# ---- bus_sync_rx_mc ----
==> bus_sync_rx_mc/congestion_map.png <==
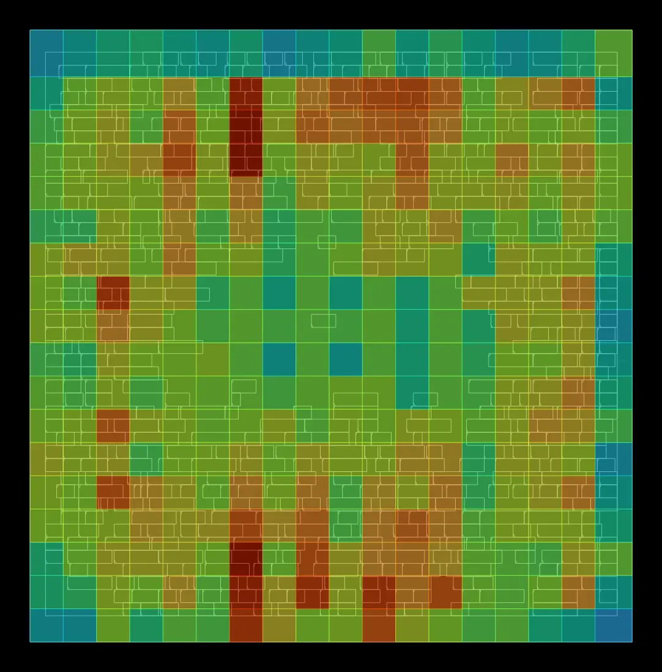

### config.mk
export PLATFORM = sky130hd
export DESIGN_NAME = bus_sync_rx_mc
export DESIGN_NICKNAME = d
export VERILOG_FILES = /design/src/rtl/bus_sync_rx_mc.sv
export SDC_FILE = /design/constraint.sdc
export NUM_CORES = 1
export LEC_CHECK = 0
export CAP_MARGIN = 30
export CORE_AREA = 3 3 122 124
export CTS_BUF_LIST = sky130_fd_sc_hd__clkbuf_4 sky130_fd_sc_hd__clkbuf_8
export DETAILED_ROUTE_END_ITERATION = 10
export DIE_AREA = 0 0 125 127
export PLACE_DENSITY = 0.81
export SLEW_MARGIN = 0
export SYNTH_ARGS = -nofsm -noshare
export SYNTH_HDL_FRONTEND = slang
export SYNTH_SLANG_ARGS = --single-unit
### constraint.sdc
create_clock -name i_clk -period 5.7 [get_ports i_clk]
set_clock_uncertainty 0.05 [all_clocks]
set_input_delay 1.14 -clock i_clk [delete_from_list [all_inputs] [get_ports i_clk]]
set_output_delay 1.14 -clock i_clk [all_outputs]
set_load 0.03 [all_outputs]
### src/rtl/bus_sync_rx_mc.sv
// Destination-side receiver for toggle-handshake bus synchronisation.
// Each channel synchronises a request toggle, captures the held word and offers it on valid/ready.
module bus_sync_rx_mc #(
    parameter int DWIDTH      = 32,
    parameter int NCH         = 4,
    parameter int SYNC_STAGES = 2,
    parameter int ACK_MODE    = 0
) (
    input  logic                  i_clk,
    input  logic                  rst,
    input  logic [NCH-1:0]        i_req_tgl,
    input  logic [NCH*DWIDTH-1:0] i_src_data,
    output logic [NCH-1:0]        o_ack_tgl,
    output logic [NCH*DWIDTH-1:0] o_data,
    output logic [NCH-1:0]        o_valid,
    input  logic [NCH-1:0]        i_ready,
    output logic [NCH-1:0]        o_pend
);

    // state    | meaning
    // ST_EMPTY | output register free, next synchronised request edge is captured
    // ST_FULL  | output register holds an unconsumed word (o_valid high)
    typedef enum logic {
        ST_EMPTY = 1'b0,
        ST_FULL  = 1'b1
    } state_t;

    generate
        if (SYNC_STAGES < 2) begin : g_bad_sync_stages
            $error("bus_sync_rx_mc: SYNC_STAGES must be at least 2");
        end
    endgenerate

    genvar c;
    generate
        for (c = 0; c < NCH; c++) begin : g_ch
            logic [SYNC_STAGES-1:0] r_sync;
            logic                   r_req_seen;
            logic                   r_ack;
            logic [DWIDTH-1:0]      r_data;
            state_t                 r_state;
            state_t                 w_state_nxt;
            logic                   w_edge;
            logic                   w_capture;
            logic                   w_ack_flip;

            always_ff @(posedge i_clk or posedge rst) begin
                if (rst) begin
                    r_sync <= '0;
                end else begin
                    r_sync <= {r_sync[SYNC_STAGES-2:0], i_req_tgl[c]};
                end
            end

            // Level compare against the last accepted toggle, so an edge held off by backpressure is kept.
            assign w_edge = r_sync[SYNC_STAGES-1] ^ r_req_seen;

            always_comb begin
                w_state_nxt = r_state;
                w_capture   = 1'b0;
                w_ack_flip  = 1'b0;
                case (r_state)
                    ST_EMPTY: begin
                        if (w_edge) begin
                            w_capture   = 1'b1;
                            w_ack_flip  = (ACK_MODE == 0);
                            w_state_nxt = ST_FULL;
                        end
                    end
                    ST_FULL: begin
                        if (i_ready[c]) begin
                            if (w_edge && (ACK_MODE == 0)) begin
                                w_capture  = 1'b1;
                                w_ack_flip = 1'b1;
                            end else begin
                                w_ack_flip  = (ACK_MODE != 0);
                                w_state_nxt = ST_EMPTY;
                            end
                        end
                    end
                endcase
            end

            always_ff @(posedge i_clk or posedge rst) begin
                if (rst) begin
                    r_state    <= ST_EMPTY;
                    r_req_seen <= 1'b0;
                    r_ack      <= 1'b0;
                    r_data     <= '0;
                end else begin
                    r_state <= w_state_nxt;
                    if (w_capture) begin
                        r_req_seen <= ~r_req_seen;
                        r_data     <= i_src_data[c*DWIDTH +: DWIDTH];
                    end
                    if (w_ack_flip) begin
                        r_ack <= ~r_ack;
                    end
                end
            end

            assign o_data[c*DWIDTH +: DWIDTH] = r_data;
            assign o_valid[c]                 = (r_state == ST_FULL);
            assign o_pend[c]                  = (r_state == ST_FULL) & w_edge;
            assign o_ack_tgl[c]               = r_ack;
        end
    endgenerate

endmodule

# ---- pipeline_hazard_ctrl_flat ----
$ cat config.mk
export PLATFORM = sky130hd
export DESIGN_NAME = pipeline_hazard_ctrl_flat
export DESIGN_NICKNAME = d
export VERILOG_FILES = /design/src/rtl/pipeline_hazard_ctrl_pkg.sv /design/src/rtl/pipeline_hazard_ctrl_if.sv /design/src/rtl/pipeline_hazard_ctrl_scoreboard.sv /design/src/rtl/pipeline_hazard_ctrl.sv /design/src/flat_wrapper.sv
export SDC_FILE = /design/constraint.sdc
export NUM_CORES = 1
export LEC_CHECK = 0
export CORE_MARGIN = 2
export CORE_UTILIZATION = 46
export DETAILED_ROUTE_END_ITERATION = 8
export PLACE_DENSITY = 0.7
export SYNTH_ARGS = -nofsm -noshare
export SYNTH_HDL_FRONTEND = slang
export SYNTH_HIERARCHICAL = 1
export SYNTH_SLANG_ARGS = --single-unit
export TNS_END_PERCENT = 10
$ cat constraint.sdc
create_clock -name clk -period 4.5 [get_ports clk]
set_clock_uncertainty 0.15 [all_clocks]
set_input_delay 1.125 -clock clk [delete_from_list [all_inputs] [get_ports clk]]
set_output_delay 1.125 -clock clk [all_outputs]
set_load 0.02 [all_outputs]
$ cat src/rtl/pipeline_hazard_ctrl_pkg.sv
// rtl/pipeline_hazard_ctrl_pkg.sv - shared types and constants for the pipeline hazard controller
package pipeline_pkg;

  localparam int REG_W_DEF = 3;

  typedef enum logic [1:0] {
    ST_RUN      = 2'd0,
    ST_FLUSH    = 2'd1,
    ST_MEM_WAIT = 2'd2
  } state_t;

  typedef struct packed {
    logic       reg_wr;
    logic       mem_rd;
    logic       mem_wr;
    logic       branch;
    logic [3:0] alu_op;
  } ctrl_word_t;

  // Every pipeline register loads this word when flushed or bubbled.
  localparam ctrl_word_t NOP_CTRL = '0;

endpackage

$ cat src/rtl/pipeline_hazard_ctrl_if.sv
// rtl/pipeline_hazard_ctrl_if.sv - datapath <-> hazard controller signal bundle
interface pipeline_hazard_ctrl_if #(
  parameter int REG_W = 3
);
  logic             id_valid;
  logic [REG_W-1:0] id_rs1;
  logic             id_rs1_used;
  logic [REG_W-1:0] id_rs2;
  logic             id_rs2_used;
  logic [REG_W-1:0] id_rd;
  logic             id_wr_en;
  logic             wb_valid;
  logic [REG_W-1:0] wb_rd;
  logic             ex_branch_taken;
  logic             mem_req;
  logic             mem_ready;
  logic             pc_en;
  logic             if_id_en;
  logic             id_fo_en;
  logic             fo_ex_en;
  logic             if_id_flush;
  logic             id_fo_bubble;
  logic             hazard_stall;
  logic [1:0]       state_o;

  modport master (
    output id_valid, id_rs1, id_rs1_used, id_rs2, id_rs2_used, id_rd, id_wr_en,
           wb_valid, wb_rd, ex_branch_taken, mem_req, mem_ready,
    input  pc_en, if_id_en, id_fo_en, fo_ex_en, if_id_flush, id_fo_bubble,
           hazard_stall, state_o
  );

  modport slave (
    input  id_valid, id_rs1, id_rs1_used, id_rs2, id_rs2_used, id_rd, id_wr_en,
           wb_valid, wb_rd, ex_branch_taken, mem_req, mem_ready,
    output pc_en, if_id_en, id_fo_en, fo_ex_en, if_id_flush, id_fo_bubble,
           hazard_stall, state_o
  );
endinterface

$ cat src/rtl/pipeline_hazard_ctrl_scoreboard.sv
// rtl/pipeline_hazard_ctrl_scoreboard.sv - per-register outstanding-write counters
module hazard_scoreboard #(
  parameter int REG_W = 3,
  parameter int CNT_W = 2
) (
  input  logic             clk,
  input  logic             rst_n,
  input  logic             i_issue,
  input  logic [REG_W-1:0] i_issue_rd,
  input  logic             i_retire,
  input  logic [REG_W-1:0] i_retire_rd,
  input  logic             i_squash,
  input  logic [REG_W-1:0] i_squash_rd,
  input  logic [REG_W-1:0] i_rs1,
  input  logic [REG_W-1:0] i_rs2,
  input  logic [REG_W-1:0] i_rd,
  output logic             o_pend_rs1,
  output logic             o_pend_rs2,
  output logic             o_sat_rd
);
  localparam int NREG  = 1 << REG_W;
  localparam int SUM_W = CNT_W + 2;
  localparam logic [SUM_W-1:0] CNT_MAX = SUM_W'((1 << CNT_W) - 1);

  logic [CNT_W-1:0] r_cnt [NREG];

  // Increment and both decrements net together; the result clamps to [0, max].
  function automatic logic [CNT_W-1:0] f_next(input logic [CNT_W-1:0] cnt, input logic inc,
                                              input logic dec_a, input logic dec_b);
    logic [SUM_W-1:0] up, dn, res;
    up = {2'b00, cnt} + SUM_W'(inc);
    dn = SUM_W'(dec_a) + SUM_W'(dec_b);
    if (up <= dn) res = '0;
    else          res = up - dn;
    if (res > CNT_MAX) res = CNT_MAX;
    return res[CNT_W-1:0];
  endfunction

  always_ff @(posedge clk or negedge rst_n) begin
    if (!rst_n) begin
      for (int i = 0; i < NREG; i++) r_cnt[i] <= '0;
    end else begin
      for (int i = 0; i < NREG; i++)
        r_cnt[i] <= f_next(r_cnt[i],
                           i_issue  && (i_issue_rd  == REG_W'(i)),
                           i_retire && (i_retire_rd == REG_W'(i)),
                           i_squash && (i_squash_rd == REG_W'(i)));
    end
  end

  assign o_pend_rs1 = (r_cnt[i_rs1] != '0);
  assign o_pend_rs2 = (r_cnt[i_rs2] != '0);
  assign o_sat_rd   = &r_cnt[i_rd];

endmodule

$ cat src/rtl/pipeline_hazard_ctrl.sv
// rtl/pipeline_hazard_ctrl.sv - stall/flush controller for the 5-stage pipeline
module pipeline_hazard_ctrl
  import pipeline_pkg::*;
#(
  parameter int REG_W        = REG_W_DEF,
  parameter int FLUSH_CYCLES = 2,
  parameter int CNT_W        = 2
) (
  input logic                  clk,
  input logic                  rst_n,
  pipeline_hazard_ctrl_if.slave bus
);
  localparam logic [1:0] FLUSH_LOAD = 2'(FLUSH_CYCLES - 1);

  state_t           r_state;
  logic [1:0]       r_flush_cnt;
  logic [REG_W-1:0] r_fo_rd;
  logic             r_fo_wr;

  logic w_pend_rs1, w_pend_rs2, w_sat_rd;
  logic w_mem_stall, w_act, w_hazard, w_branch, w_issue, w_squash;
  logic w_pc_en, w_if_id_en, w_id_fo_en, w_fo_ex_en, w_if_id_flush, w_id_fo_bubble, w_stall;

  hazard_scoreboard #(.REG_W(REG_W), .CNT_W(CNT_W)) u_sb (
    .clk         (clk),
    .rst_n       (rst_n),
    .i_issue     (w_issue),
    .i_issue_rd  (bus.id_rd),
    .i_retire    (bus.wb_valid),
    .i_retire_rd (bus.wb_rd),
    .i_squash    (w_squash),
    .i_squash_rd (r_fo_rd),
    .i_rs1       (bus.id_rs1),
    .i_rs2       (bus.id_rs2),
    .i_rd        (bus.id_rd),
    .o_pend_rs1  (w_pend_rs1),
    .o_pend_rs2  (w_pend_rs2),
    .o_sat_rd    (w_sat_rd)
  );

  assign w_mem_stall = bus.mem_req & ~bus.mem_ready;
  // The cycle that releases MEM_WAIT behaves exactly like a RUN cycle.
  assign w_act    = (r_state == ST_RUN) | ((r_state == ST_MEM_WAIT) & ~w_mem_stall);
  assign w_hazard = w_act & bus.id_valid & ((bus.id_rs1_used & w_pend_rs1) |
                                            (bus.id_rs2_used & w_pend_rs2) |
                                            (bus.id_wr_en & w_sat_rd));
  assign w_branch = w_act & ~w_mem_stall & bus.ex_branch_taken;
  assign w_issue  = w_act & bus.id_valid & bus.id_wr_en & ~w_hazard & ~w_mem_stall &
                    ~bus.ex_branch_taken;
  assign w_squash = w_branch & r_fo_wr;

  always_comb begin
    {w_pc_en, w_if_id_en, w_id_fo_en, w_fo_ex_en} = 4'b0000;
    {w_if_id_flush, w_id_fo_bubble, w_stall}      = 3'b000;
    if (!rst_n) begin
      {w_if_id_flush, w_id_fo_bubble} = 2'b11;
    end else if (r_state == ST_FLUSH) begin
      {w_pc_en, w_if_id_en, w_id_fo_en, w_fo_ex_en} = 4'b1111;
      {w_if_id_flush, w_id_fo_bubble}               = 2'b11;
    end else if (w_act && !w_mem_stall) begin
      {w_pc_en, w_if_id_en, w_id_fo_en, w_fo_ex_en} = 4'b1111;
      if (w_branch) begin
        {w_if_id_flush, w_id_fo_bubble} = 2'b11;
      end else if (w_hazard) begin
        {w_pc_en, w_if_id_en}     = 2'b00;
        {w_id_fo_bubble, w_stall} = 2'b11;
      end
    end
  end

  always_ff @(posedge clk or negedge rst_n) begin
    if (!rst_n) begin
      r_state     <= ST_RUN;
      r_flush_cnt <= '0;
      r_fo_rd     <= '0;
      r_fo_wr     <= 1'b0;
    end else begin
      case (r_state)
        ST_RUN, ST_MEM_WAIT: begin
          if (w_mem_stall) begin
            r_state <= ST_MEM_WAIT;
          end else if (w_branch) begin
            r_flush_cnt <= FLUSH_LOAD;
            r_state     <= (FLUSH_CYCLES > 1) ? ST_FLUSH : ST_RUN;
          end else begin
            r_state <= ST_RUN;
          end
        end
        ST_FLUSH: begin
          r_flush_cnt <= r_flush_cnt - 2'd1;
          if (r_flush_cnt <= 2'd1) r_state <= ST_RUN;
        end
        default: r_state <= ST_RUN;
      endcase
      if (w_id_fo_en) begin
        r_fo_rd <= bus.id_rd;
        r_fo_wr <= w_issue & ~w_id_fo_bubble;
      end
    end
  end

  assign bus.pc_en        = w_pc_en;
  assign bus.if_id_en     = w_if_id_en;
  assign bus.id_fo_en     = w_id_fo_en;
  assign bus.fo_ex_en     = w_fo_ex_en;
  assign bus.if_id_flush  = w_if_id_flush;
  assign bus.id_fo_bubble = w_id_fo_bubble;
  assign bus.hazard_stall = w_stall;
  assign bus.state_o      = r_state;

endmodule
$ cat src/flat_wrapper.sv
// flat-port wrapper written by rule: the top's interface ports become plain ports
module pipeline_hazard_ctrl_flat import pipeline_pkg::*;
#(
  parameter int REG_W        = REG_W_DEF,
  parameter int FLUSH_CYCLES = 2,
  parameter int CNT_W        = 2
)
  (clk, rst_n, bus_id_valid, bus_id_rs1, bus_id_rs1_used, bus_id_rs2, bus_id_rs2_used, bus_id_rd, bus_id_wr_en, bus_wb_valid, bus_wb_rd, bus_ex_branch_taken, bus_mem_req, bus_mem_ready, bus_pc_en, bus_if_id_en, bus_id_fo_en, bus_fo_ex_en, bus_if_id_flush, bus_id_fo_bubble, bus_hazard_stall, bus_state_o);
  pipeline_hazard_ctrl_if #(.REG_W(REG_W)) bus_i ();
  input logic clk;
  input logic rst_n;
  input wire logic [$bits(bus_i.id_valid)-1:0] bus_id_valid;
  input wire logic [$bits(bus_i.id_rs1)-1:0] bus_id_rs1;
  input wire logic [$bits(bus_i.id_rs1_used)-1:0] bus_id_rs1_used;
  input wire logic [$bits(bus_i.id_rs2)-1:0] bus_id_rs2;
  input wire logic [$bits(bus_i.id_rs2_used)-1:0] bus_id_rs2_used;
  input wire logic [$bits(bus_i.id_rd)-1:0] bus_id_rd;
  input wire logic [$bits(bus_i.id_wr_en)-1:0] bus_id_wr_en;
  input wire logic [$bits(bus_i.wb_valid)-1:0] bus_wb_valid;
  input wire logic [$bits(bus_i.wb_rd)-1:0] bus_wb_rd;
  input wire logic [$bits(bus_i.ex_branch_taken)-1:0] bus_ex_branch_taken;
  input wire logic [$bits(bus_i.mem_req)-1:0] bus_mem_req;
  input wire logic [$bits(bus_i.mem_ready)-1:0] bus_mem_ready;
  output wire logic [$bits(bus_i.pc_en)-1:0] bus_pc_en;
  output wire logic [$bits(bus_i.if_id_en)-1:0] bus_if_id_en;
  output wire logic [$bits(bus_i.id_fo_en)-1:0] bus_id_fo_en;
  output wire logic [$bits(bus_i.fo_ex_en)-1:0] bus_fo_ex_en;
  output wire logic [$bits(bus_i.if_id_flush)-1:0] bus_if_id_flush;
  output wire logic [$bits(bus_i.id_fo_bubble)-1:0] bus_id_fo_bubble;
  output wire logic [$bits(bus_i.hazard_stall)-1:0] bus_hazard_stall;
  output wire logic [$bits(bus_i.state_o)-1:0] bus_state_o;
  assign bus_i.id_valid = bus_id_valid;
  assign bus_i.id_rs1 = bus_id_rs1;
  assign bus_i.id_rs1_used = bus_id_rs1_used;
  assign bus_i.id_rs2 = bus_id_rs2;
  assign bus_i.id_rs2_used = bus_id_rs2_used;
  assign bus_i.id_rd = bus_id_rd;
  assign bus_i.id_wr_en = bus_id_wr_en;
  assign bus_i.wb_valid = bus_wb_valid;
  assign bus_i.wb_rd = bus_wb_rd;
  assign bus_i.ex_branch_taken = bus_ex_branch_taken;
  assign bus_i.mem_req = bus_mem_req;
  assign bus_i.mem_ready = bus_mem_ready;
  assign bus_pc_en = bus_i.pc_en;
  assign bus_if_id_en = bus_i.if_id_en;
  assign bus_id_fo_en = bus_i.id_fo_en;
  assign bus_fo_ex_en = bus_i.fo_ex_en;
  assign bus_if_id_flush = bus_i.if_id_flush;
  assign bus_id_fo_bubble = bus_i.id_fo_bubble;
  assign bus_hazard_stall = bus_i.hazard_stall;
  assign bus_state_o = bus_i.state_o;
  pipeline_hazard_ctrl #(.REG_W(REG_W), .FLUSH_CYCLES(FLUSH_CYCLES), .CNT_W(CNT_W)) u_core (.clk(clk), .rst_n(rst_n), .bus(bus_i));
endmodule
# ---- vga_capture_rx_flat ----
`config.mk`:
```
export PLATFORM = sky130hd
export DESIGN_NAME = vga_capture_rx_flat
export DESIGN_NICKNAME = d
export VERILOG_FILES = /design/src/rtl/vga_capture_rx_if.sv /design/src/rtl/vga_capture_rx.sv /design/src/flat_wrapper.sv
export SDC_FILE = /design/constraint.sdc
export NUM_CORES = 1
export LEC_CHECK = 0
export ABC_AREA = 1
export CAP_MARGIN = 20
export CORE_ASPECT_RATIO = 0.8
export CORE_UTILIZATION = 36
export DETAILED_ROUTE_END_ITERATION = 12
export SLEW_MARGIN = 20
export SYNTH_ARGS = -nofsm -noshare
export SYNTH_HDL_FRONTEND = slang
export SYNTH_SLANG_ARGS = --single-unit
```
`constraint.sdc`:
```
create_clock -name clk -period 3.5 [get_ports clk]
set_input_delay 0.875 -clock clk [delete_from_list [all_inputs] [get_ports clk]]
set_output_delay 0.875 -clock clk [all_outputs]
set_load 0.05 [all_outputs]
```
`src/rtl/vga_capture_rx_if.sv`:
```
// VGA capture link: incoming sync/colour pins and the recovered pixel stream.
// master = video source / pixel sink side, slave = vga_capture_rx.
interface vga_capture_rx_if;
    logic       hsync_in;
    logic       vsync_in;
    logic [2:0] rgb_in;
    logic       pix_valid;
    logic [9:0] pix_x;
    logic [9:0] pix_y;
    logic [2:0] pix_rgb;
    logic       frame_start;
    logic       locked;
    logic       sync_err;

    modport master (
        output hsync_in, vsync_in, rgb_in,
        input  pix_valid, pix_x, pix_y, pix_rgb,
        input  frame_start, locked, sync_err
    );

    modport slave (
        input  hsync_in, vsync_in, rgb_in,
        output pix_valid, pix_x, pix_y, pix_rgb,
        output frame_start, locked, sync_err
    );
endinterface

```
`src/rtl/vga_capture_rx.sv`:
```
// VGA receiver: recovers x/y from sync edges, checks 800x525 timing, and
// emits per-pixel write strobes once locked. Optional macro:
// VGA_CAPTURE_BGR_SWAP_EN swaps red/blue on pix_rgb.
// Ports: clk, rst (async, active high); vif.slave carries hsync_in,
// vsync_in, rgb_in in and pix_valid, pix_x, pix_y, pix_rgb, frame_start,
// locked, sync_err out.
module vga_capture_rx #(
    parameter int unsigned H_ACTIVE    = 640,
    parameter int unsigned H_FRONT     = 16,
    parameter int unsigned H_TOTAL     = 800,
    parameter int unsigned V_ACTIVE    = 480,
    parameter int unsigned V_FRONT     = 10,
    parameter int unsigned V_TOTAL     = 525,
    parameter int unsigned LOCK_FRAMES = 2
) (
    input logic             clk,
    input logic             rst,
    vga_capture_rx_if.slave vif
);
    localparam logic [9:0] HS_X  = 10'(H_ACTIVE + H_FRONT);
    localparam logic [9:0] VS_Y  = 10'(V_ACTIVE + V_FRONT);
    localparam logic [9:0] H_END = 10'(H_TOTAL - 1);
    localparam logic [9:0] V_END = 10'(V_TOTAL - 1);
    localparam logic [9:0] H_ACT = 10'(H_ACTIVE);
    localparam logic [9:0] V_ACT = 10'(V_ACTIVE);
    localparam logic [3:0] LOCK_N = 4'(LOCK_FRAMES);

    typedef enum logic [1:0] {
        SEARCH,
        ACQUIRE,
        LOCKED
    } state_t;

    state_t     state;
    logic       hs_q, hs_d, vs_q, vs_d;
    logic [2:0] rgb_q;
    logic [9:0] hcnt, vcnt;
    logic [3:0] good;

    logic       pix_valid_r, frame_start_r, locked_r, sync_err_r;
    logic [9:0] pix_x_r, pix_y_r;
    logic [2:0] pix_rgb_r;

    logic       hfall, vfall, tracking, h_exp, v_exp;
    logic       mismatch, active;
    logic [9:0] cur_h, cur_v, nxt_h, nxt_v;
    logic [2:0] rgb_map;

    // In SEARCH the counters are idle, so the VSYNC fall sample takes its
    // coordinate (0, V_ACTIVE+V_FRONT) directly instead of from hcnt/vcnt.
    always_comb begin
        hfall    = !hs_q && hs_d;
        vfall    = !vs_q && vs_d;
        tracking = (state != SEARCH);
        cur_h    = hcnt;
        cur_v    = vcnt;
        if (!tracking && vfall) begin
            cur_h = '0;
            cur_v = VS_Y;
        end
        h_exp    = (cur_h == HS_X);
        v_exp    = (cur_h == '0) && (cur_v == VS_Y);
        mismatch = tracking && ((hfall != h_exp) || (vfall != v_exp));
        active   = (state == LOCKED) && (cur_h < H_ACT) && (cur_v < V_ACT);
        nxt_h    = cur_h + 10'd1;
        nxt_v    = cur_v;
        if (cur_h == H_END) begin
            nxt_h = '0;
            nxt_v = (cur_v == V_END) ? '0 : cur_v + 10'd1;
        end
    end

`ifdef VGA_CAPTURE_BGR_SWAP_EN
    assign rgb_map = {rgb_q[0], rgb_q[1], rgb_q[2]};
`else
    assign rgb_map = rgb_q;
`endif

    always_ff @(posedge clk or posedge rst) begin
        if (rst) begin
            state         <= SEARCH;
            hs_q          <= 1'b1;
            hs_d          <= 1'b1;
            vs_q          <= 1'b1;
            vs_d          <= 1'b1;
            rgb_q         <= '0;
            hcnt          <= '0;
            vcnt          <= '0;
            good          <= '0;
            pix_valid_r   <= 1'b0;
            frame_start_r <= 1'b0;
            locked_r      <= 1'b0;
            sync_err_r    <= 1'b0;
            pix_x_r       <= '0;
            pix_y_r       <= '0;
            pix_rgb_r     <= '0;
        end else begin
            hs_q          <= vif.hsync_in;
            vs_q          <= vif.vsync_in;
            rgb_q         <= vif.rgb_in;
            hs_d          <= hs_q;
            vs_d          <= vs_q;
            pix_x_r       <= cur_h;
            pix_y_r       <= cur_v;
            pix_rgb_r     <= rgb_map;
            pix_valid_r   <= active;
            frame_start_r <= active && (cur_h == '0) && (cur_v == '0);
            sync_err_r    <= 1'b0;
            unique case (state)
                SEARCH: begin
                    if (vfall) begin
                        good  <= '0;
                        hcnt  <= nxt_h;
                        vcnt  <= nxt_v;
                        state <= ACQUIRE;
                    end
                end
                ACQUIRE: begin
                    if (mismatch) begin
                        hcnt  <= '0;
                        vcnt  <= '0;
                        state <= SEARCH;
                    end else begin
                        hcnt <= nxt_h;
                        vcnt <= nxt_v;
                        if (v_exp) begin
                            good <= good + 4'd1;
                            if (good + 4'd1 == LOCK_N) begin
                                state    <= LOCKED;
                                locked_r <= 1'b1;
                            end
                        end
                    end
                end
                LOCKED: begin
                    if (mismatch) begin
                        hcnt       <= '0;
                        vcnt       <= '0;
                        sync_err_r <= 1'b1;
                        locked_r   <= 1'b0;
                        state      <= SEARCH;
                    end else begin
                        hcnt <= nxt_h;
                        vcnt <= nxt_v;
                    end
                end
                default: begin
                    state    <= SEARCH;
                    locked_r <= 1'b0;
                end
            endcase
        end
    end

    assign vif.pix_valid   = pix_valid_r;
    assign vif.pix_x       = pix_x_r;
    assign vif.pix_y       = pix_y_r;
    assign vif.pix_rgb     = pix_rgb_r;
    assign vif.frame_start = frame_start_r;
    assign vif.locked      = locked_r;
    assign vif.sync_err    = sync_err_r;
endmodule
```
`src/flat_wrapper.sv`:
```
// flat-port wrapper written by rule: the top's interface ports become plain ports
module vga_capture_rx_flat 
#(
    parameter int unsigned H_ACTIVE    = 640,
    parameter int unsigned H_FRONT     = 16,
    parameter int unsigned H_TOTAL     = 800,
    parameter int unsigned V_ACTIVE    = 480,
    parameter int unsigned V_FRONT     = 10,
    parameter int unsigned V_TOTAL     = 525,
    parameter int unsigned LOCK_FRAMES = 2
)
  (clk, rst, vif_hsync_in, vif_vsync_in, vif_rgb_in, vif_pix_valid, vif_pix_x, vif_pix_y, vif_pix_rgb, vif_frame_start, vif_locked, vif_sync_err);
  vga_capture_rx_if vif_i ();
  input logic clk;
  input logic rst;
  input wire logic [$bits(vif_i.hsync_in)-1:0] vif_hsync_in;
  input wire logic [$bits(vif_i.vsync_in)-1:0] vif_vsync_in;
  input wire logic [$bits(vif_i.rgb_in)-1:0] vif_rgb_in;
  output wire logic [$bits(vif_i.pix_valid)-1:0] vif_pix_valid;
  output wire logic [$bits(vif_i.pix_x)-1:0] vif_pix_x;
  output wire logic [$bits(vif_i.pix_y)-1:0] vif_pix_y;
  output wire logic [$bits(vif_i.pix_rgb)-1:0] vif_pix_rgb;
  output wire logic [$bits(vif_i.frame_start)-1:0] vif_frame_start;
  output wire logic [$bits(vif_i.locked)-1:0] vif_locked;
  output wire logic [$bits(vif_i.sync_err)-1:0] vif_sync_err;
  assign vif_i.hsync_in = vif_hsync_in;
  assign vif_i.vsync_in = vif_vsync_in;
  assign vif_i.rgb_in = vif_rgb_in;
  assign vif_pix_valid = vif_i.pix_valid;
  assign vif_pix_x = vif_i.pix_x;
  assign vif_pix_y = vif_i.pix_y;
  assign vif_pix_rgb = vif_i.pix_rgb;
  assign vif_frame_start = vif_i.frame_start;
  assign vif_locked = vif_i.locked;
  assign vif_sync_err = vif_i.sync_err;
  vga_capture_rx #(.H_ACTIVE(H_ACTIVE), .H_FRONT(H_FRONT), .H_TOTAL(H_TOTAL), .V_ACTIVE(V_ACTIVE), .V_FRONT(V_FRONT), .V_TOTAL(V_TOTAL), .LOCK_FRAMES(LOCK_FRAMES)) u_core (.clk(clk), .rst(rst), .vif(vif_i));
endmodule
```

==> screenshots <==
Metal layers overlaid.
(a)
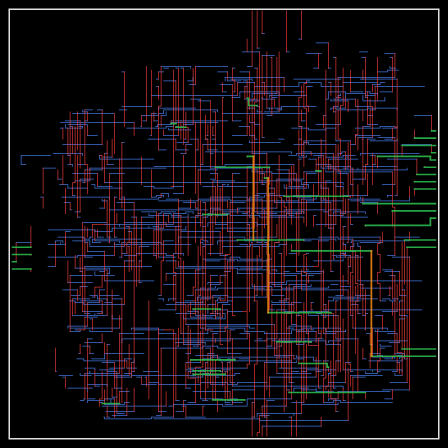
(b)
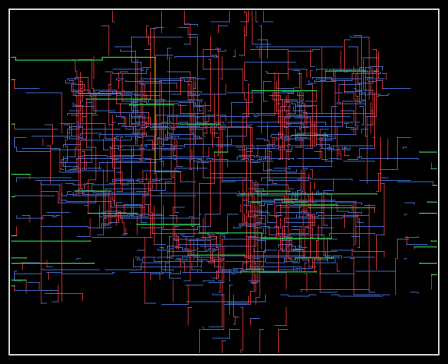
(c)
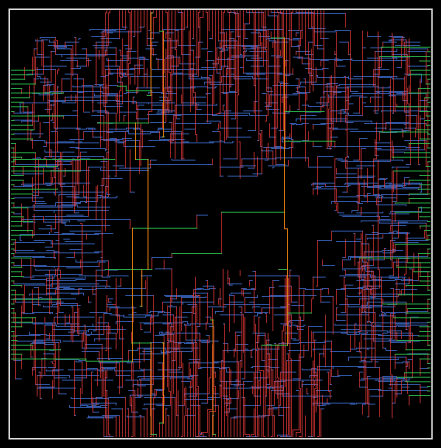
(c) -> bus_sync_rx_mc
(b) -> vga_capture_rx_flat
(a) -> pipeline_hazard_ctrl_flat
- most wire: (c)

==> vga_capture_rx_flat/floorplan.png <==
Scale bar: 20 um. Pins as bars on the die edge.
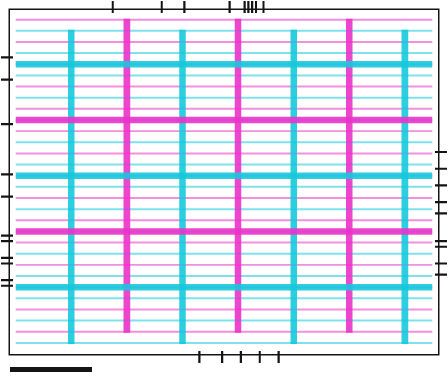
Magenta shows VDD. Cyan shows VSS.
5 straps on met5. The core has 29 rows. 7 straps on met4.

==> metrics.cfg, vga_capture_rx_flat <==
[status]
status=finished clean

[worst_setup_path]
cp-start-kind=register
critPathLaunch=u_core.state[0]
rrSetupSlack_ns=0.49
arrival_ns=3.24
r2r_end=u_core.hcnt[6]
endpoint=u_core.hcnt[6]
critPathCaptureType=register
cp_max_fo=20
worst-path-buf-inv=1
ff2ff_path_depth=14

[finish]
final_cell_mix=105 x nand2_1, 56 x dfrtp_1, 47 x inv_1, 37 x nor2_1
clock_cell_area_share_pct=6.18
syn_to_final_growth_pct=21.8
flop-count=60
seq-cell-share_pct=40.9
comb_share_pct=34.5
buf_share_pct=9.72
fin_cells=518
comb_cells=250
final_nets=423

[grt]
grt_max_degree=32
overflow=0
busiest_layer=met2
grt_pass1_vias=2397
grt_usage_pct=16.7
use_met1_pct=22.4

[timing]
min_period_ns=3.01
finalClockPeriodUsage_pct=86.0
setup_ws_ns=0.490
hold_ws_ns=0.350
finalClockSkew_ns=0.0118

[job]
drv_cap=0

[detailed_routing]
drt-pass1-iter-count=5
drc=0
routed.top_layer=met4
dr_total_vias=2445
drtIter0Drc=154
wl_mm=6.54

[clock_network]
clk_pin_slew_ns=0.07
cts_tree=built
cts_inserted_buffers=9
clk_latency_ns=0.35
clk_path_buf_depth=2
cts_root_buffer=clkbuf_8
postCtsSetupBuffers=0

[power_and_ir_drop]
switchingPower_uw=1150
p_clk_share_pct=25.8
power_leader=combinational cells
switching_share_pct=41.4
p_seq_share_pct=33.8

[floorplanning]
fp_util_pct=37.7
dieHeight_um=84.0
die_area_sq_um=8770
rows=29
num_tap_cells=108

[logic_synthesis]
ys_types=29
ys_sh_mux_pct=0
ys_seq_elements=60
fp_nets=384
synth_area_per_cell_sq_um=8.26
post_synth_ao_oa_area_fraction_pct=3.10
yosys_area_sq_um=3020
top_cell_area_share_pct=46.4
yosys_warnings=0
yosys.area.top_type=dfrtp_1
ys_cells=366

[place]
placed_area_sq_um=3450
placed_cells=502

[hold_path]
worstHoldStart=u_core.rgb_map[2]

==> bus_sync_rx_mc/floorplan.png <==
Scale bar: 50 um. Pins as bars on the die edge.
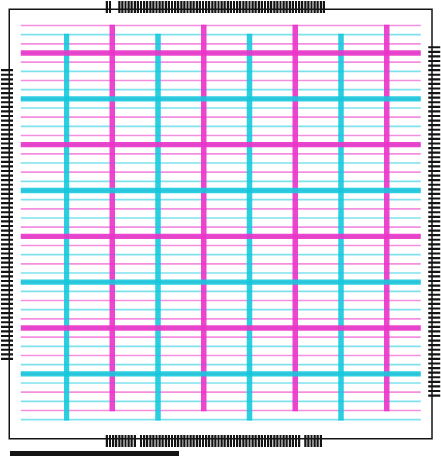
Magenta shows VDD. Cyan shows VSS.
278 signal pins sit on the boundary. 8 straps on met4.

## Picture notes: bus_sync_rx_mc/congestion_map.png
Core Util, Final: 65.4%
GR peak layer: met2

==> metrics.cfg, bus_sync_rx_mc <==
[hold_path]
worstHoldStart=g_ch[0].r_sync[0]

[detailed_routing]
avgRoutedWirePerCell_um=17.7
drt-pass1-iter-count=4
antenna_left=0
wl_mm=14.1

[finish]
seq-cell-share_pct=40.8
fillers=993
drive_gt1_share_pct=27.2
flop-count=148
top_area_cell_class=registers

[logic_synthesis]
ys_sh_mux_pct=29.4
most_common_cell=dfrtp_1
yosys.area_share.adder_pct=0
fp_nets=466

[floorplanning]
io_pins=278
core_sq_um=13900

[timing]
slew_headroom_pct=38.4
hold_ws_ns=0.305

[worst_setup_path]
ff2ff_path_depth=4
critical-path-slowest-cell=clkdlybuf4s50_1

[grt]
grt_pass1_wl_mm=22.6
grt_use_met3_pct=5.98
use_met2_pct=31.7

[status]
status=finished clean

[power_and_ir_drop]
finalPower_uw=4470
p_seq_share_pct=35.6

[clock_network]
clkSinkCount=148

==> pipeline_hazard_ctrl_flat/floorplan.png <==
Scale bar: 20 um. Pins as bars on the die edge.
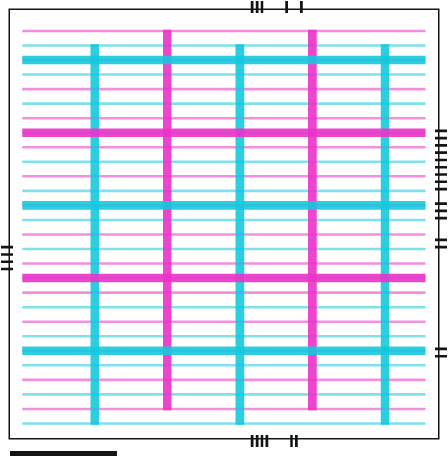
Magenta shows VDD. Cyan shows VSS.
28 met1 rails follow the rows. The core has 27 rows. 5 straps on met4.

==> metrics.cfg, pipeline_hazard_ctrl_flat <==
[worst_setup_path]
crit_path_cell_trace=buf_4 > nor3_2 > a21oi_1 > mux4_2 > a222oi_1 > inv_1 > nor2_4 > nand2_4 > nor3_2 > ha_2 > inv_2 > ha_4 > inv_1 > fa_2 > inv_2 > ha_4 > inv_2 > nor2_1 > a221oi_1
endpoint=u_core/u_sb/r_cnt[7]
arrival_ns=4.50
r2r_end=u_core/u_sb/r_cnt[7]
critical-path-slowest-cell=mux4_2
critPathCaptureType=register
max_stage_delay_ns=0.47
critPathKind=input port to register

[grt]
grt_pass1_wl_mm=10.1
grt_pass1_vias=2253
grt_use_met3_pct=2.02
use_met1_pct=25.9

[clock_network]
clk_latency_ns=0.27
clkSinkCount=24
clk_pin_slew_ns=0.09
cts_inserted_buffers=3
postCtsSetupBuffers=4
cts_tree=built

[finish]
final_cell_mix=53 x inv_1, 35 x nor2_1, 26 x buf_4, 24 x dfrtp_1, 22 x ha_1
final_util_pct=65.3
final_common_cell=inv_1

[hold_path]
worstHoldStart=u_core/r_fo_wr
whs_endpoint=u_core/r_fo_wr

[logic_synthesis]
yosys.area_share.adder_pct=31.3
ys_seq_share_pct=22.6
most_common_cell=inv_1
synthFlopType=dfrtp_1
synth_xor_xnor_area_share_pct=0.329
ys_cells=303
top_cell_area_share_pct=22.6
ys_types=37

[power_and_ir_drop]
combinationalPowerShare_pct=53.5
p_clk_share_pct=12.6
p_seq_uw=406

[timing]
slew_headroom_pct=72.5
hold_violations=0
worst_pin_slew_ns=0.413
rsz0062_at_grt=true

[detailed_routing]
vias_per_cell=5.37
wl_met3_um=247

[status]
status=finished clean

[place]
placed_cells=419
gp_congestion=0.809
place_ws_ns=-0.719

[floorplanning]
fp.dieW_um=80.1
dieHeight_um=80.1
io_pins=31
rows=27


# ---- uart2_txrx_flat ----
==> uart2_txrx_flat/congestion_map.png <==
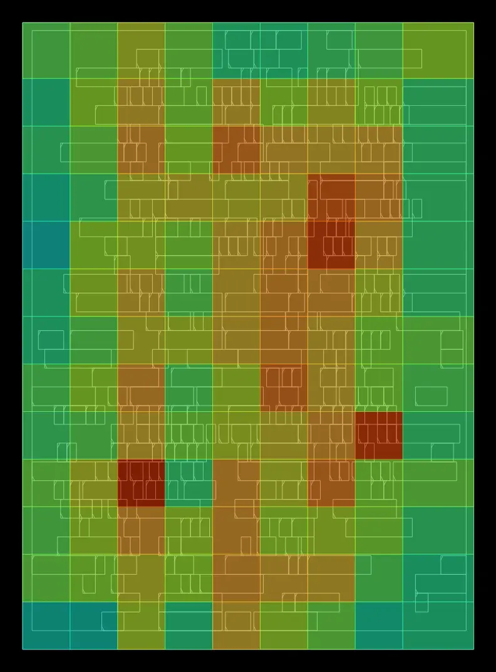

## config.mk

```make
export PLATFORM = sky130hd
export DESIGN_NAME = uart2_txrx_flat
export DESIGN_NICKNAME = d
export VERILOG_FILES = /design/src/rtl/uart2_txrx_if.sv /design/src/rtl/uart2_txrx.sv /design/src/flat_wrapper.sv
export SDC_FILE = /design/constraint.sdc
export NUM_CORES = 1
export LEC_CHECK = 0
export ABC_AREA = 1
export CAP_MARGIN = 20
export CORE_ASPECT_RATIO = 1.4
export CORE_UTILIZATION = 45
export CTS_BUF_LIST = sky130_fd_sc_hd__clkbuf_16
export DETAILED_ROUTE_END_ITERATION = 16
export PLACE_DENSITY = 0.67
export SLEW_MARGIN = 20
export SYNTH_ARGS = -nofsm -noshare
export SYNTH_HDL_FRONTEND = slang
export SYNTH_SLANG_ARGS = --single-unit
```

## constraint.sdc

```tcl
create_clock -name clk_sis -period 1.5 [get_ports clk_sis]
set_input_delay 0.15 -clock clk_sis [delete_from_list [all_inputs] [get_ports clk_sis]]
set_output_delay 0.15 -clock clk_sis [all_outputs]
set_load 0.02 [all_outputs]
```

## src/rtl/uart2_txrx_if.sv

```systemverilog
// Line-side and request signals of the uart2_txrx channel, plus read-only
// views of both FSM states so checkers can follow the block's progress.
interface uart2_txrx_if #(
    parameter int DATA_BITS = 8
);
    logic                 start_bit;
    logic [DATA_BITS-1:0] data_in;
    logic                 stop_bit;
    logic                 tx2;
    logic                 rx2;
    logic [2:0]           tx_state;
    logic [1:0]           rx_state;

    // start_bit is a request (valid) sampled every clk_sis cycle. Ready is implicit:
    // a request is taken only while tx_state is idle, and a request made at any
    // other time is dropped, not queued. data_in/stop_bit need only be stable in
    // the cycle that start_bit is taken.
    modport master (
        output start_bit, data_in, stop_bit, rx2,
        input  tx2, tx_state, rx_state
    );

    modport slave (
        input  start_bit, data_in, stop_bit, rx2,
        output tx2, tx_state, rx_state
    );
endinterface

```

## src/rtl/uart2_txrx.sv

```systemverilog
// Full-duplex UART channel: sends locally requested bytes and echoes every
// correctly framed received byte back out on tx2.
module uart2_txrx #(
    parameter int OVERSAMPLE = 16,
    parameter int DATA_BITS  = 8
) (
    input  logic        clk_sis,
    input  logic        rst,
    input  logic        clk_uart,
    uart2_txrx_if.slave bus
);
    localparam int TW = $clog2(OVERSAMPLE);
    localparam int BW = (DATA_BITS > 1) ? $clog2(DATA_BITS) : 1;
    localparam logic [TW-1:0] TICK_LAST = TW'(OVERSAMPLE - 1);
    localparam logic [TW-1:0] TICK_HALF = TW'(OVERSAMPLE / 2 - 1);
    localparam logic [BW-1:0] BIT_LAST  = BW'(DATA_BITS - 1);

    typedef enum logic [2:0] {
        TX_IDLE  = 3'd0,
        TX_START = 3'd1,
        TX_DATA  = 3'd2,
        TX_STOP1 = 3'd3,
        TX_STOP2 = 3'd4
    } tx_state_e;

    typedef enum logic [1:0] {
        RX_IDLE  = 2'd0,
        RX_START = 2'd1,
        RX_DATA  = 2'd2,
        RX_STOP  = 2'd3
    } rx_state_e;

    tx_state_e            tx_state_q, tx_state_d;
    logic [TW-1:0]        tx_tick_q, tx_tick_d;
    logic [BW-1:0]        tx_bit_q, tx_bit_d;
    logic [DATA_BITS-1:0] tx_shift_q, tx_shift_d;
    logic                 tx_two_stop_q, tx_two_stop_d;
    logic                 tx_line_q, tx_line_d;
    logic                 echo_take;

    rx_state_e            rx_state_q, rx_state_d;
    logic [TW-1:0]        rx_tick_q, rx_tick_d;
    logic [BW-1:0]        rx_bit_q, rx_bit_d;
    logic [DATA_BITS-1:0] rx_shift_q, rx_shift_d;
    logic                 rx_last_q, rx_last_d;
    logic                 sync1_q, sync1_d;
    logic                 sync2_q, sync2_d;
    logic                 rx_done;

    logic                 echo_valid_q, echo_valid_d;
    logic [DATA_BITS-1:0] echo_data_q, echo_data_d;

    // Transmitter: a local request outranks a pending echo in the same cycle.
    always_comb begin
        tx_state_d    = tx_state_q;
        tx_tick_d     = tx_tick_q;
        tx_bit_d      = tx_bit_q;
        tx_shift_d    = tx_shift_q;
        tx_two_stop_d = tx_two_stop_q;
        tx_line_d     = tx_line_q;
        echo_take     = 1'b0;
        if (tx_state_q == TX_IDLE) begin
            tx_line_d = 1'b1;
            tx_tick_d = '0;
            tx_bit_d  = '0;
            if (bus.start_bit) begin
                tx_shift_d    = bus.data_in;
                tx_two_stop_d = bus.stop_bit;
                tx_state_d    = TX_START;
                tx_line_d     = 1'b0;
            end else if (echo_valid_q) begin
                tx_shift_d    = echo_data_q;
                tx_two_stop_d = 1'b0;
                tx_state_d    = TX_START;
                tx_line_d     = 1'b0;
                echo_take     = 1'b1;
            end
        end else if (clk_uart) begin
            if (tx_tick_q != TICK_LAST) begin
                tx_tick_d = tx_tick_q + TW'(1);
            end else begin
                tx_tick_d = '0;
                case (tx_state_q)
                    TX_START: begin
                        tx_state_d = TX_DATA;
                        tx_line_d  = tx_shift_q[0];
                    end
                    TX_DATA: begin
                        if (tx_bit_q == BIT_LAST) begin
                            tx_state_d = TX_STOP1;
                            tx_line_d  = 1'b1;
                        end else begin
                            tx_bit_d   = tx_bit_q + BW'(1);
                            tx_shift_d = tx_shift_q >> 1;
                            tx_line_d  = tx_shift_d[0];
                        end
                    end
                    TX_STOP1: tx_state_d = tx_two_stop_q ? TX_STOP2 : TX_IDLE;
                    default:  tx_state_d = TX_IDLE;
                endcase
            end
        end
    end

    // Receiver: start edge and all samples are taken on tick cycles only.
    always_comb begin
        sync1_d    = bus.rx2;
        sync2_d    = sync1_q;
        rx_state_d = rx_state_q;
        rx_tick_d  = rx_tick_q;
        rx_bit_d   = rx_bit_q;
        rx_shift_d = rx_shift_q;
        rx_last_d  = rx_last_q;
        rx_done    = 1'b0;
        if (clk_uart) begin
            rx_last_d = sync2_q;
            case (rx_state_q)
                RX_IDLE: begin
                    if (rx_last_q && !sync2_q) begin
                        rx_state_d = RX_START;
                        rx_tick_d  = '0;
                    end
                end
                RX_START: begin
                    if (rx_tick_q == TICK_HALF) begin
                        rx_tick_d  = '0;
                        rx_bit_d   = '0;
                        rx_state_d = sync2_q ? RX_IDLE : RX_DATA;
                    end else begin
                        rx_tick_d = rx_tick_q + TW'(1);
                    end
                end
                RX_DATA: begin
                    if (rx_tick_q == TICK_LAST) begin
                        rx_tick_d  = '0;
                        rx_shift_d = {sync2_q, rx_shift_q[DATA_BITS-1:1]};
                        if (rx_bit_q == BIT_LAST) rx_state_d = RX_STOP;
                        else                      rx_bit_d   = rx_bit_q + BW'(1);
                    end else begin
                        rx_tick_d = rx_tick_q + TW'(1);
                    end
                end
                default: begin
                    if (rx_tick_q == TICK_LAST) begin
                        rx_tick_d  = '0;
                        rx_done    = sync2_q;
                        rx_state_d = RX_IDLE;
                    end else begin
                        rx_tick_d = rx_tick_q + TW'(1);
                    end
                end
            endcase
        end
    end

    // A new reception overwrites the buffer even if TX takes the old byte this cycle.
    always_comb begin
        echo_valid_d = echo_valid_q;
        echo_data_d  = echo_data_q;
        if (echo_take) echo_valid_d = 1'b0;
        if (rx_done) begin
            echo_valid_d = 1'b1;
            echo_data_d  = rx_shift_q;
        end
    end

    always_ff @(posedge clk_sis or negedge rst) begin
        if (!rst) begin
            tx_state_q    <= TX_IDLE;
            tx_tick_q     <= '0;
            tx_bit_q      <= '0;
            tx_shift_q    <= '0;
            tx_two_stop_q <= 1'b0;
            tx_line_q     <= 1'b1;
            rx_state_q    <= RX_IDLE;
            rx_tick_q     <= '0;
            rx_bit_q      <= '0;
            rx_shift_q    <= '0;
            rx_last_q     <= 1'b1;
            sync1_q       <= 1'b1;
            sync2_q       <= 1'b1;
            echo_valid_q  <= 1'b0;
            echo_data_q   <= '0;
        end else begin
            tx_state_q    <= tx_state_d;
            tx_tick_q     <= tx_tick_d;
            tx_bit_q      <= tx_bit_d;
            tx_shift_q    <= tx_shift_d;
            tx_two_stop_q <= tx_two_stop_d;
            tx_line_q     <= tx_line_d;
            rx_state_q    <= rx_state_d;
            rx_tick_q     <= rx_tick_d;
            rx_bit_q      <= rx_bit_d;
            rx_shift_q    <= rx_shift_d;
            rx_last_q     <= rx_last_d;
            sync1_q       <= sync1_d;
            sync2_q       <= sync2_d;
            echo_valid_q  <= echo_valid_d;
            echo_data_q   <= echo_data_d;
        end
    end

    assign bus.tx2      = tx_line_q;
    assign bus.tx_state = tx_state_q;
    assign bus.rx_state = rx_state_q;
endmodule

```

## src/flat_wrapper.sv

```systemverilog
// flat-port wrapper written by rule: the top's interface ports become plain ports
module uart2_txrx_flat 
#(
    parameter int OVERSAMPLE = 16,
    parameter int DATA_BITS  = 8
)
  (clk_sis, rst, clk_uart, bus_start_bit, bus_data_in, bus_stop_bit, bus_rx2, bus_tx2, bus_tx_state, bus_rx_state);
  uart2_txrx_if #(.DATA_BITS(DATA_BITS)) bus_i ();
  input  logic clk_sis;
  input  logic rst;
  input  logic clk_uart;
  input wire logic [$bits(bus_i.start_bit)-1:0] bus_start_bit;
  input wire logic [$bits(bus_i.data_in)-1:0] bus_data_in;
  input wire logic [$bits(bus_i.stop_bit)-1:0] bus_stop_bit;
  input wire logic [$bits(bus_i.rx2)-1:0] bus_rx2;
  output wire logic [$bits(bus_i.tx2)-1:0] bus_tx2;
  output wire logic [$bits(bus_i.tx_state)-1:0] bus_tx_state;
  output wire logic [$bits(bus_i.rx_state)-1:0] bus_rx_state;
  assign bus_i.start_bit = bus_start_bit;
  assign bus_i.data_in = bus_data_in;
  assign bus_i.stop_bit = bus_stop_bit;
  assign bus_i.rx2 = bus_rx2;
  assign bus_tx2 = bus_i.tx2;
  assign bus_tx_state = bus_i.tx_state;
  assign bus_rx_state = bus_i.rx_state;
  uart2_txrx #(.OVERSAMPLE(OVERSAMPLE), .DATA_BITS(DATA_BITS)) u_core (.clk_sis(clk_sis), .rst(rst), .clk_uart(clk_uart), .bus(bus_i));
endmodule
```

# ---- perf_counter_readout_sequencer_flat ----
File: config.mk
export PLATFORM = sky130hd
export DESIGN_NAME = perf_counter_readout_sequencer_flat
export DESIGN_NICKNAME = d
export VERILOG_FILES = /design/src/rtl/continuous_monitoring_system_pkg.sv /design/src/rtl/perf_counter_readout_sequencer_if.sv /design/src/rtl/perf_window_timer.sv /design/src/rtl/perf_counter_readout_sequencer.sv /design/src/flat_wrapper.sv
export SDC_FILE = /design/constraint.sdc
export NUM_CORES = 1
export LEC_CHECK = 0
export CAP_MARGIN = 20
export CORE_UTILIZATION = 48
export CTS_BUF_LIST = sky130_fd_sc_hd__clkbuf_4
export CTS_CLUSTER_DIAMETER = 120
export DETAILED_ROUTE_END_ITERATION = 16
export GPL_ROUTABILITY_DRIVEN = 0
export HOLD_SLACK_MARGIN = 0.08
export PLACE_DENSITY = 0.79
export SETUP_SLACK_MARGIN = 0.05
export SLEW_MARGIN = 30
export SYNTH_ARGS = -nofsm -noshare
export SYNTH_HDL_FRONTEND = slang
export SYNTH_HIERARCHICAL = 1
export SYNTH_SLANG_ARGS = --single-unit
File: constraint.sdc
create_clock -name clk -period 2.5 [get_ports clk]
set_input_delay 0.5 -clock clk [delete_from_list [all_inputs] [get_ports clk]]
set_output_delay 0.5 -clock clk [all_outputs]
set_load 0.01 [all_outputs]
File: src/rtl/continuous_monitoring_system_pkg.sv
// Shared constants and types for the continuous monitoring system.
// This includes the performance counter readout sequencer.
package continuous_monitoring_system_pkg;

   localparam int NO_OF_PERFORMANCE_EVENTS            = 8;
   localparam int PERFORMANCE_EVENT_MOD_COUNTER_WIDTH = 8;
   localparam int PERF_READOUT_PERIOD_WIDTH           = 16;
   localparam int PERF_READOUT_DROP_CNT_WIDTH         = 8;

   typedef enum logic [1:0] {
      PERF_RD_IDLE    = 2'd0,
      PERF_RD_CAPTURE = 2'd1,
      PERF_RD_STREAM  = 2'd2
   } perf_rd_state_e;

endpackage

File: src/rtl/perf_counter_readout_sequencer_if.sv
// Snapshot stream from the readout sequencer to the trace/packetizer stage.
// The stream carries one counter per beat.
interface perf_counter_readout_sequencer_if #(
   parameter int COUNTER_WIDTH = continuous_monitoring_system_pkg::PERFORMANCE_EVENT_MOD_COUNTER_WIDTH,
   parameter int INDEX_WIDTH   = $clog2(continuous_monitoring_system_pkg::NO_OF_PERFORMANCE_EVENTS)
);

   logic [COUNTER_WIDTH-1:0] out_data;
   logic [INDEX_WIDTH-1:0]   out_index;
   logic                     out_valid;
   logic                     out_ready;
   logic                     out_last;

   modport master (
      output out_data,
      output out_index,
      output out_valid,
      output out_last,
      input  out_ready
   );

   modport slave (
      input  out_data,
      input  out_index,
      input  out_valid,
      input  out_last,
      output out_ready
   );

endinterface

File: src/rtl/perf_window_timer.sv
// Window timer: counts 0..period-1 and pulses expire in the wrap cycle.
// The timer is held at 0 while disabled or while period is 0.
module perf_window_timer
   import continuous_monitoring_system_pkg::*;
#(
   parameter int PERIOD_WIDTH = PERF_READOUT_PERIOD_WIDTH
) (
   input  logic                    clk,
   input  logic                    rst_n,
   input  logic                    en,
   input  logic [PERIOD_WIDTH-1:0] period,
   output logic                    expire
);

   logic [PERIOD_WIDTH-1:0] timer_q;
   logic [PERIOD_WIDTH-1:0] timer_d;

   // >= rather than == so a period shrunk below the running count still wraps
   always_comb begin
      timer_d = '0;
      expire  = 1'b0;
      if (en && (period != '0)) begin
         if (timer_q >= (period - PERIOD_WIDTH'(1))) begin
            expire = 1'b1;
         end else begin
            timer_d = timer_q + PERIOD_WIDTH'(1);
         end
      end
   end

   always_ff @(posedge clk or negedge rst_n) begin
      if (!rst_n) begin
         timer_q <= '0;
      end else begin
         timer_q <= timer_d;
      end
   end

endmodule

File: src/rtl/perf_counter_readout_sequencer.sv
// Snapshots the performance counter array, periodically or on a trigger, and clears the array.
// It then streams the snapshot out one counter per beat.
//
// state   | meaning
// IDLE    | waiting for a trigger or window expiry
// CAPTURE | snapshot loaded and counters_clr high, exactly one cycle
// STREAM  | beats index 0..NO_OF_EVENTS-1 sent over out_if
module perf_counter_readout_sequencer
   import continuous_monitoring_system_pkg::*;
#(
   parameter int NO_OF_EVENTS   = NO_OF_PERFORMANCE_EVENTS,
   parameter int COUNTER_WIDTH  = PERFORMANCE_EVENT_MOD_COUNTER_WIDTH,
   parameter int PERIOD_WIDTH   = PERF_READOUT_PERIOD_WIDTH,
   parameter int DROP_CNT_WIDTH = PERF_READOUT_DROP_CNT_WIDTH
) (
   input  logic                      clk,
   input  logic                      rst_n,
   input  logic                      en,
   input  logic [PERIOD_WIDTH-1:0]   period,
   input  logic                      trigger,
   input  logic [COUNTER_WIDTH-1:0]  counters_in [NO_OF_EVENTS],
   output logic                      counters_clr,
   perf_counter_readout_sequencer_if.master out_if,
   output logic                      busy,
   output logic [DROP_CNT_WIDTH-1:0] dropped
);

   localparam int IDX_W = (NO_OF_EVENTS > 1) ? $clog2(NO_OF_EVENTS) : 1;
   localparam logic [IDX_W-1:0] LAST_IDX = IDX_W'(NO_OF_EVENTS - 1);

   localparam logic [1:0] ST_IDLE    = 2'(PERF_RD_IDLE);
   localparam logic [1:0] ST_CAPTURE = 2'(PERF_RD_CAPTURE);
   localparam logic [1:0] ST_STREAM  = 2'(PERF_RD_STREAM);

   logic [1:0]                state_q, state_d;
   logic [IDX_W-1:0]          idx_q, idx_d;
   logic [COUNTER_WIDTH-1:0]  snap_q [NO_OF_EVENTS];
   logic [COUNTER_WIDTH-1:0]  snap_d [NO_OF_EVENTS];
   logic                      clr_q, clr_d;
   logic [DROP_CNT_WIDTH-1:0] drop_q, drop_d;
   logic                      expire;
   logic                      req;
   logic                      is_last;

   perf_window_timer #(
      .PERIOD_WIDTH(PERIOD_WIDTH)
   ) u_timer (
      .clk    (clk),
      .rst_n  (rst_n),
      .en     (en),
      .period (period),
      .expire (expire)
   );

   assign is_last = (state_q == ST_STREAM) && (idx_q == LAST_IDX);

   always_comb begin
      state_d = state_q;
      idx_d   = idx_q;
      snap_d  = snap_q;
      clr_d   = 1'b0;
      drop_d  = drop_q;
      // trigger and expiry in the same cycle collapse into one request
      req     = en && (trigger || expire);

      if (req && (state_q != ST_IDLE) && (drop_q != '1)) begin
         drop_d = drop_q + DROP_CNT_WIDTH'(1);
      end

      case (state_q)
         ST_IDLE: begin
            if (req) begin
               state_d = ST_CAPTURE;
               clr_d   = 1'b1;
            end
         end
         ST_CAPTURE: begin
            snap_d  = counters_in;
            idx_d   = '0;
            state_d = ST_STREAM;
         end
         ST_STREAM: begin
            if (out_if.out_ready) begin
               if (is_last) begin
                  idx_d   = '0;
                  state_d = ST_IDLE;
               end else begin
                  idx_d = idx_q + IDX_W'(1);
               end
            end
         end
         default: begin
            state_d = ST_IDLE;
            idx_d   = '0;
         end
      endcase
   end

   always_ff @(posedge clk or negedge rst_n) begin
      if (!rst_n) begin
         state_q <= ST_IDLE;
         idx_q   <= '0;
         snap_q  <= '{default: '0};
         clr_q   <= 1'b0;
         drop_q  <= '0;
      end else begin
         state_q <= state_d;
         idx_q   <= idx_d;
         snap_q  <= snap_d;
         clr_q   <= clr_d;
         drop_q  <= drop_d;
      end
   end

   assign counters_clr     = clr_q;
   assign busy             = (state_q != ST_IDLE);
   assign dropped          = drop_q;
   assign out_if.out_valid = (state_q == ST_STREAM);
   assign out_if.out_index = idx_q;
   assign out_if.out_data  = snap_q[idx_q];
   assign out_if.out_last  = is_last;

endmodule

File: src/flat_wrapper.sv
// flat-port wrapper written by rule: the top's interface ports become plain ports
module perf_counter_readout_sequencer_flat import continuous_monitoring_system_pkg::*;
#(
   parameter int NO_OF_EVENTS   = NO_OF_PERFORMANCE_EVENTS,
   parameter int COUNTER_WIDTH  = PERFORMANCE_EVENT_MOD_COUNTER_WIDTH,
   parameter int PERIOD_WIDTH   = PERF_READOUT_PERIOD_WIDTH,
   parameter int DROP_CNT_WIDTH = PERF_READOUT_DROP_CNT_WIDTH
)
  (clk, rst_n, en, period, trigger, counters_in, counters_clr, busy, dropped, out_if_out_data, out_if_out_index, out_if_out_valid, out_if_out_last, out_if_out_ready);
  perf_counter_readout_sequencer_if #(.COUNTER_WIDTH(COUNTER_WIDTH)) out_if_i ();
  input  logic clk;
  input  logic rst_n;
  input  logic en;
  input  logic [PERIOD_WIDTH-1:0] period;
  input  logic trigger;
  input  logic [COUNTER_WIDTH-1:0] counters_in[NO_OF_EVENTS];
  output logic counters_clr;
  output logic busy;
  output logic [DROP_CNT_WIDTH-1:0] dropped;
  output wire logic [$bits(out_if_i.out_data)-1:0] out_if_out_data;
  output wire logic [$bits(out_if_i.out_index)-1:0] out_if_out_index;
  output wire logic [$bits(out_if_i.out_valid)-1:0] out_if_out_valid;
  output wire logic [$bits(out_if_i.out_last)-1:0] out_if_out_last;
  input wire logic [$bits(out_if_i.out_ready)-1:0] out_if_out_ready;
  assign out_if_out_data = out_if_i.out_data;
  assign out_if_out_index = out_if_i.out_index;
  assign out_if_out_valid = out_if_i.out_valid;
  assign out_if_out_last = out_if_i.out_last;
  assign out_if_i.out_ready = out_if_out_ready;
  perf_counter_readout_sequencer #(.NO_OF_EVENTS(NO_OF_EVENTS), .COUNTER_WIDTH(COUNTER_WIDTH), .PERIOD_WIDTH(PERIOD_WIDTH), .DROP_CNT_WIDTH(DROP_CNT_WIDTH)) u_core (.clk(clk), .rst_n(rst_n), .en(en), .period(period), .trigger(trigger), .counters_in(counters_in), .counters_clr(counters_clr), .out_if(out_if_i), .busy(busy), .dropped(dropped));
endmodule

==> screenshots <==
Clock network drawn from the DEF.
Scale bar: 20 um.
picture 1
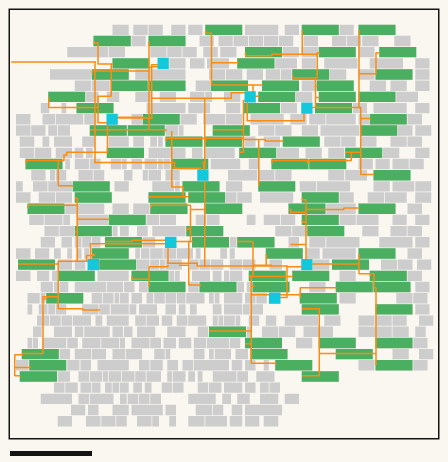
picture 2
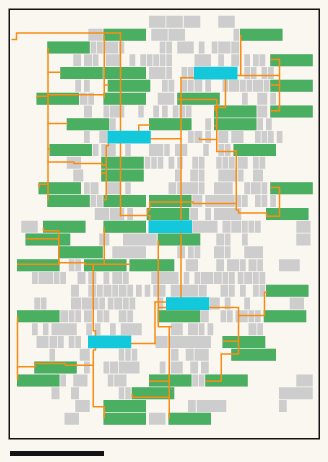
- largest die: picture 1
- most sequential cells: picture 1
For uart2_txrx_flat, see picture 2.
For perf_counter_readout_sequencer_flat, see picture 1.

==> uart2_txrx_flat/class_map.png <==
Scale bar: 20 um.
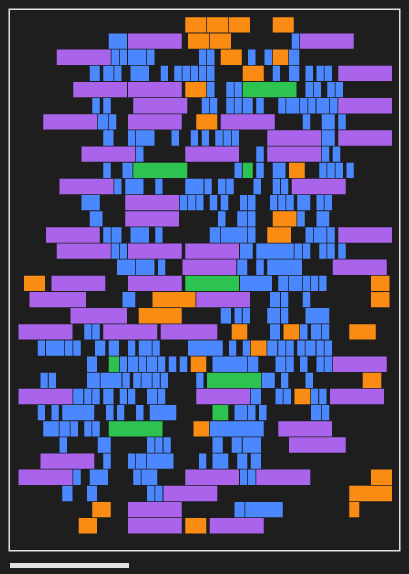
Purple shows registers, cells 49, share of their area 41%. Green shows clock drivers and dummy loads, cells 8, share of their area 4.8%. Orange shows remaining buffers and delay cells, cells 33, share of their area 11%. Blue shows remaining logic cells, cells 258, share of their area 43%.
row cnt: 32
Seq/total area: 39.9%
core area: 5490 sq um
Core Util, Final: 56.2%

==> uart2_txrx_flat/layers.png <==
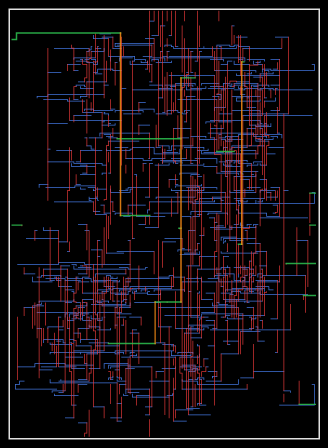
Green shows M3, wire length 83.9 um. Blue shows M1, wire length 2,150 um. Red shows M2, wire length 2,550 um. Orange shows M4, wire length 134 um.

About uart2_txrx_flat/congestion_map.png:
GRT met3 Usage: 3.41%
GR peak layer: met2

==> metrics.cfg, uart2_txrx_flat <==
[power_and_ir_drop]
power.leakage_uw=0.00158
comb_power_uw=2140
vdd_drop_max_mv=0.793
clock_power_uw=1090
finalPower_uw=5190
power_leader=combinational cells
power_density_nw_per_um2=1680

[finish]
comb_cells=232
final_cell_area_sq_um=3080
clock_cell_area_share_pct=4.63
n_clock_buffer=5
inv_count=26
top_area_cell_class=registers
antennaDiodeCount=0
final_common_cell=nand2_1
final_nets=367
top_regs=u_core.echo_data_q (8), u_core.rx_shift_q (8), u_core.tx_shift_q (8)

[worst_setup_path]
crit_family=adder cells
crit_cells=6
arrival_ns=1.60
cp-start-kind=register
cp_max_fo=8

[timing]
finalClockPeriodUsage_pct=94.8
min_period_ns=1.42
finalClockSkew_ns=0.00495
worst_pin_slew_ns=0.275

[logic_synthesis]
ys_sh_mux_pct=0
async_reset_ff_share_pct=100
syn_inst=316
synth.logic.top_family=simple AND/OR/NAND/NOR gates
ys_seq_elements=49
yosys.area.top_type=dfrtp_1
yosys-top-cells-area=dfrtp_1 44%, nand2_1 19%, dfstp_2 4.1%, o21ai_0 3.7%, nand3_1 3.5%
synth_xor_xnor_area_share_pct=1.03
synth_area_per_cell_sq_um=8.04

[detailed_routing]
wl_met3_um=83
drt-pass1-iter-count=4
routed.top_layer=met4

[place]
place_ws_ns=-0.0338
gp_congestion=0.806
placed_area_sq_um=2870

[clock_network]
clkSinkCount=49
clk_path_buf_depth=2
postCtsHoldBufs=1
cts_resized=7

[floorplanning]
io_pins=20
dieHeight_um=90.9

[hold_path]
min_path_cells=1

[grt]
antenna_found_initial=0
use_met2_pct=31.2
grt_max_degree=50

[status]
status=finished clean

==> perf_counter_readout_sequencer_flat/layers.png <==
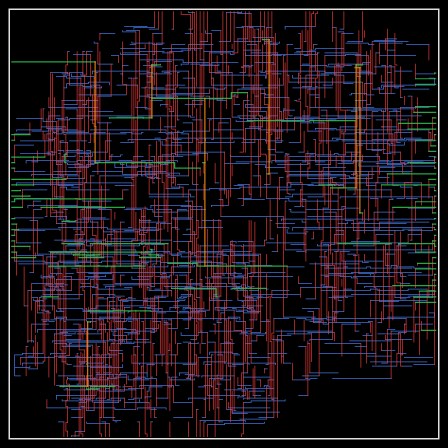
Blue shows M1, wire length 5,360 um. Orange shows M4, wire length 192 um. Red shows M2, wire length 6,440 um. Green shows M3, wire length 577 um.

==> perf_counter_readout_sequencer_flat/floorplan.png <==
Scale bar: 20 um. Pins as bars on the die edge.
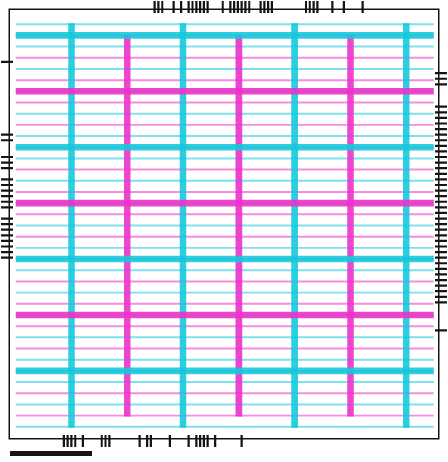
Cyan shows VSS. Magenta shows VDD.
7 straps on met4. The core has 36 rows. 7 straps on met5. 108 signal pins sit on the boundary.
core area: 9950 sq um
chip width: 104 um
die y size: 104 um

==> metrics.cfg, perf_counter_readout_sequencer_flat <==
[status]
status=finished with violations
violations=setup timing

[logic_synthesis]
syn_inst=377
synth_area_per_cell_sq_um=13.3
yosys-top-cells-area=dfrtp_1 47%, mux2_2 15%, ha_1 5.3%, mux4_1 4.2%, mux4_2 3.6%
synth.logic.top_family=multiplexers
yosys.area_share.adder_pct=5.25
synth_xor_xnor_area_share_pct=5.78
fp_nets=483
ys_types=49
ys_seq_elements=94
post_synth_ao_oa_area_fraction_pct=3.38
ys_seq_share_pct=47.0

[detailed_routing]
avgRoutedWirePerCell_um=18.0
drtIter0Drc=130
dr_total_vias=3786
routed.top_layer=met4
drc=0
wl_mm=12.6
vias_per_cell=5.42
drt-met1-wl_mm=5.36

[clock_network]
cts_resized=128
postCtsSetupBuffers=20
htree_levels=3
clk_latency_ns=0.46

[grt]
overflow=0
antenna_found_initial=0
grt_pass1_vias=4179
grt_usage_pct=24.3

[power_and_ir_drop]
switching_share_pct=31.8
power_density_nw_per_um2=864
switchingPower_uw=1980
comb_power_uw=2960
p_seq_share_pct=39.9

[worst_setup_path]
worst-path-buf-inv=4
cp_data_required_time_ns=2.88
critPathKind=input port to register
crit_family=simple AND/OR/NAND/NOR gates
r2r_end=u_core/dropped[7]

[finish]
n_clock_buffer=10
final_cell_area_sq_um=7210
flop-count=94
num-nonclk-buffers=186
register_area_sq_um=2350
inv_count=6
comb_share_pct=38.4
largest_reg_flops=64
fillers=680
clock_cell_area_share_pct=1.77

[timing]
fin_tns_setup_ns=-13.27
fmax_mhz=296
slew_headroom_pct=51.9
worst_pin_slew_ns=0.716
hold_violations=0
drv_slew=0
setup_viol=34
setup_ws_ns=-0.882
finalClockSkew_ns=0.0162

[place]
placed_cells=654

[floorplanning]
die_area_sq_um=10800



==> notes/layouts.md <==
Pictures saved along the way, in no particular order.

Routing congestion map.
shot_01.png
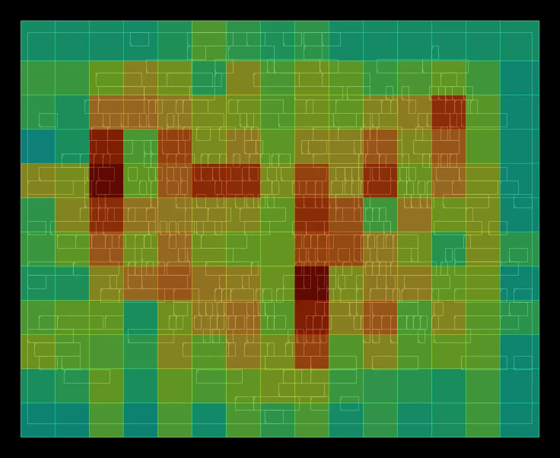
shot_02.png
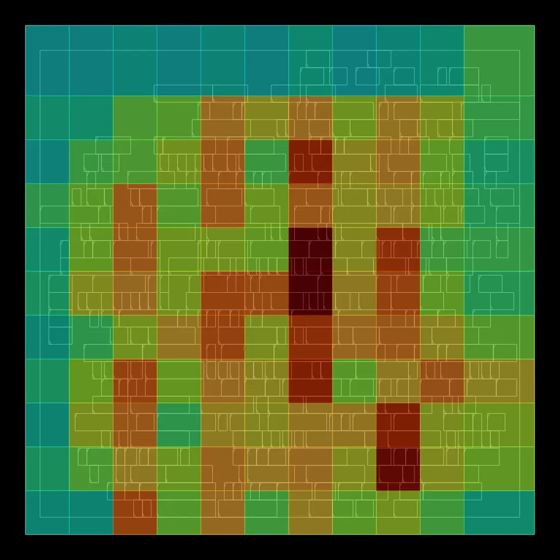
shot_03.png
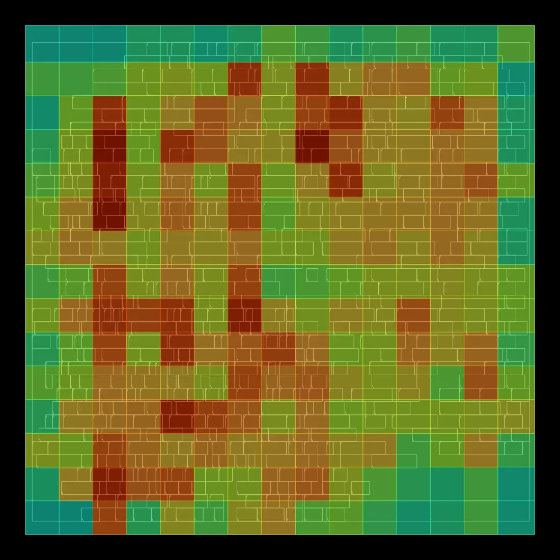
- shot_03.png = perf_counter_readout_sequencer_flat
- shot_01.png = vga_capture_rx_flat
- shot_02.png = pipeline_hazard_ctrl_flat
- least wire per cell: shot_01.png
- highest track usage: shot_03.png


==> notes/layouts.md <==
Pictures saved along the way, in no particular order.

Clock network drawn from the DEF.
Plate I
Scale bar: 50 um.
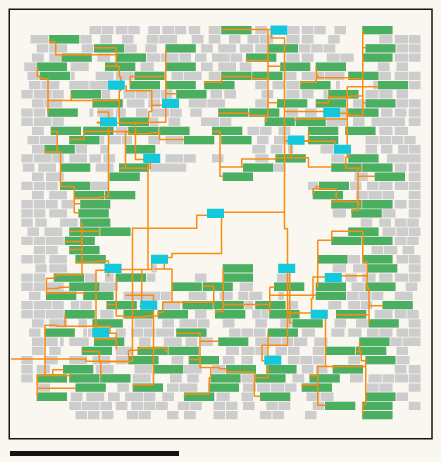
Plate II
Scale bar: 20 um.
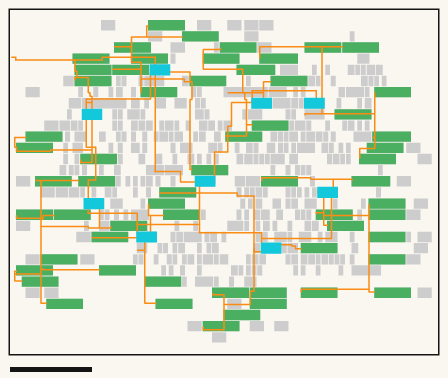
Plate III
Scale bar: 20 um.
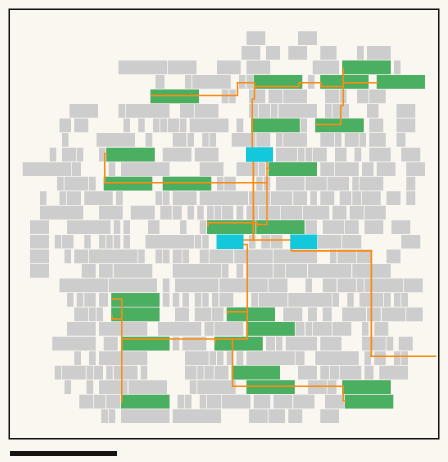
| from | picture |
|---|---|
| bus_sync_rx_mc | Plate I |
| vga_capture_rx_flat | Plate II |
| pipeline_hazard_ctrl_flat | Plate III |
- fewest sequential cells: Plate III

